==================== i2s_dac_tx
<file path="src/rtl/i2s_dac_tx.sv">
// i2s_dac_tx: I2S playback transmitter. Buffers one stereo 16-bit pair taken
// over a valid/ready handshake and shifts it MSB-first onto dacdat. Framing
// comes from the codec-driven daclrc. Everything runs on the codec bit clock.
//
// Latency: the left MSB appears on dacdat two bclk edges after a daclrc fall
// reaches the input. The right MSB follows a daclrc rise with the same delay.
// Backpressure: the buffer holds one entry. in_ready = !buf_full. The buffer
// is freed only when a frame starts and takes the pair. in_ready is high again
// the cycle after that, so a held pair transfers on that edge.
//
// Ports:
//   bclk          bit clock from codec; all logic is clocked on its posedge
//   reset         synchronous, active-high
//   daclrc        codec L/R clock; low = left slot, high = right slot
//   play          playback enable; low forces IDLE and a silent dacdat
//   in_data       sample pair; [2*WIDTH-1:WIDTH] = left, [WIDTH-1:0] = right
//   in_valid      in_data valid
//   in_ready      buffer empty, can accept
//   dacdat        registered serial data to codec
//   underrun_cnt  count of frames started with an empty buffer (saturating)
//
// Build option: define I2S_DAC_MONO_EN to send the left word in both slots.
// In that build in_data[WIDTH-1:0] is ignored.

module i2s_dac_tx #(
    parameter int WIDTH  = 16,
    parameter int UCNT_W = 16
) (
    input  logic                 bclk,
    input  logic                 reset,
    input  logic                 daclrc,
    input  logic                 play,
    input  logic [2*WIDTH-1:0]   in_data,
    input  logic                 in_valid,
    output logic                 in_ready,
    output logic                 dacdat,
    output logic [UCNT_W-1:0]    underrun_cnt
);

    localparam int CNT_W = $clog2(WIDTH + 1);

    typedef enum logic [2:0] {
        IDLE,
        LEFT,
        GAP_L,
        RIGHT,
        GAP_R
    } state_t;

    state_t              state_q;
    state_t              state_d;

    // The two most recent daclrc samples. Bit 1 is the older sample.
    logic [1:0]          lrc_hist;
    logic                lrc_fall;
    logic                lrc_rise;

    // Single-entry input buffer.
    logic                buf_full;
    logic [WIDTH-1:0]    buf_l;
`ifndef I2S_DAC_MONO_EN
    logic [WIDTH-1:0]    buf_r;
`else
    logic                unused_right;
`endif
    logic                accept;
    logic                consume;

    // Output shifters. shift_l carries the remaining left bits. hold_r keeps
    // the right word until the rise, then shifts it out.
    logic [WIDTH-1:0]    shift_l;
    logic [WIDTH-1:0]    shift_l_d;
    logic [WIDTH-1:0]    hold_r;
    logic [WIDTH-1:0]    hold_r_d;
    logic [CNT_W-1:0]    bit_cnt;
    logic [CNT_W-1:0]    bit_cnt_d;
    logic                dacdat_d;
    logic [UCNT_W-1:0]   ucnt_d;

    // Words loaded at the start of a frame: buffer contents or silence.
    logic [WIDTH-1:0]    load_l;
    logic [WIDTH-1:0]    load_r;

    // Edge detection uses the history before this cycle's update. That adds
    // one bclk of delay, which gives the fixed two-edge latency.
    assign lrc_fall = (lrc_hist == 2'b10);
    assign lrc_rise = (lrc_hist == 2'b01);

    assign in_ready = !buf_full;
    assign accept   = in_valid && !buf_full;

`ifdef I2S_DAC_MONO_EN
    assign unused_right = ^in_data[WIDTH-1:0];
`endif

    //--------------------------------------------------------------------
    // Next-state and datapath logic
    //--------------------------------------------------------------------
    always_comb begin
        state_d   = state_q;
        dacdat_d  = dacdat;
        bit_cnt_d = bit_cnt;
        shift_l_d = shift_l;
        hold_r_d  = hold_r;
        ucnt_d    = underrun_cnt;
        consume   = 1'b0;
        load_l    = '0;
        load_r    = '0;

        if (!play) begin
            // The buffer and counter are kept, so playback resumes cleanly
            // on the next fall after play is set again.
            state_d   = IDLE;
            dacdat_d  = 1'b0;
            bit_cnt_d = '0;
        end else if (lrc_fall) begin
            // A fall always starts a new frame, even in the middle of a word.
            if (buf_full) begin
                load_l  = buf_l;
`ifdef I2S_DAC_MONO_EN
                load_r  = buf_l;
`else
                load_r  = buf_r;
`endif
                consume = 1'b1;
            end else begin
                if (underrun_cnt != {UCNT_W{1'b1}}) begin
                    ucnt_d = underrun_cnt + UCNT_W'(1);
                end
            end
            dacdat_d  = load_l[WIDTH-1];
            shift_l_d = load_l << 1;
            hold_r_d  = load_r;
            bit_cnt_d = CNT_W'(1);
            state_d   = LEFT;
        end else if (lrc_rise && (state_q == LEFT || state_q == GAP_L)) begin
            // A rise during LEFT cuts the left word short. A rise in any
            // other state is not part of a frame that began with a fall.
            dacdat_d  = hold_r[WIDTH-1];
            hold_r_d  = hold_r << 1;
            bit_cnt_d = CNT_W'(1);
            state_d   = RIGHT;
        end else begin
            case (state_q)
                LEFT: begin
                    if (bit_cnt == CNT_W'(WIDTH)) begin
                        dacdat_d = 1'b0;
                        state_d  = GAP_L;
                    end else begin
                        dacdat_d  = shift_l[WIDTH-1];
                        shift_l_d = shift_l << 1;
                        bit_cnt_d = bit_cnt + CNT_W'(1);
                    end
                end
                RIGHT: begin
                    if (bit_cnt == CNT_W'(WIDTH)) begin
                        dacdat_d = 1'b0;
                        state_d  = GAP_R;
                    end else begin
                        dacdat_d  = hold_r[WIDTH-1];
                        hold_r_d  = hold_r << 1;
                        bit_cnt_d = bit_cnt + CNT_W'(1);
                    end
                end
                default: begin
                    // IDLE and both gaps output silence.
                    dacdat_d = 1'b0;
                end
            endcase
        end
    end

    //--------------------------------------------------------------------
    // State register
    //--------------------------------------------------------------------
    always_ff @(posedge bclk) begin
        if (reset) begin
            state_q <= IDLE;
        end else begin
            state_q <= state_d;
        end
    end

    //--------------------------------------------------------------------
    // Datapath registers
    //--------------------------------------------------------------------
    always_ff @(posedge bclk) begin
        if (reset) begin
            lrc_hist     <= 2'b00;
            dacdat       <= 1'b0;
            bit_cnt      <= '0;
            shift_l      <= '0;
            hold_r       <= '0;
            underrun_cnt <= '0;
        end else begin
            lrc_hist     <= {lrc_hist[0], daclrc};
            dacdat       <= dacdat_d;
            bit_cnt      <= bit_cnt_d;
            shift_l      <= shift_l_d;
            hold_r       <= hold_r_d;
            underrun_cnt <= ucnt_d;
        end
    end

    //--------------------------------------------------------------------
    // Input buffer
    //--------------------------------------------------------------------
    // accept needs an empty buffer and consume needs a full one, so the two
    // cannot happen on the same edge.
    always_ff @(posedge bclk) begin
        if (reset) begin
            buf_full <= 1'b0;
            buf_l    <= '0;
`ifndef I2S_DAC_MONO_EN
            buf_r    <= '0;
`endif
        end else if (accept) begin
            buf_full <= 1'b1;
            buf_l    <= in_data[2*WIDTH-1:WIDTH];
`ifndef I2S_DAC_MONO_EN
            buf_r    <= in_data[WIDTH-1:0];
`endif
        end else if (consume) begin
            buf_full <= 1'b0;
        end
    end

endmodule

</file>
<file path="config.mk">
export PLATFORM = sky130hd
export DESIGN_NAME = i2s_dac_tx
export DESIGN_NICKNAME = d
export VERILOG_FILES = /design/src/rtl/i2s_dac_tx.sv
export SDC_FILE = /design/constraint.sdc
export NUM_CORES = 1
export LEC_CHECK = 0
export ABC_AREA = 1
export CELL_PAD_IN_SITES_DETAIL_PLACEMENT = 0
export CELL_PAD_IN_SITES_GLOBAL_PLACEMENT = 1
export CORE_MARGIN = 3
export CORE_UTILIZATION = 30
export CTS_CLUSTER_DIAMETER = 120
export DETAILED_ROUTE_END_ITERATION = 6
export PLACE_DENSITY_LB_ADDON = 0.2
export SYNTH_ARGS = -nofsm -noshare
export SYNTH_HDL_FRONTEND = slang
export SYNTH_SLANG_ARGS = --single-unit
export TNS_END_PERCENT = 20
</file>
<file path="constraint.sdc">
create_clock -name bclk -period 3.9 [get_ports bclk]
set_input_delay 0.585 -clock bclk [delete_from_list [all_inputs] [get_ports bclk]]
set_output_delay 0.585 -clock bclk [all_outputs]
set_load 0.01 [all_outputs]
</file>
==================== atcbmc200_rspmux
[config.mk]
export PLATFORM = sky130hd
export DESIGN_NAME = atcbmc200_rspmux
export DESIGN_NICKNAME = d
export VERILOG_FILES = /design/src/rtl/atcbmc200_rspmux.sv
export SDC_FILE = /design/constraint.sdc
export NUM_CORES = 1
export LEC_CHECK = 0
export CELL_PAD_IN_SITES_DETAIL_PLACEMENT = 1
export CELL_PAD_IN_SITES_GLOBAL_PLACEMENT = 1
export CORE_AREA = 2 2 152 154
export CTS_BUF_LIST = sky130_fd_sc_hd__clkbuf_8
export CTS_CLUSTER_DIAMETER = 50
export DETAILED_ROUTE_END_ITERATION = 16
export DIE_AREA = 0 0 154 156
export HOLD_SLACK_MARGIN = 0.03
export PLACE_DENSITY_LB_ADDON = 0.1
export SYNTH_ARGS = -nofsm -noshare
export SYNTH_HDL_FRONTEND = slang
export SYNTH_SLANG_ARGS = --single-unit
[constraint.sdc]
create_clock -name hclk -period 1.9 [get_ports hclk]
set_input_delay 0.38 -clock hclk [delete_from_list [all_inputs] [get_ports hclk]]
set_output_delay 0.38 -clock hclk [all_outputs]
set_load 0.02 [all_outputs]
[src/rtl/atcbmc200_rspmux.sv]
// AHB bus-matrix data-phase response mux with embedded default slave and
// sticky decode-error capture register.
module atcbmc200_rspmux #(
  parameter int NSLV       = 8,
  parameter int DATA_WIDTH = 32,
  parameter int ADDR_WIDTH = 32
) (
  input  logic                       hclk,
  input  logic                       hresetn,
  input  logic [NSLV-1:0]            hsel_vec,
  input  logic [1:0]                 htrans,
  input  logic [ADDR_WIDTH-1:0]      haddr,
  input  logic                       hwrite,
  input  logic [NSLV*DATA_WIDTH-1:0] s_hrdata,
  input  logic [NSLV-1:0]            s_hreadyout,
  input  logic [NSLV-1:0]            s_hresp,
  output logic [DATA_WIDTH-1:0]      hrdata,
  output logic                       hready,
  output logic                       hresp,
  output logic                       err_valid,
  output logic                       err_ovf,
  output logic [ADDR_WIDTH-1:0]      err_addr,
  output logic                       err_write,
  input  logic                       err_clr
);

  typedef enum logic [1:0] {
    DS_IDLE,
    DS_ERR1,
    DS_ERR2
  } ds_state_t;

  localparam logic [NSLV-1:0] ONE = NSLV'(1);

  ds_state_t       ds_state, ds_next;
  logic [NSLV-1:0] dp_sel;
  logic            active, onehot, bad_dec, accept;
  logic            sel_ready, sel_resp;

  assign active  = htrans[1];
  assign onehot  = (hsel_vec != '0) && ((hsel_vec & (hsel_vec - ONE)) == '0);
  assign bad_dec = active && !onehot;
  assign accept  = hready;

  // dp_sel is one-hot or zero, so OR-reducing the masked slave signals is a mux.
  always_comb begin
    hrdata    = '0;
    sel_ready = |(dp_sel & s_hreadyout);
    sel_resp  = |(dp_sel & s_hresp);
    for (int unsigned i = 0; i < NSLV; i++) begin
      if (dp_sel[i]) begin
        hrdata = hrdata | s_hrdata[i*DATA_WIDTH +: DATA_WIDTH];
      end
    end
    if (|dp_sel) begin
      hready = sel_ready;
      hresp  = sel_resp;
    end else begin
      unique case (ds_state)
        DS_ERR1: begin hready = 1'b0; hresp = 1'b1; end
        DS_ERR2: begin hready = 1'b1; hresp = 1'b1; end
        default: begin hready = 1'b1; hresp = 1'b0; end
      endcase
    end
  end

  always_comb begin
    ds_next = ds_state;
    unique case (ds_state)
      DS_ERR1: ds_next = DS_ERR2;
      default: begin
        if (accept) begin
          ds_next = bad_dec ? DS_ERR1 : DS_IDLE;
        end
      end
    endcase
  end

  always_ff @(posedge hclk or negedge hresetn) begin
    if (!hresetn) begin
      ds_state <= DS_IDLE;
      dp_sel   <= '0;
    end else begin
      ds_state <= ds_next;
      if (accept) begin
        dp_sel <= (active && !bad_dec) ? hsel_vec : '0;
      end
    end
  end

  // A clear coinciding with a new capture behaves as clear-then-capture.
  always_ff @(posedge hclk or negedge hresetn) begin
    if (!hresetn) begin
      err_valid <= 1'b0;
      err_ovf   <= 1'b0;
      err_addr  <= '0;
      err_write <= 1'b0;
    end else if (accept && bad_dec) begin
      if (!err_valid || err_clr) begin
        err_valid <= 1'b1;
        err_ovf   <= 1'b0;
        err_addr  <= haddr;
        err_write <= hwrite;
      end else begin
        err_ovf <= 1'b1;
      end
    end else if (err_clr) begin
      err_valid <= 1'b0;
      err_ovf   <= 1'b0;
    end
  end

endmodule

==================== alarm_controller
<file path="config.mk">
export PLATFORM = sky130hd
export DESIGN_NAME = alarm_controller
export DESIGN_NICKNAME = d
export VERILOG_FILES = /design/src/rtl/alarm_controller_pkg.sv /design/src/rtl/alarm_controller_mod60_updown.sv /design/src/rtl/alarm_controller.sv
export SDC_FILE = /design/constraint.sdc
export NUM_CORES = 1
export LEC_CHECK = 0
export CAP_MARGIN = 20
export CORE_MARGIN = 3
export CORE_UTILIZATION = 45
export CTS_BUF_LIST = sky130_fd_sc_hd__clkbuf_2 sky130_fd_sc_hd__clkbuf_4 sky130_fd_sc_hd__clkbuf_8
export CTS_CLUSTER_SIZE = 40
export DETAILED_ROUTE_END_ITERATION = 6
export PLACE_DENSITY = 0.73
export SLEW_MARGIN = 20
export SYNTH_ARGS = -nofsm -noshare
export SYNTH_HDL_FRONTEND = slang
export SYNTH_SLANG_ARGS = --single-unit
</file>
<file path="constraint.sdc">
create_clock -name clk_1H -period 1.6 [get_ports clk_1H]
set_input_delay 0.48 -clock clk_1H [delete_from_list [all_inputs] [get_ports clk_1H]]
set_output_delay 0.48 -clock clk_1H [all_outputs]
set_load 0.01 [all_outputs]
</file>
<file path="src/rtl/alarm_controller_pkg.sv">
// Shared definitions for the alarm controller: minute range, FSM state
// encoding and the mod-60 wrap helpers used by the alarm-minute register.
package alarm_controller_pkg;

   localparam int MIN_MAX = 59;

   typedef enum logic [1:0] {
      ST_IDLE    = 2'd0,
      ST_RINGING = 2'd1,
      ST_SNOOZED = 2'd2
   } alarm_state_t;

   function automatic logic [5:0] wrap_inc(input logic [5:0] v);
      return (v == 6'(MIN_MAX)) ? 6'd0 : v + 6'd1;
   endfunction

   function automatic logic [5:0] wrap_dec(input logic [5:0] v);
      return (v == 6'd0) ? 6'(MIN_MAX) : v - 6'd1;
   endfunction

endpackage

</file>
<file path="src/rtl/alarm_controller_mod60_updown.sv">
// 6-bit wrapping up/down register (0..59) holding the programmed alarm minute.
module mod60_updown
   import alarm_controller_pkg::*;
(
   input  logic       clk_1H,
   input  logic       reset,
   input  logic       inc,
   input  logic       dec,
   output logic [5:0] q
);

   logic [5:0] val_q;

   always_ff @(posedge clk_1H or posedge reset) begin
      if (reset) begin
         val_q <= 6'd0;
      end else if (inc) begin
         val_q <= wrap_inc(val_q);
      end else if (dec) begin
         val_q <= wrap_dec(val_q);
      end
   end

   assign q = val_q;

endmodule

</file>
<file path="src/rtl/alarm_controller.sv">
// Alarm controller: fires at alarm_min:00, rings for a bounded time with a
// beeping buzzer, and allows a limited number of snoozes per alarm event.
//
//   state      | meaning
//   -----------+-------------------------------------------------------
//   ST_IDLE    | armed or disarmed, waiting for alarm_min:00
//   ST_RINGING | buzzer beeping, ring timer running
//   ST_SNOOZED | buzzer silent, snooze timer running toward re-ring
module alarm_controller
   import alarm_controller_pkg::*;
#(
   parameter int RING_SECS   = 30,
   parameter int SNOOZE_SECS = 120,
   parameter int MAX_SNOOZE  = 3
) (
   input  logic       clk_1H,
   input  logic       reset,
   input  logic [5:0] sec_binary,
   input  logic [5:0] min_binary,
   input  logic       alarm_set_switch,
   input  logic       incr_pb,
   input  logic       decr_pb,
   input  logic       alarm_enable,
   input  logic       snooze_pb,
   input  logic       stop_pb,
   output logic [5:0] alarm_min,
   output logic       buzzer,
   output logic       alarm_ringing,
   output logic       snooze_active,
   output logic [1:0] snooze_count
);

   localparam int RW = $clog2(RING_SECS);
   localparam int SW = $clog2(SNOOZE_SECS);
   localparam logic [RW-1:0] RING_LAST = RW'(RING_SECS - 1);
   localparam logic [SW-1:0] SNZ_LAST  = SW'(SNOOZE_SECS - 1);
   localparam logic [1:0]    SNZ_LIMIT = 2'(MAX_SNOOZE);

   alarm_state_t  state_q;
   logic [RW-1:0] ring_cnt_q;
   logic [SW-1:0] snz_cnt_q;
   logic [1:0]    snz_used_q;
   logic          buzzer_q;
   logic          ringing_q;
   logic          snoozing_q;

   logic set_inc;
   logic set_dec;
   logic trigger;

   // incr wins when both buttons are held
   assign set_inc = alarm_set_switch & incr_pb;
   assign set_dec = alarm_set_switch & decr_pb & ~incr_pb;

   mod60_updown u_alarm_min (
      .clk_1H (clk_1H),
      .reset  (reset),
      .inc    (set_inc),
      .dec    (set_dec),
      .q      (alarm_min)
   );

   assign trigger = alarm_enable && (state_q == ST_IDLE) &&
                    (min_binary == alarm_min) && (sec_binary == 6'd0);

   always_ff @(posedge clk_1H or posedge reset) begin
      if (reset) begin
         state_q    <= ST_IDLE;
         ring_cnt_q <= '0;
         snz_cnt_q  <= '0;
         snz_used_q <= 2'd0;
         buzzer_q   <= 1'b0;
         ringing_q  <= 1'b0;
         snoozing_q <= 1'b0;
      end else if (!alarm_enable) begin
         state_q    <= ST_IDLE;
         snz_used_q <= 2'd0;
         buzzer_q   <= 1'b0;
         ringing_q  <= 1'b0;
         snoozing_q <= 1'b0;
      end else begin
         case (state_q)
            ST_IDLE: begin
               if (trigger) begin
                  state_q    <= ST_RINGING;
                  ring_cnt_q <= '0;
                  snz_used_q <= 2'd0;
                  buzzer_q   <= 1'b1;
                  ringing_q  <= 1'b1;
               end
            end
            ST_RINGING: begin
               if (stop_pb) begin
                  state_q   <= ST_IDLE;
                  buzzer_q  <= 1'b0;
                  ringing_q <= 1'b0;
               end else if (snooze_pb && (snz_used_q < SNZ_LIMIT)) begin
                  state_q    <= ST_SNOOZED;
                  snz_cnt_q  <= '0;
                  snz_used_q <= snz_used_q + 2'd1;
                  buzzer_q   <= 1'b0;
                  ringing_q  <= 1'b0;
                  snoozing_q <= 1'b1;
               end else if (ring_cnt_q == RING_LAST) begin
                  state_q   <= ST_IDLE;
                  buzzer_q  <= 1'b0;
                  ringing_q <= 1'b0;
               end else begin
                  ring_cnt_q <= ring_cnt_q + RW'(1);
                  buzzer_q   <= ~buzzer_q;
               end
            end
            ST_SNOOZED: begin
               if (stop_pb) begin
                  state_q    <= ST_IDLE;
                  snoozing_q <= 1'b0;
               end else if (snz_cnt_q == SNZ_LAST) begin
                  state_q    <= ST_RINGING;
                  ring_cnt_q <= '0;
                  buzzer_q   <= 1'b1;
                  ringing_q  <= 1'b1;
                  snoozing_q <= 1'b0;
               end else begin
                  snz_cnt_q <= snz_cnt_q + SW'(1);
               end
            end
            default: begin
               state_q    <= ST_IDLE;
               buzzer_q   <= 1'b0;
               ringing_q  <= 1'b0;
               snoozing_q <= 1'b0;
            end
         endcase
      end
   end

   assign buzzer        = buzzer_q;
   assign alarm_ringing = ringing_q;
   assign snooze_active = snoozing_q;
   assign snooze_count  = snz_used_q;

endmodule
</file>

==> layout pictures side by side <==
Sizing map.
image #1
Scale: 2 px per µm.
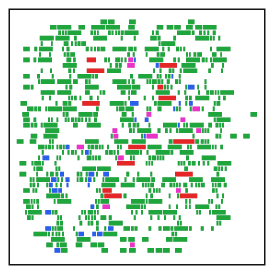
image #2
Scale: 2 px per µm.
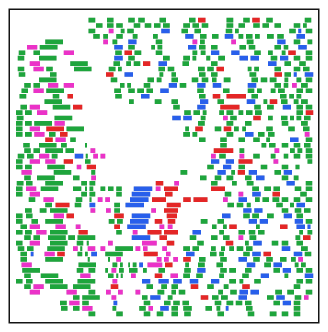
image #3
Scale: 4 px per µm.
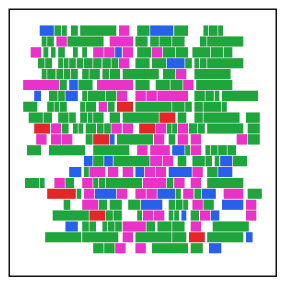
For i2s_dac_tx, see image #1.
For atcbmc200_rspmux, see image #2.
For alarm_controller, see image #3.
- fewest cells: image #3

==> atcbmc200_rspmux/zoom.png <==
Region (52, 84) to (102, 134) µm. Cells in gray, sequential cells in the stronger gray; small squares are vias.
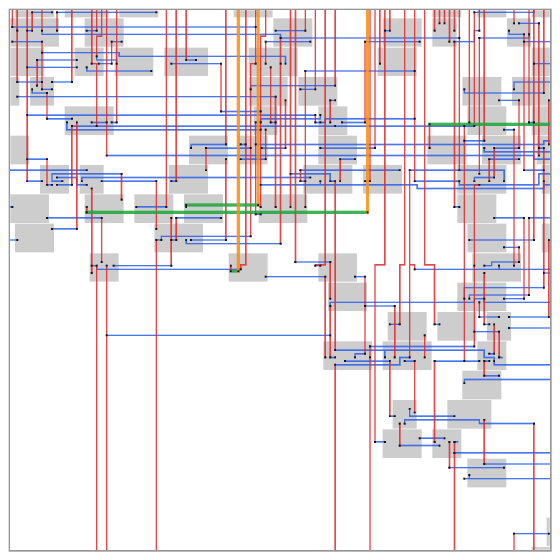
| color | layer |
|---|---|
| green | met3 |
| red | met2 |
| orange | met4 |
| blue | met1 |
most frequent: clkdlybuf4s50_1 (32), a22oi_2 (11)
sequential cells in the window: 0
cells with their middle in the window: 59

==> atcbmc200_rspmux/wire_density.png <==
Scale: 2 px per µm. The die is cut into 31 by 31 equal tiles; dark purple is low, yellow is high, scaled to the fullest tile. Values are wire area over tile area, all layers added.
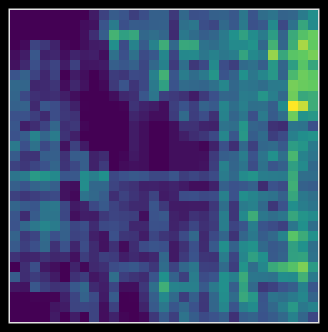
mean over tiles: 0.17
densest ninth of the die: north-east
fullest tile: 0.67
nearly empty tiles: 9.7%
tiles over half the peak: 8.7%
Detailed Route WL: 25790 µm
GRT Total Usage: 0.1987
via count: 4998
routed len/inst: 24.35 µm

==> results.txt, atcbmc200_rspmux <==
Worst r2r src -> dp_sel[0]$_DFFE_PN0N_
Setup Fix Bufs, Post-CTS -> 15
Post-route antenna net violation count -> 0
Most frequent cell after synthesis -> a22oi_1
Status -> finished with violations
Setup ws final -> -242.5 ps
DR WL met2 -> 13620 µm
Sw frac -> 0.3740
CTS-repair resized insts -> 242
Clock Sinks -> 45
DRC -> 0
Final setup fails -> 66
Worst-path clk slew -> 100 ps
PortBufs -> 385
CP max stage delay -> 480 ps
Failing checks -> setup timing
CP Capture Point -> err_addr[19]$_DFFE_PN0P_
-- atcbmc200_rspmux: kinds of logic after synthesis --
| family | share of synthesized area |
|---|---|
| buf+inv | 0.05526 |
| mux | 0.1444 |
| simple gates | 0.1079 |
| compound gates | 0.3477 |
| xor+xnor | 0.002632 |
| fa+ha+maj | 0.003759 |
| flops | 0.3383 |
-- atcbmc200_rspmux: area by class of cell --
type / instances / share of cell area
timing repair buffer: 461 / 0.5342
multi-input combinational: 245 / 0.2801
sequential: 45 / 0.1292
tap: 285 / 0.04056
clock buffer: 5 / 0.007828
clock inverter: 3 / 0.003274
antenna: 11 / 0.003131
inverter: 4 / 0.001708
-- atcbmc200_rspmux: cells in the final DEF (no fill, tap or decap), drive strengths merged, types with 2 or more instances in the layout --
cell	n
nor4	3
buf	109
mux2	33
o21ai	2
a22o	10
a221oi	2
nand4b	4
inv	7
clkbuf	6
and3	3
dfrtp	45
nand4	33
nand2	4
diode	11
dlygate4sd2	3
a22oi	133
clkdlybuf4s50	344
a21oi	2
nor2	6
dlymetal6s2s	3
-- atcbmc200_rspmux: critical path: cells and delay by family --
kind / cells / cell delay, ps
simple gates: 2 / 340
buf+inv: 3 / 780
mux: 1 / 290
compound gates: 3 / 530
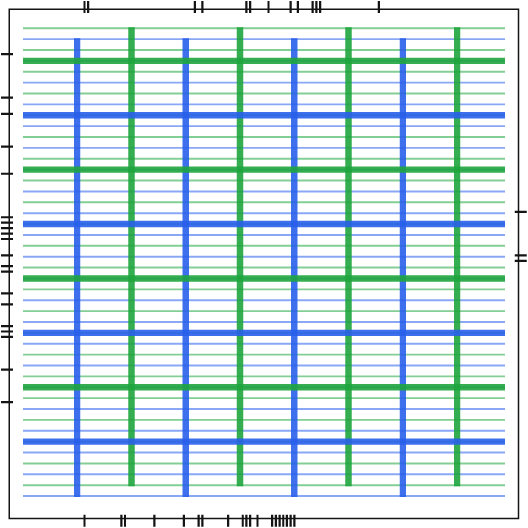
(i2s_dac_tx/pdn.png)
Scale: 4 px per µm. Pins as bars on the die edge.
| color | net |
|---|---|
| green | VDD |
| blue | VSS |
signal pins: 55
met4 straps: 8
die width: 127.0 µm
maximum vdd drop: 191.7 µV
core area: 14100 µm²
Die Ht: 127.0 µm

==> i2s_dac_tx/final_placement.png <==
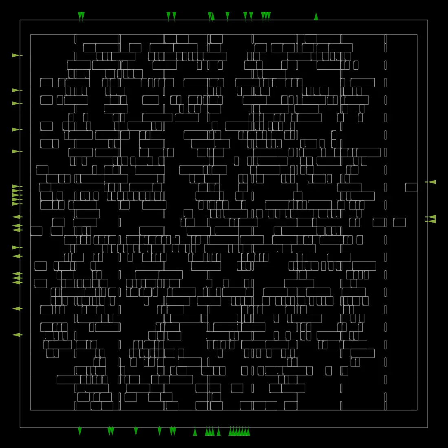
flip-flops: 91
Finished Core Util: 0.3779

==> results.txt, i2s_dac_tx <==
Hold slack -> 445.5 ps
CTS Root Buffer Type -> clkbuf_16
Leading cell kind -> logic gates
Adder-Cell Fraction of Synth Area -> 0.008552
Synth Instances -> 637
Setup slack, reg-to-reg -> 1490 ps
Die area -> 16120 µm²
GRT Total Usage -> 0.1485
Yosys aoi share -> 0.1331
Cycle use final -> 0.6172
Worst r2r path cells -> 7
Ys async rst share -> 0
Ports -> 55
Log Warnings -> 27
HP Class -> reg -> reg
Top Family by Delay on Critical Path -> simple AND/OR/NAND/NOR gates
CP Capture Point -> hold_r[6]$_SDFFE_PP0P_
Worst skew pair latency -> 350 ps
Most frequent logic cell in the layout -> nor2_1
Slew HR -> 0.4914
MUX share of area -> 0
Sequential-to-total area share from yosys stat -> 0.4151
Buffers & Inverters on Critical Path -> 1
Most instantiated logic cells after routing -> nor2_1 (158), nand2_1 (115), dfxtp_1 (91)
Synth cell count leaders -> nor2_1 (158), nand2_1 (115), dfxtp_1 (91), nand3_1 (42), o21ai_0 (41)
Number of synthesized register bits -> 91
Register area -> 1822 µm²
First-pass GRT wire length -> 19750 µm
Status -> finished clean
Syn nets -> 677
Row count -> 43
Post-cts hold-fix buffer tally -> 0
#MultiIn Comb -> 468
Inverters -> 40
Synth Flop Type -> dfxtp_1
Synth area leaders -> dfxtp_1 (42%), nor2_1 (14%), nand2_1 (9.8%)
Yosys chip area -> 4389 µm²
Max Freq -> 415.5 MHz
==> i2s_dac_tx: kinds of logic after synthesis <==
kind of cell             Yosys count
AND-OR/OR-AND                    101
flip-flops                        91
adder cells (fa/ha/maj)            3
buffers and inverters             78
AND/OR/NAND/NOR                  359
XOR/XNOR                           5
==> i2s_dac_tx: worst register-to-register path, cell delays in order, from the launching register on <==
cell and delay (ps):
dfxtp_1 350, inv_1 60, nand3_1 130, nand2_1 70
nand2_1 560, nand3_2 730, a21oi_1 340, nor2_1 70
==> i2s_dac_tx: metal layers <==
layer  up-vias  GRT usage  wire [µm]
met2        50     0.2347       5236
li1       2136          -          -
met3        11    0.03453        392
met4         0    0.04353        170
met5         -          0          0
met1      1870     0.2025       5613
==> i2s_dac_tx: through the flow <==
stage               setup slack (ps)    util  cells  cell area [µm²]
detailed placement              1443  0.3557    840             5014
floorplan                       2336       -    637             4389
finish                          1493  0.3779    856             5326
global placement                1490  0.3557    840             5014
global route                    1249  0.3779    856             5326
CTS                             1456  0.3779    856             5326
==> i2s_dac_tx: power by group <==
group	total [mW]	switching (mW)	internal (mW)
logic	0.198	0.114	0.0840
registers	1.00	0.0275	0.973
clock network	0.911	0.377	0.534
==> alarm_controller/final_placement.png <==
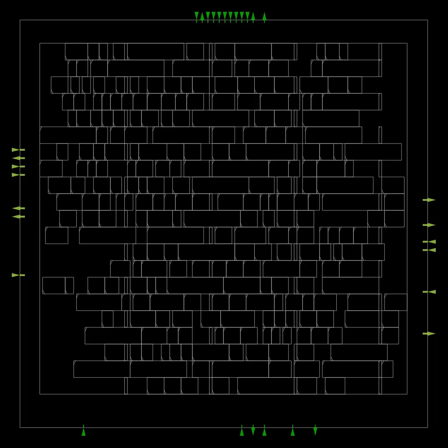
core area: 3416 µm²
Finished Layout Cells: 320
row count: 21

==> results.txt, alarm_controller <==
Status -> finished with violations
Failing checks -> setup timing
Leakage -> 1.119 nW
CTS-repair resized insts -> 45
Dominant cell area share -> 0.3817
Setup ws final -> -280.4 ps
Pwr top -> combinational cells
Combinational share of cell area -> 0.4324
Max-cap violations -> 0
Die Ht -> 66.35 µm
Ys Warns -> 0
Flip-flops with a built-in enable -> 0
Final setup fails -> 18
Cells in synth_stat.txt -> 197
Detailed Route WL -> 4972 µm
Combinational power -> 1.23 mW
DRT met1 WL -> 2017 µm
Maximum vdd drop -> 757.3 µV
CTS Root Buffer Type -> clkbuf_4
Max reg flops -> 7
Register area -> 625.6 µm²
Avg Inst Size Synth -> 8.320 µm²
Global route hottest layer -> met2
Clk buf depth -> 2
Post-cts hold-fix buffer tally -> 0
GRT Total Usage -> 0.2270
Comb pwr share -> 0.540
Clock Power Share -> 0.132
Nets -> 302
==> alarm_controller: through the flow <==
step	worst slack, ps	hold slack, ps	utilization	TNS [ps]
6_report	-280.4	494.3	0.7429	-3207
3_3_place_gp	-637.1	471.4	0.6637	-9736
5_1_grt	-299.1	519.0	0.7429	-4113
4_1_cts	-172.4	494.9	0.7077	-1335
2_1_floorplan	-83.85	450.0	-	-524.0
3_5_place_dp	-704.7	515.6	0.6637	-10560
==> alarm_controller: worst paths after layout <==
| kind | from | end | slack [ps] |
|---|---|---|---|
| setup / recovery | snz_cnt_q[1]$_DFFE_PP0P_ | ring_cnt_q[2]$_DFFE_PP0P_ | -280 |
| hold / removal | reset | snz_cnt_q[4]$_DFFE_PP0P_ | 490 |
| setup reg to reg | snz_cnt_q[1]$_DFFE_PP0P_ | ring_cnt_q[2]$_DFFE_PP0P_ | -280 |
| hold reg to reg | ring_cnt_q[4]$_DFFE_PP0P_ | ring_cnt_q[4]$_DFFE_PP0P_ | 530 |
| max in group asynchronous | reset | ring_cnt_q[0]$_DFFE_PP0P_ | 860 |
| min in group clk_1H | ring_cnt_q[4]$_DFFE_PP0P_ | ring_cnt_q[4]$_DFFE_PP0P_ | 530 |

==================== seg7_scan_driver
==> seg7_scan_driver/final_placement.png <==
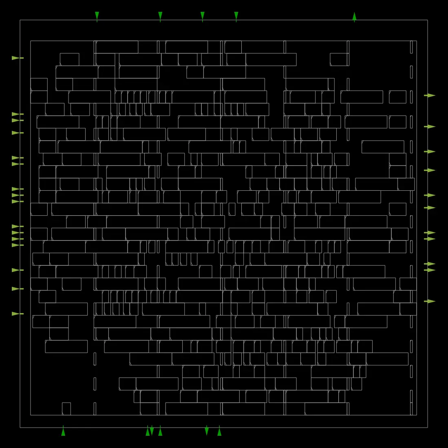

### src/rtl/seg7_pkg.sv
// Shared constants for the seven-segment scan driver: hex segment table,
// the "all segments off" pattern and a counter-width helper.
package seg7_pkg;

    localparam int unsigned SEG_W = 7;

    // Segment patterns, bit 0 = a ... bit 6 = g, active-high.
    localparam logic [SEG_W-1:0] SEG_OFF = 7'h00;

    localparam logic [SEG_W-1:0] SEG_HEX [0:15] = '{
        7'h3F, 7'h06, 7'h5B, 7'h4F, 7'h66, 7'h6D, 7'h7D, 7'h07,
        7'h7F, 7'h6F, 7'h77, 7'h7C, 7'h39, 7'h5E, 7'h79, 7'h71
    };

    // Bits needed to count 0..n-1; never less than one bit.
    function automatic int unsigned cnt_width(input int unsigned n);
        if (n < 2) begin
            return 1;
        end
        return $clog2(n);
    endfunction

endpackage

### src/rtl/seg7_hex_decode.sv
// Combinational hex nibble to active-high seven-segment pattern.
//   nibble : 4-bit hex digit
//   seg_c  : segments, [0]=a .. [6]=g, active-high
module seg7_hex_decode
    import seg7_pkg::*;
(
    input  logic [3:0]       nibble,
    output logic [SEG_W-1:0] seg_c
);

    always_comb begin
        seg_c = SEG_HEX[nibble];
    end

endmodule

### src/rtl/seg7_scan_driver.sv
// Time-multiplexed seven-segment display driver with a framed update path.
// New digit values are accepted through valid/ready into a pending register and
// committed to the display only at a frame wrap, so a frame never mixes values.
//   clk, rst     : clock, asynchronous active-low reset
//   value_i      : NUM_DIGITS hex nibbles, digit 0 in [3:0]
//   dp_i         : per-digit decimal points, captured with value_i
//   value_valid  : producer offers value_i/dp_i
//   value_ready  : pending register empty
//   blank_lz_i   : leading-zero blanking enable
//   seg_o, dp_o  : segments (a..g) and decimal point
//   an_o         : digit enables, one-hot while active
//   frame_o      : one-cycle pulse in the first cycle of each frame
module seg7_scan_driver
    import seg7_pkg::*;
#(
    parameter int unsigned NUM_DIGITS   = 4,
    parameter int unsigned SCAN_DIV     = 3000,
    parameter int unsigned BLANK_CYC    = 16,
    parameter int unsigned COMMON_ANODE = 0
) (
    input  logic                    clk,
    input  logic                    rst,
    input  logic [4*NUM_DIGITS-1:0] value_i,
    input  logic [NUM_DIGITS-1:0]   dp_i,
    input  logic                    value_valid,
    output logic                    value_ready,
    input  logic                    blank_lz_i,
    output logic [SEG_W-1:0]        seg_o,
    output logic                    dp_o,
    output logic [NUM_DIGITS-1:0]   an_o,
    output logic                    frame_o
);

    localparam int unsigned VAL_W = 4 * NUM_DIGITS;
    localparam int unsigned CNT_W = cnt_width(SCAN_DIV);
    localparam int unsigned IDX_W = cnt_width(NUM_DIGITS);
    localparam logic        POL   = (COMMON_ANODE != 0);

    logic [CNT_W-1:0]      scan_cnt, scan_nxt_c;
    logic [IDX_W-1:0]      digit_idx, idx_nxt_c;
    logic [VAL_W-1:0]      disp_val, pend_val, disp_val_nxt_c;
    logic [NUM_DIGITS-1:0] disp_dp, pend_dp, disp_dp_nxt_c;
    logic                  pend_full, pend_full_nxt_c;
    logic                  frame_wrap_c, commit_c, accept_c;
    logic [NUM_DIGITS-1:0] upper_zero_c;
    logic [3:0]            nib_c;
    logic                  dp_sel_c, lz_sel_c, active_c;
    logic [SEG_W-1:0]      hex_seg_c, seg_nxt_c;
    logic [NUM_DIGITS-1:0] an_nxt_c;
    logic                  dp_nxt_c;

    // Scan timer, handshake and commit next-state.
    always_comb begin
        scan_nxt_c      = scan_cnt + CNT_W'(1);
        idx_nxt_c       = digit_idx;
        frame_wrap_c    = 1'b0;
        if (scan_cnt == CNT_W'(SCAN_DIV - 1)) begin
            scan_nxt_c = '0;
            if (digit_idx == IDX_W'(NUM_DIGITS - 1)) begin
                idx_nxt_c    = '0;
                frame_wrap_c = 1'b1;
            end else begin
                idx_nxt_c = digit_idx + IDX_W'(1);
            end
        end
        commit_c        = frame_wrap_c && pend_full;
        accept_c        = value_valid && value_ready;
        pend_full_nxt_c = pend_full;
        if (commit_c) begin
            pend_full_nxt_c = 1'b0;
        end else if (accept_c) begin
            pend_full_nxt_c = 1'b1;
        end
        disp_val_nxt_c = commit_c ? pend_val : disp_val;
        disp_dp_nxt_c  = commit_c ? pend_dp  : disp_dp;
    end

    // Digit select and leading-zero detection on the value shown next cycle.
    // upper_zero_c[i] is set when nibble i and all more significant ones are 0.
    always_comb begin
        nib_c        = disp_val_nxt_c[3:0];
        dp_sel_c     = disp_dp_nxt_c[0];
        lz_sel_c     = 1'b0;
        upper_zero_c = '0;
        upper_zero_c[NUM_DIGITS-1] = (disp_val_nxt_c[VAL_W-1 -: 4] == 4'h0);
        for (int i = NUM_DIGITS - 2; i >= 0; i--) begin
            upper_zero_c[i] = upper_zero_c[i+1] && (disp_val_nxt_c[4*i +: 4] == 4'h0);
        end
        for (int i = 0; i < NUM_DIGITS; i++) begin
            if (idx_nxt_c == IDX_W'(i)) begin
                nib_c    = disp_val_nxt_c[4*i +: 4];
                dp_sel_c = disp_dp_nxt_c[i];
                lz_sel_c = (i != 0) && upper_zero_c[i];
            end
        end
    end

    seg7_hex_decode u_hex_decode (
        .nibble (nib_c),
        .seg_c  (hex_seg_c)
    );

    // Active-high output values for the next cycle; dead-time blanking first.
    always_comb begin
        active_c  = (scan_nxt_c >= CNT_W'(BLANK_CYC));
        an_nxt_c  = '0;
        seg_nxt_c = SEG_OFF;
        dp_nxt_c  = 1'b0;
        if (active_c) begin
            an_nxt_c = NUM_DIGITS'(1) << idx_nxt_c;
            if (!(blank_lz_i && lz_sel_c)) begin
                seg_nxt_c = hex_seg_c;
            end
            dp_nxt_c = dp_sel_c;
        end
    end

    // State and registered outputs; polarity applied at the flop input.
    always_ff @(posedge clk or negedge rst) begin
        if (!rst) begin
            scan_cnt    <= '0;
            digit_idx   <= '0;
            disp_val    <= '0;
            disp_dp     <= '0;
            pend_val    <= '0;
            pend_dp     <= '0;
            pend_full   <= 1'b0;
            value_ready <= 1'b1;
            an_o        <= {NUM_DIGITS{POL}};
            seg_o       <= SEG_OFF ^ {SEG_W{POL}};
            dp_o        <= POL;
            frame_o     <= 1'b0;
        end else begin
            scan_cnt    <= scan_nxt_c;
            digit_idx   <= idx_nxt_c;
            disp_val    <= disp_val_nxt_c;
            disp_dp     <= disp_dp_nxt_c;
            if (accept_c) begin
                pend_val <= value_i;
                pend_dp  <= dp_i;
            end
            pend_full   <= pend_full_nxt_c;
            value_ready <= !pend_full_nxt_c;
            an_o        <= an_nxt_c ^ {NUM_DIGITS{POL}};
            seg_o       <= seg_nxt_c ^ {SEG_W{POL}};
            dp_o        <= dp_nxt_c ^ POL;
            frame_o     <= frame_wrap_c;
        end
    end

endmodule

### config.mk
export PLATFORM = sky130hd
export DESIGN_NAME = seg7_scan_driver
export DESIGN_NICKNAME = d
export VERILOG_FILES = /design/src/rtl/seg7_pkg.sv /design/src/rtl/seg7_hex_decode.sv /design/src/rtl/seg7_scan_driver.sv
export SDC_FILE = /design/constraint.sdc
export NUM_CORES = 1
export LEC_CHECK = 0
export ABC_AREA = 0
export CAP_MARGIN = 30
export CORE_MARGIN = 2
export CORE_UTILIZATION = 48
export CTS_CLUSTER_SIZE = 28
export DETAILED_ROUTE_END_ITERATION = 6
export PLACE_DENSITY = 0.7
export SYNTH_ARGS = -nofsm -noshare
export SYNTH_HDL_FRONTEND = slang
export SYNTH_SLANG_ARGS = --single-unit
### constraint.sdc
create_clock -name clk -period 4.9 [get_ports clk]
set_input_delay 1.47 -clock clk [delete_from_list [all_inputs] [get_ports clk]]
set_output_delay 1.47 -clock clk [all_outputs]
set_load 0.02 [all_outputs]
==================== weights_sram_writer
**src/rtl/cvxif_pkg.sv**
```systemverilog
// Shared CVXIF types: convolution layer descriptor plus the constants and
// state enum used by the weights SRAM writer.
package cvxif_pkg;

    localparam int KERNEL_ELEMS = 9;
    localparam int BYTE_LANES   = 4;
    localparam int LANE_W       = $clog2(BYTE_LANES);

    typedef enum logic [0:0] {
        IDLE,
        RUN
    } wsw_state_e;

    typedef struct packed {
        logic [7:0] W_in;
        logic [7:0] H_in;
        logic [7:0] C_in;
        logic [7:0] W_kernels;
        logic [1:0] stride;
        logic [1:0] padding;
    } convolution;

endpackage

```
**src/rtl/weights_sram_writer_packer.sv**
```systemverilog
// Byte lane packer: accumulates weight bytes into one SRAM word with pending
// byte enables; the merged view includes the byte being pushed this cycle.
module byte_lane_packer
    import cvxif_pkg::*;
(
    input  logic                    i_clk,
    input  logic                    i_rst,
    input  logic                    push,
    input  logic [LANE_W-1:0]       lane,
    input  logic [7:0]              wt_byte,
    input  logic                    flush,
    output logic [BYTE_LANES*8-1:0] word,
    output logic [BYTE_LANES-1:0]   be
);

    logic [BYTE_LANES*8-1:0] word_q;
    logic [BYTE_LANES-1:0]   be_q;

    always_comb begin
        word = word_q;
        be   = be_q;
        if (push) begin
            word[{lane, 3'b000} +: 8] = wt_byte;
            be[lane]                  = 1'b1;
        end
    end

    // A flush hands the merged word out and restarts from an all-zero word.
    always_ff @(posedge i_clk) begin
        if (i_rst || flush) begin
            word_q <= '0;
            be_q   <= '0;
        end else if (push) begin
            word_q <= word;
            be_q   <= be;
        end
    end

endmodule

```
**src/rtl/weights_sram_writer.sv**
```systemverilog
// Weights SRAM writer: packs a per-channel int8 weight stream four bytes per
// word and writes it at the channel's byte offset in the weights SRAM.
module weights_sram_writer
    import cvxif_pkg::*;
#(
    parameter int ADR_W  = 16,
    parameter int SRAM_W = 32
) (
    input  logic                  i_clk,
    input  logic                  i_rst,
    input  convolution            data,
    input  logic                  i_start,
    input  logic [6:0]            i_ch,
    input  logic                  i_wt_valid,
    input  logic [7:0]            i_wt_data,
    output logic                  o_wt_ready,
    output logic [ADR_W-1:0]      o_sram_addr,
    output logic                  o_sram_wren,
    output logic [SRAM_W-1:0]     o_sram_wdata,
    output logic [BYTE_LANES-1:0] o_sram_be,
    output logic                  o_busy,
    output logic                  o_done
);

    localparam int CW = ADR_W + 2;

    wsw_state_e              state_q, state_d;
    logic [CW-1:0]           bp_q, bp_d;
    logic [CW-1:0]           n_q, n_d;
    logic [CW-1:0]           start_n, start_bp;
    logic                    busy_d, done_d;
    logic                    fire, last, flush;
    logic [LANE_W-1:0]       lane;
    logic [BYTE_LANES*8-1:0] pk_word;
    logic [BYTE_LANES-1:0]   pk_be;
    logic                    unused_data;

    assign unused_data = ^{data.W_in, data.H_in, data.C_in, data.stride, data.padding};

    assign start_n  = CW'(data.W_kernels) * CW'(KERNEL_ELEMS);
    assign start_bp = (CW'(i_ch) - CW'(1)) * start_n;

    assign fire  = (state_q == RUN) && i_wt_valid;
    assign lane  = bp_q[LANE_W-1:0];
    assign last  = (n_q == CW'(1));
    assign flush = fire && ((lane == LANE_W'(BYTE_LANES - 1)) || last);

    always_comb begin
        state_d    = state_q;
        bp_d       = bp_q;
        n_d        = n_q;
        busy_d     = o_busy;
        done_d     = 1'b0;
        o_wt_ready = 1'b0;
        case (state_q)
            IDLE: begin
                if (i_start && (i_ch != '0)) begin
                    bp_d = start_bp;
                    n_d  = start_n;
                    // An empty kernel set completes immediately without a write.
                    if (start_n == '0) begin
                        done_d = 1'b1;
                    end else begin
                        busy_d  = 1'b1;
                        state_d = RUN;
                    end
                end
            end
            RUN: begin
                o_wt_ready = 1'b1;
                if (fire) begin
                    bp_d = bp_q + CW'(1);
                    n_d  = n_q - CW'(1);
                    if (last) begin
                        state_d = IDLE;
                        busy_d  = 1'b0;
                        done_d  = 1'b1;
                    end
                end
            end
            default: state_d = IDLE;
        endcase
    end

    byte_lane_packer u_packer (
        .i_clk   (i_clk),
        .i_rst   (i_rst),
        .push    (fire),
        .lane    (lane),
        .wt_byte (i_wt_data),
        .flush   (flush),
        .word    (pk_word),
        .be      (pk_be)
    );

    always_ff @(posedge i_clk) begin
        if (i_rst) begin
            state_q      <= IDLE;
            bp_q         <= '0;
            n_q          <= '0;
            o_busy       <= 1'b0;
            o_done       <= 1'b0;
            o_sram_wren  <= 1'b0;
            o_sram_addr  <= '0;
            o_sram_wdata <= '0;
            o_sram_be    <= '0;
        end else begin
            state_q     <= state_d;
            bp_q        <= bp_d;
            n_q         <= n_d;
            o_busy      <= busy_d;
            o_done      <= done_d;
            o_sram_wren <= flush;
            // Address is taken from the pointer before increment: the flushed byte's word.
            if (flush) begin
                o_sram_addr  <= bp_q[CW-1:LANE_W];
                o_sram_wdata <= pk_word;
                o_sram_be    <= pk_be;
            end
        end
    end

endmodule

```
**config.mk**
```make
export PLATFORM = sky130hd
export DESIGN_NAME = weights_sram_writer
export DESIGN_NICKNAME = d
export VERILOG_FILES = /design/src/rtl/cvxif_pkg.sv /design/src/rtl/weights_sram_writer_packer.sv /design/src/rtl/weights_sram_writer.sv
export SDC_FILE = /design/constraint.sdc
export NUM_CORES = 1
export LEC_CHECK = 0
export ABC_AREA = 1
export CORE_MARGIN = 2
export CORE_UTILIZATION = 35
export DETAILED_ROUTE_END_ITERATION = 6
export SYNTH_ARGS = -nofsm -noshare
export SYNTH_HDL_FRONTEND = slang
export SYNTH_SLANG_ARGS = --single-unit
export TNS_END_PERCENT = 20
```
**constraint.sdc**
```tcl
create_clock -name i_clk -period 12.5 [get_ports i_clk]
set_clock_uncertainty 0.05 [all_clocks]
set_input_delay 2.5 -clock i_clk [delete_from_list [all_inputs] [get_ports i_clk]]
set_output_delay 2.5 -clock i_clk [all_outputs]
set_load 0.05 [all_outputs]
```
==================== fdiv_seq
--- config.mk ---
export PLATFORM = sky130hd
export DESIGN_NAME = fdiv_seq
export DESIGN_NICKNAME = d
export VERILOG_FILES = /design/src/rtl/fpu_pkg.sv /design/src/rtl/fdiv_step.sv /design/src/rtl/fdiv_seq.sv
export SDC_FILE = /design/constraint.sdc
export NUM_CORES = 1
export LEC_CHECK = 0
export CELL_PAD_IN_SITES_DETAIL_PLACEMENT = 0
export CELL_PAD_IN_SITES_GLOBAL_PLACEMENT = 1
export CORE_MARGIN = 5
export CORE_UTILIZATION = 45
export CTS_CLUSTER_DIAMETER = 100
export DETAILED_ROUTE_END_ITERATION = 7
export PLACE_DENSITY = 0.92
export SLEW_MARGIN = 20
export SYNTH_ARGS = -nofsm -noshare
export SYNTH_HDL_FRONTEND = slang
export SYNTH_SLANG_ARGS = --single-unit
--- constraint.sdc ---
create_clock -name clk -period 7.7 [get_ports clk]
set_clock_uncertainty 0.05 [all_clocks]
set_input_delay 1.155 -clock clk [delete_from_list [all_inputs] [get_ports clk]]
set_output_delay 1.155 -clock clk [all_outputs]
set_load 0.02 [all_outputs]
--- src/rtl/fpu_pkg.sv ---
// Shared IEEE-754 single-precision field layout, constants and FSM state type.
// Latency: n/a (declarations only).
// Backpressure: n/a.
package fpu_pkg;

  localparam int EXP_LEN   = 8;
  localparam int MAN_LEN   = 23;
  localparam int BIAS      = 127;
  localparam int SIGN_POS  = EXP_LEN + MAN_LEN;
  localparam int EXP_LSB   = MAN_LEN;
  localparam int DIV_ITERS = 25;

  localparam logic [EXP_LEN-1:0] EXP_ALL1 = '1;
  localparam logic [31:0]        QNAN     = 32'h7FC0_0000;

  // Flag bit positions within {nv, dz, of, uf}.
  localparam logic [3:0] FLAG_NV = 4'b1000;
  localparam logic [3:0] FLAG_DZ = 4'b0100;
  localparam logic [3:0] FLAG_OF = 4'b0010;
  localparam logic [3:0] FLAG_UF = 4'b0001;

  typedef enum logic [1:0] {
    IDLE = 2'd0,
    DIV  = 2'd1,
    NORM = 2'd2,
    DONE = 2'd3
  } state_t;

endpackage

--- src/rtl/fdiv_step.sv ---
// One restoring-division iteration: compare/subtract divisor, emit a quotient bit, shift remainder.
// Latency: combinational.
// Backpressure: none; the caller sequences iterations.
module fdiv_step
  import fpu_pkg::*;
(
  input  logic [MAN_LEN+1:0] rem,
  input  logic [MAN_LEN:0]   mb,
  output logic [MAN_LEN+1:0] next_rem,
  output logic               q_bit
);

  logic [MAN_LEN:0] diff;
  logic [MAN_LEN:0] kept;

  // The remainder after a successful subtract is always below mb, so the
  // difference fits in mantissa width and the top bit can be dropped.
  always_comb begin
    q_bit    = (rem >= {1'b0, mb});
    diff     = rem[MAN_LEN:0] - mb;
    kept     = q_bit ? diff : rem[MAN_LEN:0];
    next_rem = {kept, 1'b0};
  end

endmodule

--- src/rtl/fdiv_seq.sv ---
// Sequential IEEE-754 single divider (restoring, truncating, denormals flushed to zero).
// Latency: 1 cycle for special operands, 27 cycles accept-to-out_valid for normal operands.
// Backpressure: one op in flight; in_ready only in IDLE, result held in DONE until out_ready.
module fdiv_seq
  import fpu_pkg::*;
#(
  parameter int N = 32
) (
  input  logic         clk,
  input  logic         rst,
  input  logic         in_valid,
  output logic         in_ready,
  input  logic [N-1:0] a,
  input  logic [N-1:0] b,
  output logic         out_valid,
  input  logic         out_ready,
  output logic [N-1:0] out,
  output logic [3:0]   flags
);

  if (N != 32) begin : g_bad_width
    $error("fdiv_seq: only N=32 is supported");
  end

  state_t               state, state_nxt;
  logic [4:0]           cnt;
  logic                 sign;
  logic [EXP_LEN-1:0]   ea, eb;
  logic [MAN_LEN:0]     mb;
  logic [MAN_LEN+1:0]   rem;
  logic [MAN_LEN+1:0]   q;
  logic [MAN_LEN+1:0]   step_rem;
  logic                 step_q;

  logic                 accept;
  logic                 in_sign;
  logic [EXP_LEN-1:0]   a_exp, b_exp;
  logic [MAN_LEN-1:0]   a_man, b_man;
  logic                 a_zero, a_inf, a_nan, b_zero, b_inf, b_nan;
  logic                 spec_hit;
  logic [31:0]          spec_out;
  logic [3:0]           spec_flags;

  logic signed [9:0]    e_base, e_norm;
  logic [MAN_LEN-1:0]   man_norm;
  logic [31:0]          norm_out;
  logic [3:0]           norm_flags;

  assign in_ready = (state == IDLE);
  assign accept   = in_valid & in_ready;

  assign in_sign = a[SIGN_POS] ^ b[SIGN_POS];
  assign a_exp   = a[EXP_LSB +: EXP_LEN];
  assign b_exp   = b[EXP_LSB +: EXP_LEN];
  assign a_man   = a[MAN_LEN-1:0];
  assign b_man   = b[MAN_LEN-1:0];

  fdiv_step u_step (
    .rem      (rem),
    .mb       (mb),
    .next_rem (step_rem),
    .q_bit    (step_q)
  );

  // Classify incoming operands and resolve the special-case result up front.
  always_comb begin
    a_zero     = (a_exp == '0);
    b_zero     = (b_exp == '0);
    a_inf      = (a_exp == EXP_ALL1) && (a_man == '0);
    b_inf      = (b_exp == EXP_ALL1) && (b_man == '0);
    a_nan      = (a_exp == EXP_ALL1) && (a_man != '0);
    b_nan      = (b_exp == EXP_ALL1) && (b_man != '0);
    spec_hit   = a_zero | b_zero | a_inf | b_inf | a_nan | b_nan;
    spec_out   = '0;
    spec_flags = '0;
    if (a_nan || b_nan || (a_zero && b_zero) || (a_inf && b_inf)) begin
      spec_out   = QNAN;
      spec_flags = FLAG_NV;
    end else if (a_inf) begin
      spec_out = {in_sign, EXP_ALL1, {MAN_LEN{1'b0}}};
    end else if (b_zero) begin
      spec_out   = {in_sign, EXP_ALL1, {MAN_LEN{1'b0}}};
      spec_flags = FLAG_DZ;
    end else begin
      spec_out = {in_sign, {(EXP_LEN+MAN_LEN){1'b0}}};
    end
  end

  // Normalise the 25-bit quotient and range-check the exponent.
  always_comb begin
    e_base     = $signed({2'b00, ea}) - $signed({2'b00, eb}) + $signed(10'(BIAS - 1));
    e_norm     = q[MAN_LEN+1] ? (e_base + 10'sd1) : e_base;
    man_norm   = q[MAN_LEN+1] ? q[MAN_LEN:1] : q[MAN_LEN-1:0];
    norm_out   = {sign, e_norm[EXP_LEN-1:0], man_norm};
    norm_flags = '0;
    if (e_norm >= 10'sd255) begin
      norm_out   = {sign, EXP_ALL1, {MAN_LEN{1'b0}}};
      norm_flags = FLAG_OF;
    end else if (e_norm <= 10'sd0) begin
      norm_out   = {sign, {(EXP_LEN+MAN_LEN){1'b0}}};
      norm_flags = FLAG_UF;
    end
  end

  // State register.
  always_ff @(posedge clk) begin
    if (rst) state <= IDLE;
    else     state <= state_nxt;
  end

  // Next-state logic.
  always_comb begin
    state_nxt = state;
    unique case (state)
      IDLE: if (in_valid)                   state_nxt = spec_hit ? DONE : DIV;
      DIV:  if (cnt == 5'(DIV_ITERS - 1))   state_nxt = NORM;
      NORM:                                 state_nxt = DONE;
      DONE: if (out_ready)                  state_nxt = IDLE;
      default:                              state_nxt = IDLE;
    endcase
  end

  // Operand capture, iteration datapath and registered result.
  always_ff @(posedge clk) begin
    if (rst) begin
      cnt       <= '0;
      out       <= '0;
      flags     <= '0;
      out_valid <= 1'b0;
    end else begin
      unique case (state)
        IDLE: begin
          if (accept) begin
            sign <= in_sign;
            ea   <= a_exp;
            eb   <= b_exp;
            mb   <= {1'b1, b_man};
            rem  <= {2'b01, a_man};
            q    <= '0;
            cnt  <= '0;
            if (spec_hit) begin
              out       <= spec_out;
              flags     <= spec_flags;
              out_valid <= 1'b1;
            end
          end
        end
        DIV: begin
          rem <= step_rem;
          q   <= {q[MAN_LEN:0], step_q};
          cnt <= cnt + 5'd1;
        end
        NORM: begin
          out       <= norm_out;
          flags     <= norm_flags;
          out_valid <= 1'b1;
        end
        DONE: begin
          if (out_ready) out_valid <= 1'b0;
        end
        default: ;
      endcase
    end
  end

endmodule

==================== mat_mem_arbiter
File: src/rtl/mat_arb_pkg.sv
// rtl/mat_arb_pkg.sv - shared types and constants for the matrix memory arbiter
//
// Holds the arbiter state encoding, default memory geometry and burst limit,
// and the requester indices (0 = host loader, 1 = multiply controller).
package mat_arb_pkg;

    localparam int ARB_DW        = 8;
    localparam int ARB_AW        = 17;
    localparam int ARB_MAX_BURST = 16;

    localparam logic REQ_HOST = 1'b0;
    localparam logic REQ_MUL  = 1'b1;

    typedef enum logic [1:0] {
        ST_IDLE = 2'd0,
        ST_OWN0 = 2'd1,
        ST_OWN1 = 2'd2
    } arb_state_e;

    // Ownership state belonging to a requester index.
    function automatic arb_state_e own_state(input logic idx);
        return (idx == REQ_MUL) ? ST_OWN1 : ST_OWN0;
    endfunction

endpackage

File: src/rtl/arb_burst_cnt.sv
// rtl/arb_burst_cnt.sv - per-grant beat counter with terminal flag
//
// Ports:
//   clk_i, reset_i : clock, synchronous active-high reset
//   clr_i          : clear the count at the next edge (wins over inc_i)
//   inc_i          : a beat occurs this cycle
//   term_o         : this beat brings the count to MAX_BURST
module arb_burst_cnt #(
    parameter int MAX_BURST = 16
) (
    input  logic clk_i,
    input  logic reset_i,
    input  logic clr_i,
    input  logic inc_i,
    output logic term_o
);

    localparam int CW = $clog2(MAX_BURST + 1);

    logic [CW-1:0] cnt_q, cnt_d;

    // Flagged on the beat that would make the count MAX_BURST, so the owner
    // decision is taken at the same edge that retires that beat.
    assign term_o = inc_i && (cnt_q == CW'(MAX_BURST - 1));

    always_comb begin
        cnt_d = cnt_q;
        if (clr_i) begin
            cnt_d = '0;
        end else if (inc_i) begin
            cnt_d = cnt_q + CW'(1);
        end
    end

    always_ff @(posedge clk_i) begin
        if (reset_i) begin
            cnt_q <= '0;
        end else begin
            cnt_q <= cnt_d;
        end
    end

endmodule

File: src/rtl/mat_mem_arbiter.sv
// rtl/mat_mem_arbiter.sv - two-requester arbiter for a shared single-port memory
//
// Requester 0 is the host loader, requester 1 the multiply controller.
// Ports:
//   clk, reset                 : clock, synchronous active-high reset
//   reqX/weX/addrX/wdataX      : per-requester beat command (held until granted)
//   gntX                       : registered grant, one-hot or zero
//   mem_en/mem_we/mem_addr/mem_wdata, mem_rdata : shared memory port
//   rdata, rdata_vldX          : read data and one-cycle read-return strobes
// Build option: MAT_ARB_FIXED_PRIO_EN makes requester 1 win every IDLE tie;
// otherwise ties go round-robin.
module mat_mem_arbiter
    import mat_arb_pkg::*;
#(
    parameter int DW        = ARB_DW,
    parameter int AW        = ARB_AW,
    parameter int MAX_BURST = ARB_MAX_BURST
) (
    input  logic          clk,
    input  logic          reset,
    input  logic          req0,
    input  logic          req1,
    input  logic          we0,
    input  logic          we1,
    input  logic [AW-1:0] addr0,
    input  logic [AW-1:0] addr1,
    input  logic [DW-1:0] wdata0,
    input  logic [DW-1:0] wdata1,
    output logic          gnt0,
    output logic          gnt1,
    output logic          mem_en,
    output logic          mem_we,
    output logic [AW-1:0] mem_addr,
    output logic [DW-1:0] mem_wdata,
    input  logic [DW-1:0] mem_rdata,
    output logic [DW-1:0] rdata,
    output logic          rdata_vld0,
    output logic          rdata_vld1
);

    arb_state_e state_q, state_d;
    logic       last_q, last_d;
    logic       rvld0_q, rvld1_q;
    logic       beat0, beat1;
    logic       burst_term;
    logic       tie_win;

    assign beat0 = (state_q == ST_OWN0) && req0;
    assign beat1 = (state_q == ST_OWN1) && req1;

`ifdef MAT_ARB_FIXED_PRIO_EN
    assign tie_win = REQ_MUL;
`else
    assign tie_win = (last_q == REQ_MUL) ? REQ_HOST : REQ_MUL;
`endif

    // Any change of owner (including to IDLE) restarts the burst; reaching
    // the limit with nobody waiting also restarts it so the owner keeps going.
    arb_burst_cnt #(
        .MAX_BURST (MAX_BURST)
    ) u_burst_cnt (
        .clk_i   (clk),
        .reset_i (reset),
        .clr_i   ((state_d != state_q) || burst_term),
        .inc_i   (beat0 || beat1),
        .term_o  (burst_term)
    );

    always_ff @(posedge clk) begin
        if (reset) begin
            state_q <= ST_IDLE;
            last_q  <= REQ_MUL;
            rvld0_q <= 1'b0;
            rvld1_q <= 1'b0;
        end else begin
            state_q <= state_d;
            last_q  <= last_d;
            rvld0_q <= beat0 && !we0;
            rvld1_q <= beat1 && !we1;
        end
    end

    always_comb begin
        state_d = state_q;
        case (state_q)
            ST_IDLE: begin
                if (req0 && req1) begin
                    state_d = own_state(tie_win);
                end else if (req0) begin
                    state_d = ST_OWN0;
                end else if (req1) begin
                    state_d = ST_OWN1;
                end
            end
            // Dropping req hands straight over to a waiting requester so no
            // idle cycle is inserted between owners.
            ST_OWN0: begin
                if (!req0) begin
                    state_d = req1 ? ST_OWN1 : ST_IDLE;
                end else if (burst_term && req1) begin
                    state_d = ST_OWN1;
                end
            end
            ST_OWN1: begin
                if (!req1) begin
                    state_d = req0 ? ST_OWN0 : ST_IDLE;
                end else if (burst_term && req0) begin
                    state_d = ST_OWN0;
                end
            end
            default: state_d = ST_IDLE;
        endcase

        last_d = last_q;
        if ((state_d != state_q) && (state_d != ST_IDLE)) begin
            last_d = (state_d == ST_OWN1) ? REQ_MUL : REQ_HOST;
        end
    end

    always_comb begin
        gnt0      = (state_q == ST_OWN0);
        gnt1      = (state_q == ST_OWN1);
        mem_en    = 1'b0;
        mem_we    = 1'b0;
        mem_addr  = '0;
        mem_wdata = '0;
        if (beat0) begin
            mem_en    = 1'b1;
            mem_we    = we0;
            mem_addr  = addr0;
            mem_wdata = wdata0;
        end else if (beat1) begin
            mem_en    = 1'b1;
            mem_we    = we1;
            mem_addr  = addr1;
            mem_wdata = wdata1;
        end
    end

    assign rdata      = mem_rdata;
    assign rdata_vld0 = rvld0_q;
    assign rdata_vld1 = rvld1_q;

endmodule

File: config.mk
export PLATFORM = sky130hd
export DESIGN_NAME = mat_mem_arbiter
export DESIGN_NICKNAME = d
export VERILOG_FILES = /design/src/rtl/mat_arb_pkg.sv /design/src/rtl/arb_burst_cnt.sv /design/src/rtl/mat_mem_arbiter.sv
export SDC_FILE = /design/constraint.sdc
export NUM_CORES = 1
export LEC_CHECK = 0
export CAP_MARGIN = 25
export CORE_MARGIN = 2
export CORE_UTILIZATION = 24
export CTS_CLUSTER_DIAMETER = 80
export DETAILED_ROUTE_END_ITERATION = 8
export GPL_TIMING_DRIVEN = 0
export PLACE_DENSITY = 0.81
export SYNTH_ARGS = -nofsm -noshare
export SYNTH_HDL_FRONTEND = slang
export SYNTH_SLANG_ARGS = --single-unit
File: constraint.sdc
create_clock -name clk -period 1.75 [get_ports clk]
set_input_delay 0.175 -clock clk [delete_from_list [all_inputs] [get_ports clk]]
set_output_delay 0.175 -clock clk [all_outputs]
set_load 0.01 [all_outputs]
==> weights_sram_writer/drive_strength.png <==
Scale: 1.5 px per µm.
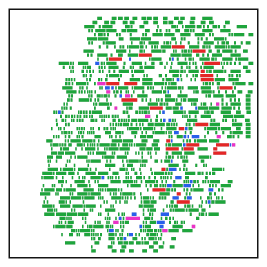
| color | size | cells |
|---|---|---|
| blue | drive 2 | 42 |
| magenta | drive 3 to 4 | 12 |
| green | drive 1 or less | 1175 |
| red | drive 6 and up | 26 |
Area growth syn-to-layout: 17.88%
Non-CTS buffers: 84
Design Area, Final: 10660 µm²
setup ws final: 4073 ps

==> weights_sram_writer/wire_density.png <==
Scale: 2 px per µm. The die is cut into 33 by 33 equal tiles; dark purple is low, yellow is high, scaled to the fullest tile. Values are wire area over tile area, all layers added.
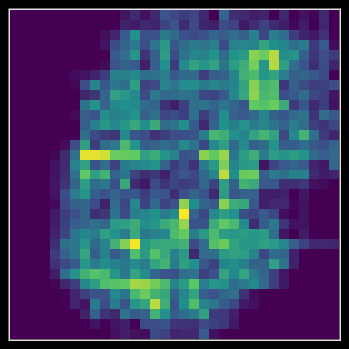
nearly empty tiles: 28%
mean over tiles: 0.13
tiles over half the peak: 17%
emptiest ninth of the die: north-west
fullest tile: 0.51
Detailed Route WL: 22970 µm
via count: 7866

==> results.txt, weights_sram_writer <==
Status -> finished clean
Die Ht -> 164.7 µm
Fillers -> 2612
CP Class -> in -> reg
Flop+latch power -> 457 µW
Seq/total area -> 0.2404
Total gr overflow -> 0
CP Capture Point -> bp_q[17]$_SDFFE_PP0P_
CTS Root Buffer Type -> clkbuf_16
Log Warnings -> 63
Leading cell kind -> logic gates
Crit. End Element -> flop
RD Place Congestion -> 0.8874
Post-cts hold-fix buffer tally -> 0
Final setup fails -> 0
Clock buffer cells -> 18
CTS tree -> yes
Comb pwr share -> 0.510
Setup slack, reg-to-reg -> 9430 ps
Leakage -> 4.641 nW
Die area -> 27130 µm²
Dpl cells -> 1553
Flip-flops with a built-in enable -> 0
Crit path depth -> 28
GRT Total Usage -> 0.1783
XOR/XNOR Area Share -> 0.02117
Largest net degree at the start of global routing -> 77
Core area -> 25250 µm²
Synth Flop Type -> dfxtp_1
First-pass GRT wire length -> 38540 µm
Inverters -> 187
Final tally of max-slew violations -> 0
Hold slack -> 399.3 ps
Yosys aoi share -> 0.1427
Top logic family -> simple AND/OR/NAND/NOR gates
DRC -> 0
Crit path required time -> 12810 ps
Syn nets -> 1357
Worst slack, placed -> 3681 ps
Startpoint class of the critical path -> primary input
HP Class -> reg -> reg
Adder-Cell Fraction of Synth Area -> 0.2217
Cycle use final -> 0.6741
Flip-flops -> 128
PortBufs -> 82
Synth unique cells -> 57
Dpl cell area -> 10070 µm²
CTS-repair resized insts -> 0
Finished Layout Cells -> 1585
Worst-Margin Slew -> 980.8 ps
==> weights_sram_writer: routing by layer <==
metal,GRT usage,part of all wire,routed length (µm)
met1,0.2391,0.46,10580
met2,0.3014,0.49,11170
met3,0.02888,0.041,946
met4,0.04190,0.012,269
met5,0,0,0
==> weights_sram_writer: placed cells by master, fill, tap and decap left out, drive strengths merged <==
master	instances
a211oi	4
a21boi	1
a21o	3
a21oi	46
a221oi	5
a22oi	30
a31o	1
a31oi	10
buf	2
bufinv	2
clkbuf	18
clkdlybuf4s50	82
clkinv	9
clkinvlp	1
dfxtp	128
fa	62
ha	61
inv	189
nand2	142
nand3	92
nand3b	2
nand4	9
nor2	182
nor3	28
nor4	3
o2111ai	1
o211ai	2
o21a	3
o21ai	110
o21bai	2
o22ai	1
o31ai	2
or2	4
xnor2	6
xor2	12
==> weights_sram_writer: synth_stat cells, types with 7 or more instances <==
library cell    n
a31oi_1        10
nand4_1         8
o21ai_1        33
buf_2           7
inv_1         178
o21ai_0        76
nand3_1        91
clkbuf_1       17
xor2_1          9
nor2_1        172
fa_1           62
nand2_1       133
nand2_2         8
a22oi_1        30
nor3_1         21
dfxtp_1       128
a21oi_1        45
ha_1           61
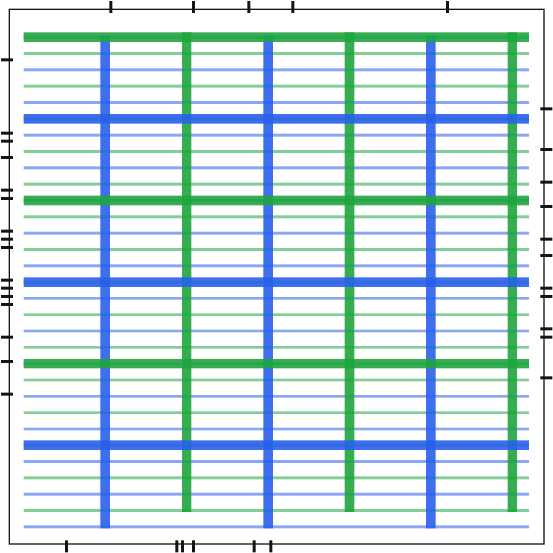
(seg7_scan_driver/pdn.png)
Scale: 6 px per µm. Pins as bars on the die edge.
| color | net |
|---|---|
| green | VDD |
| blue | VSS |
met1 rails: 31
rows: 30
met4 straps: 6
maximum vdd drop: 328.7 µV
core area: 6869 µm²
die width: 88.87 µm
Die Ht: 88.87 µm

==> seg7_scan_driver/wire_density.png <==
Scale: 4 px per µm. The die is cut into 18 by 18 equal tiles; dark purple is low, yellow is high, scaled to the fullest tile. Values are wire area over tile area, all layers added.
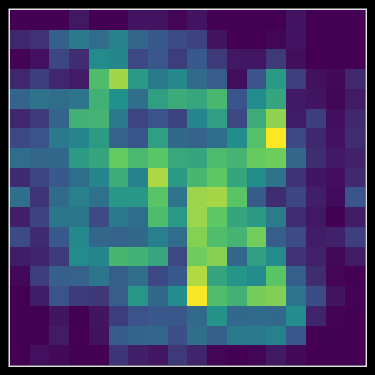
nearly empty tiles: 15%
tiles over half the peak: 21%
densest ninth of the die: center
fullest tile: 0.47
mean over tiles: 0.14
emptiest ninth of the die: north-east
routed len/inst: 15.03 µm
GRT Total Usage: 0.1943
via count: 2526
Detailed Route WL: 6990 µm

## Picture notes: seg7_scan_driver/final_placement.png
Seq/total area: 0.4103
row count: 30
flip-flops: 69
# Taps: 96
Finished Core Util: 0.6131

==> results.txt, seg7_scan_driver <==
Worst skew pair latency -> 350 ps
Synth area leaders -> dfrtp_1 (49%), mux2_2 (7.2%), nand2_1 (6.2%)
Most frequent logic cell in the layout -> dfrtp_1
Biggest regs -> disp_val (16), pend_val (16), scan_cnt (12)
Synth Instances -> 325
Dpl cells -> 448
Inverters -> 13
Fp_density -> 0.5033
Clock Sinks -> 69
MUX share of area -> 0.1390
Worst Clk Skew -> 10.25 ps
Syn nets -> 356
Flip-flops with a built-in enable -> 0
Data buffer area share -> 0.1022
Ys async rst share -> 1.000
Status -> finished clean
Worst r2r src -> scan_cnt[3]$_DFF_PN0_
First-pass GRT wire length -> 11650 µm
Combinational share of cell area -> 0.3794
Yosys aoi share -> 0.09338
CTS tree -> yes
seg7_scan_driver: per-stage QoR:
step | total power, mW | utilization | instance area (µm²) | setup WS, ps
after floorplan | 0.7428 | - | 3457 | 1380
after global placement | 0.7959 | 0.5674 | 3897 | 1040
after detailed placement | 0.8022 | 0.5674 | 3897 | 914.7
after CTS | 1.463 | 0.6091 | 4184 | 892.2
after global routing | 1.504 | 0.6131 | 4212 | 982.4
final | 1.454 | 0.6131 | 4212 | 1195
seg7_scan_driver: routing by layer:
layer / part of all wire / GRT usage
met2: 0.46 / 0.3026
met4: 0.014 / 0.06336
met1: 0.48 / 0.2691
met5: 0 / 0
met3: 0.045 / 0.04571
seg7_scan_driver: worst max-delay path, cell delays in order (launching register included):
cell and delay, ps:
dfrtp_1 430, nand4bb_1 420, or4_1 740, buf_16 230, mux4_2 420, mux2i_1 360
inv_1 140, ha_1 220, nand4_1 110, a21bo_2 240, a221oi_1 280
seg7_scan_driver: power by group:
| group | leakage [nW] | switching (mW) | internal (mW) |
|---|---|---|---|
| sequential | 0.861 | 0.0550 | 0.632 |
| clock | 0.141 | 0.222 | 0.442 |
| combinational | 0.968 | 0.0330 | 0.0703 |
==> fdiv_seq/final_placement.png <==
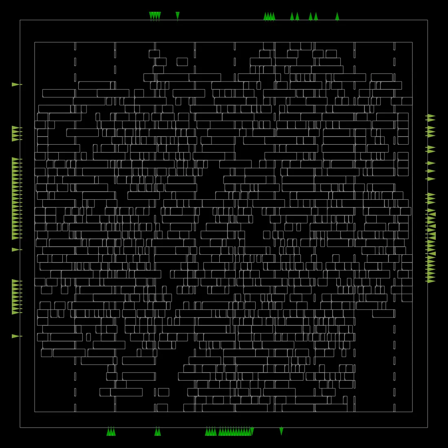
row count: 47
Finished Layout Cells: 1112
Fillers: 1483
flip-flops: 134

==> results.txt, fdiv_seq <==
Status -> finished clean
Iter 0 DRT Violations -> 336
CTS-repair resized insts -> 0
Switch Pwr -> 1.266 mW
Reg2reg end -> out[17]$_SDFFE_PP0P_
Vias per cell -> 5.454
Sequential-to-total area share from yosys stat -> 0.4643
Hold Crit Start -> out[8]$_SDFFE_PP0P_
Ys async rst share -> 0
Dpl cells -> 1080
CP max stage delay -> 600 ps
Final setup fails -> 0
Setup Fix Bufs, Post-CTS -> 0
Clock buffer cells -> 18
Data buffer area share -> 0.1172
CTS tree -> yes
DRC -> 0
Routed len/inst -> 16.04 µm
CP cell instances -> inv_1 > ha_1 > inv_1 > fa_1 > xor2_1 > inv_1 > ha_1 > nor2b_1 > mux2_2 > and2_4 > o2111ai_1 > nor4bb_1 > nor4_4 > a41oi_1 > nand3_1 > o21ai_0
Largest net degree at the start of global routing -> 58
Sw frac -> 0.3875
Cells in synth_stat.txt -> 777
==> fdiv_seq: cell usage in the layout (no fill, tap or decap), drive strengths merged, types with 4 or more instances in the layout <==
master           n
a211oi          15
ha              40
inv             66
and3             7
nand4           13
nand2b           5
mux2i           45
clkbuf          18
nor4            18
dfxtp           44
nand3           12
nor2            70
clkdlybuf4s50  105
edfxtp          90
xnor2           18
o31ai            4
a31oi            5
nand2           61
o21bai           5
o21ai           49
nor2b           11
or2              4
and2            31
o21a             6
mux2             5
a41oi            4
xor2            17
a21oi           50
o211ai           6
a21o            10
nor3            15
buf              7
==> fdiv_seq: logic make-up after synthesis <==
kind of cell,count (synthesis)
xor gates and xnor gates,35
AOI/OAI and AO/OA,173
DFF,134
and+or+nand+nor,259
adders and majority gates,42
buffers and inverters,84
muxes,50
==> fdiv_seq: state kept, by name (all words and copies together), names as in the netlist, 4 cells and up <==
| name | count |
|---|---|
| out | 32 |
| cnt | 5 |
| ea | 8 |
| flags | 4 |
| q | 25 |
| mb | 23 |
| eb | 8 |
| rem | 25 |
==> mat_mem_arbiter/pdn.png <==
Scale: 8 px per µm. Pins as bars on the die edge.
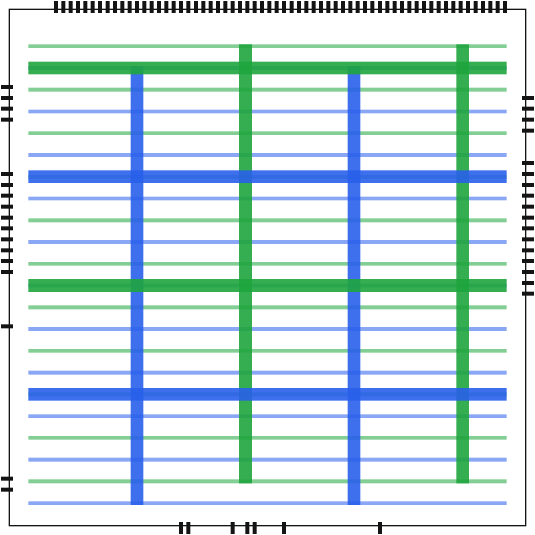
| color | net |
|---|---|
| blue | VSS |
| green | VDD |
met4 straps: 4
rows: 21
met5 straps: 4
met1 rails: 22
core area: 3416 µm²
Die Ht: 64.37 µm
die width: 64.37 µm

==> results.txt, mat_mem_arbiter <==
Seq/total area -> 0.1063
Sequential power share -> 0.299
Total power of the final layout -> 809.8 µW
Sw frac -> 0.2643
Pwr top -> combinational cells
Synth area leaders -> a22o_1 (27%), dfxtp_1 (23%), buf_4 (6.9%)
Row count -> 21
Flip-flops -> 10
Final setup fails -> 2
Leading area contributor after synthesis -> a22o_1
Vias in the first global route -> 1110
Inverters -> 2
Worst Clk Skew -> 2.336 ps
Failing checks -> setup timing
Cells in synth_stat.txt -> 100
CP cell instances -> ha_4 > and3_4 > ha_4 > mux2_4 > a2111oi_4 > o21ai_1 > o31a_1
Cycle use final -> 1.043
Startpoint class of the critical path -> flop
Synth Flop Type -> dfxtp_1
Logic cell area -> 591.8 µm²
Worst skew pair latency -> 260 ps
Leading cell kind -> buffers
Ys async rst share -> 0
Post-DP HPWL -> 2836 µm
Critical-path top delay cell -> a2111oi_4
Setup ws final -> -74.92 ps
Largest net degree at the start of global routing -> 11
Biggest regs -> u_burst_cnt.cnt_q (5), state_q (2)
Setup Fix Bufs, Post-CTS -> 3
CP max FO -> 3
Synth unique cells -> 36
Clock Sinks -> 10
RD Place Congestion -> 0.7203
Arrival @ worst endpoint -> 1980 ps
Crit path required time -> 1910 ps
Adder-Cell Fraction of Synth Area -> 0.02861
Routed met3 length -> 205 µm
Ports -> 103
HP Class -> in -> reg
Most frequent cell after synthesis -> a22o_1
Antenna Cells -> 0
Status -> finished with violations
RSZ-0062 raised after global routing -> true
Fp_density -> 0.2560
Dpl cell area -> 1898 µm²
[mat_mem_arbiter: logic make-up after synthesis]
logic type | after synthesis
AND/OR/NAND/NOR | 24
AND-OR/OR-AND | 39
buffers and inverters | 20
multiplexers | 2
adder cells (fa/ha/maj) | 2
flip-flops | 10
XOR/XNOR | 3
[mat_mem_arbiter: worst paths after layout]
kind	startpoint	end	slack, ps	cells past startpoint
setup / recovery	u_burst_cnt.cnt_q[0]$_SDFFE_PP0N_	last_q$_SDFFE_PP1P_	-70	7
hold / removal	req1	state_q[0]$_SDFF_PP0_	250	2
setup reg to reg	u_burst_cnt.cnt_q[0]$_SDFFE_PP0N_	last_q$_SDFFE_PP1P_	-70	7
hold reg to reg	u_burst_cnt.cnt_q[4]$_SDFFE_PP0N_	u_burst_cnt.cnt_q[4]$_SDFFE_PP0N_	500	2
[mat_mem_arbiter: cell usage in the layout, fill, tap and decap left out, drive strengths merged, types with 2 or more instances in the layout]
master,count
clkdlybuf4s50,65
buf,33
a22o,27
clkbuf,15
dfxtp,10
nor2,7
dlygate4sd2,7
o21ai,3
inv,2
nor2b,2
and3b,2
and2,2
nand2b,2
xor2,2
a21oi,2
nor3b,2
ha,2

==> notes/layouts.md <==
Pictures saved along the way, in no particular order.

Layout detail.
Plate I
Region (19, 37) to (69, 87) µm. Cells in gray, sequential cells in the stronger gray; small squares are vias.
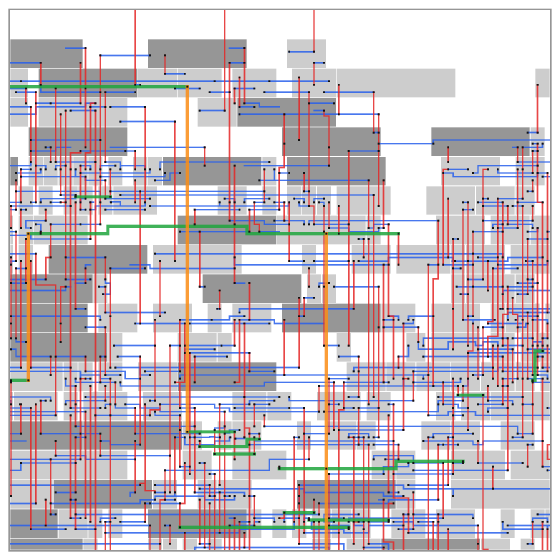
Plate II
Region (45, 74) to (95, 124) µm. Cells in gray, sequential cells in the stronger gray; small squares are vias.
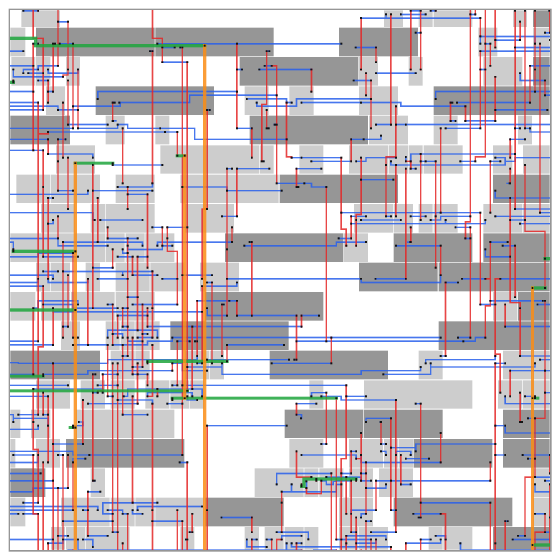
Plate III
Region (57, 90) to (107, 140) µm. Cells in gray, sequential cells in the stronger gray; small squares are vias.
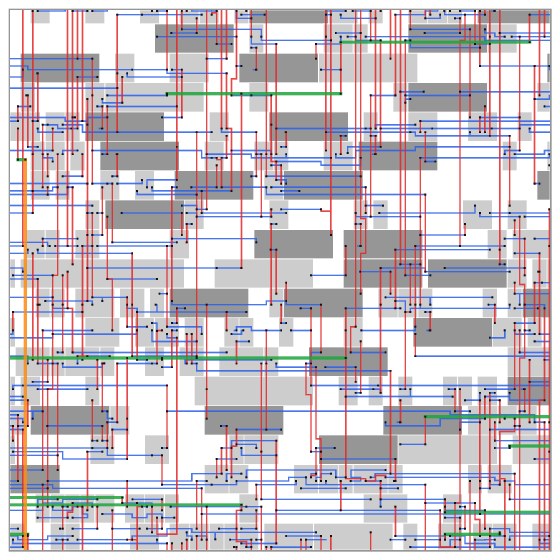
For weights_sram_writer, see Plate III.
For fdiv_seq, see Plate II.
For seg7_scan_driver, see Plate I.



==> screenshots <==
Floorplan with the power grid.
shot_01.png
Scale: 3 px per µm. Pins as bars on the die edge.
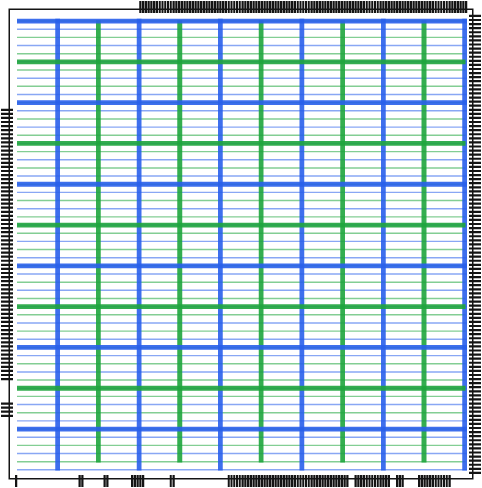
shot_02.png
Scale: 3 px per µm. Pins as bars on the die edge.
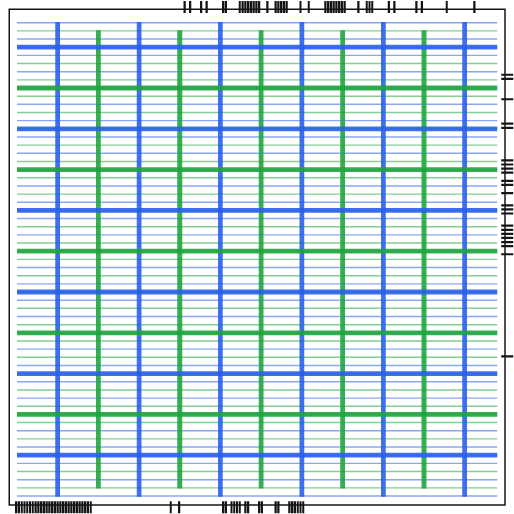
shot_03.png
Scale: 8 px per µm. Pins as bars on the die edge.
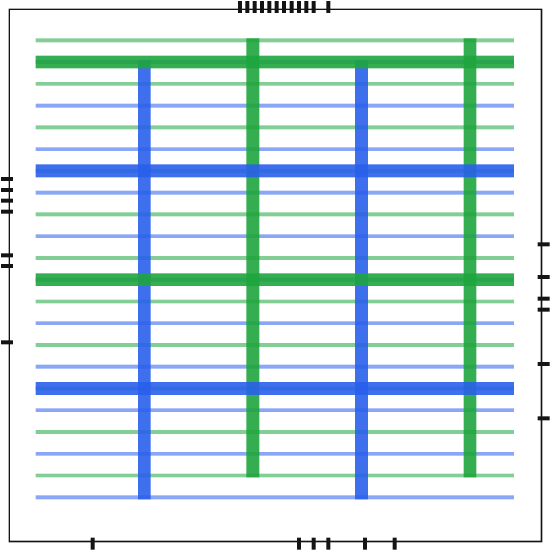
shot_04.png
Scale: 3 px per µm. Pins as bars on the die edge.
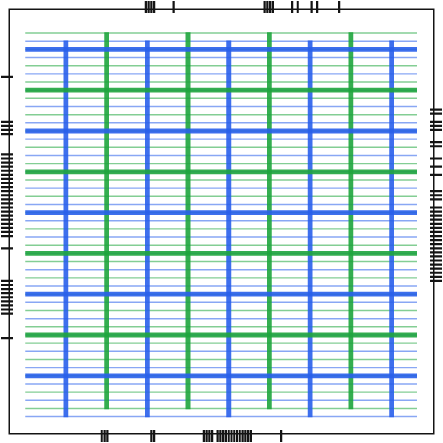
shot_01.png -> atcbmc200_rspmux
shot_02.png -> weights_sram_writer
shot_03.png -> alarm_controller
shot_04.png -> fdiv_seq
The one with the smallest die is shot_03.png.
The one with the fewest pins is shot_03.png.


## Gallery

Sizing map.
(a)
Scale: 2 px per µm.
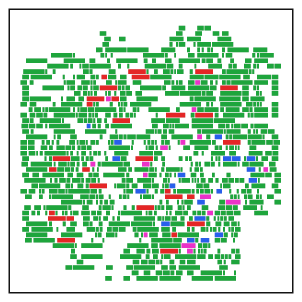
(b)
Scale: 3 px per µm.
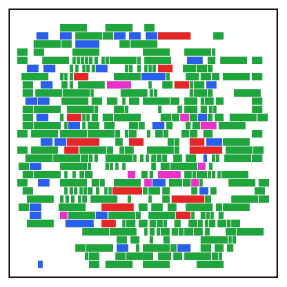
(c)
Scale: 4 px per µm.
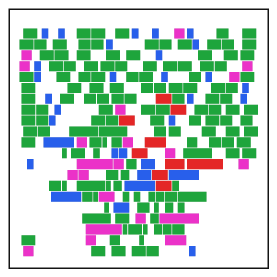
- fdiv_seq = (a)
- mat_mem_arbiter = (c)
- seg7_scan_driver = (b)
Of these, fewest cells: (c)
Of these, smallest die: (c)

Key to (a):
| color | size | cells |
|---|---|---|
| green | drive 1 or less | 828 |
| magenta | drive 3 to 4 | 16 |
| blue | drive 2 | 19 |
| red | drive 6 and up | 29 |

Power is estimated from default activity; no workload was simulated.
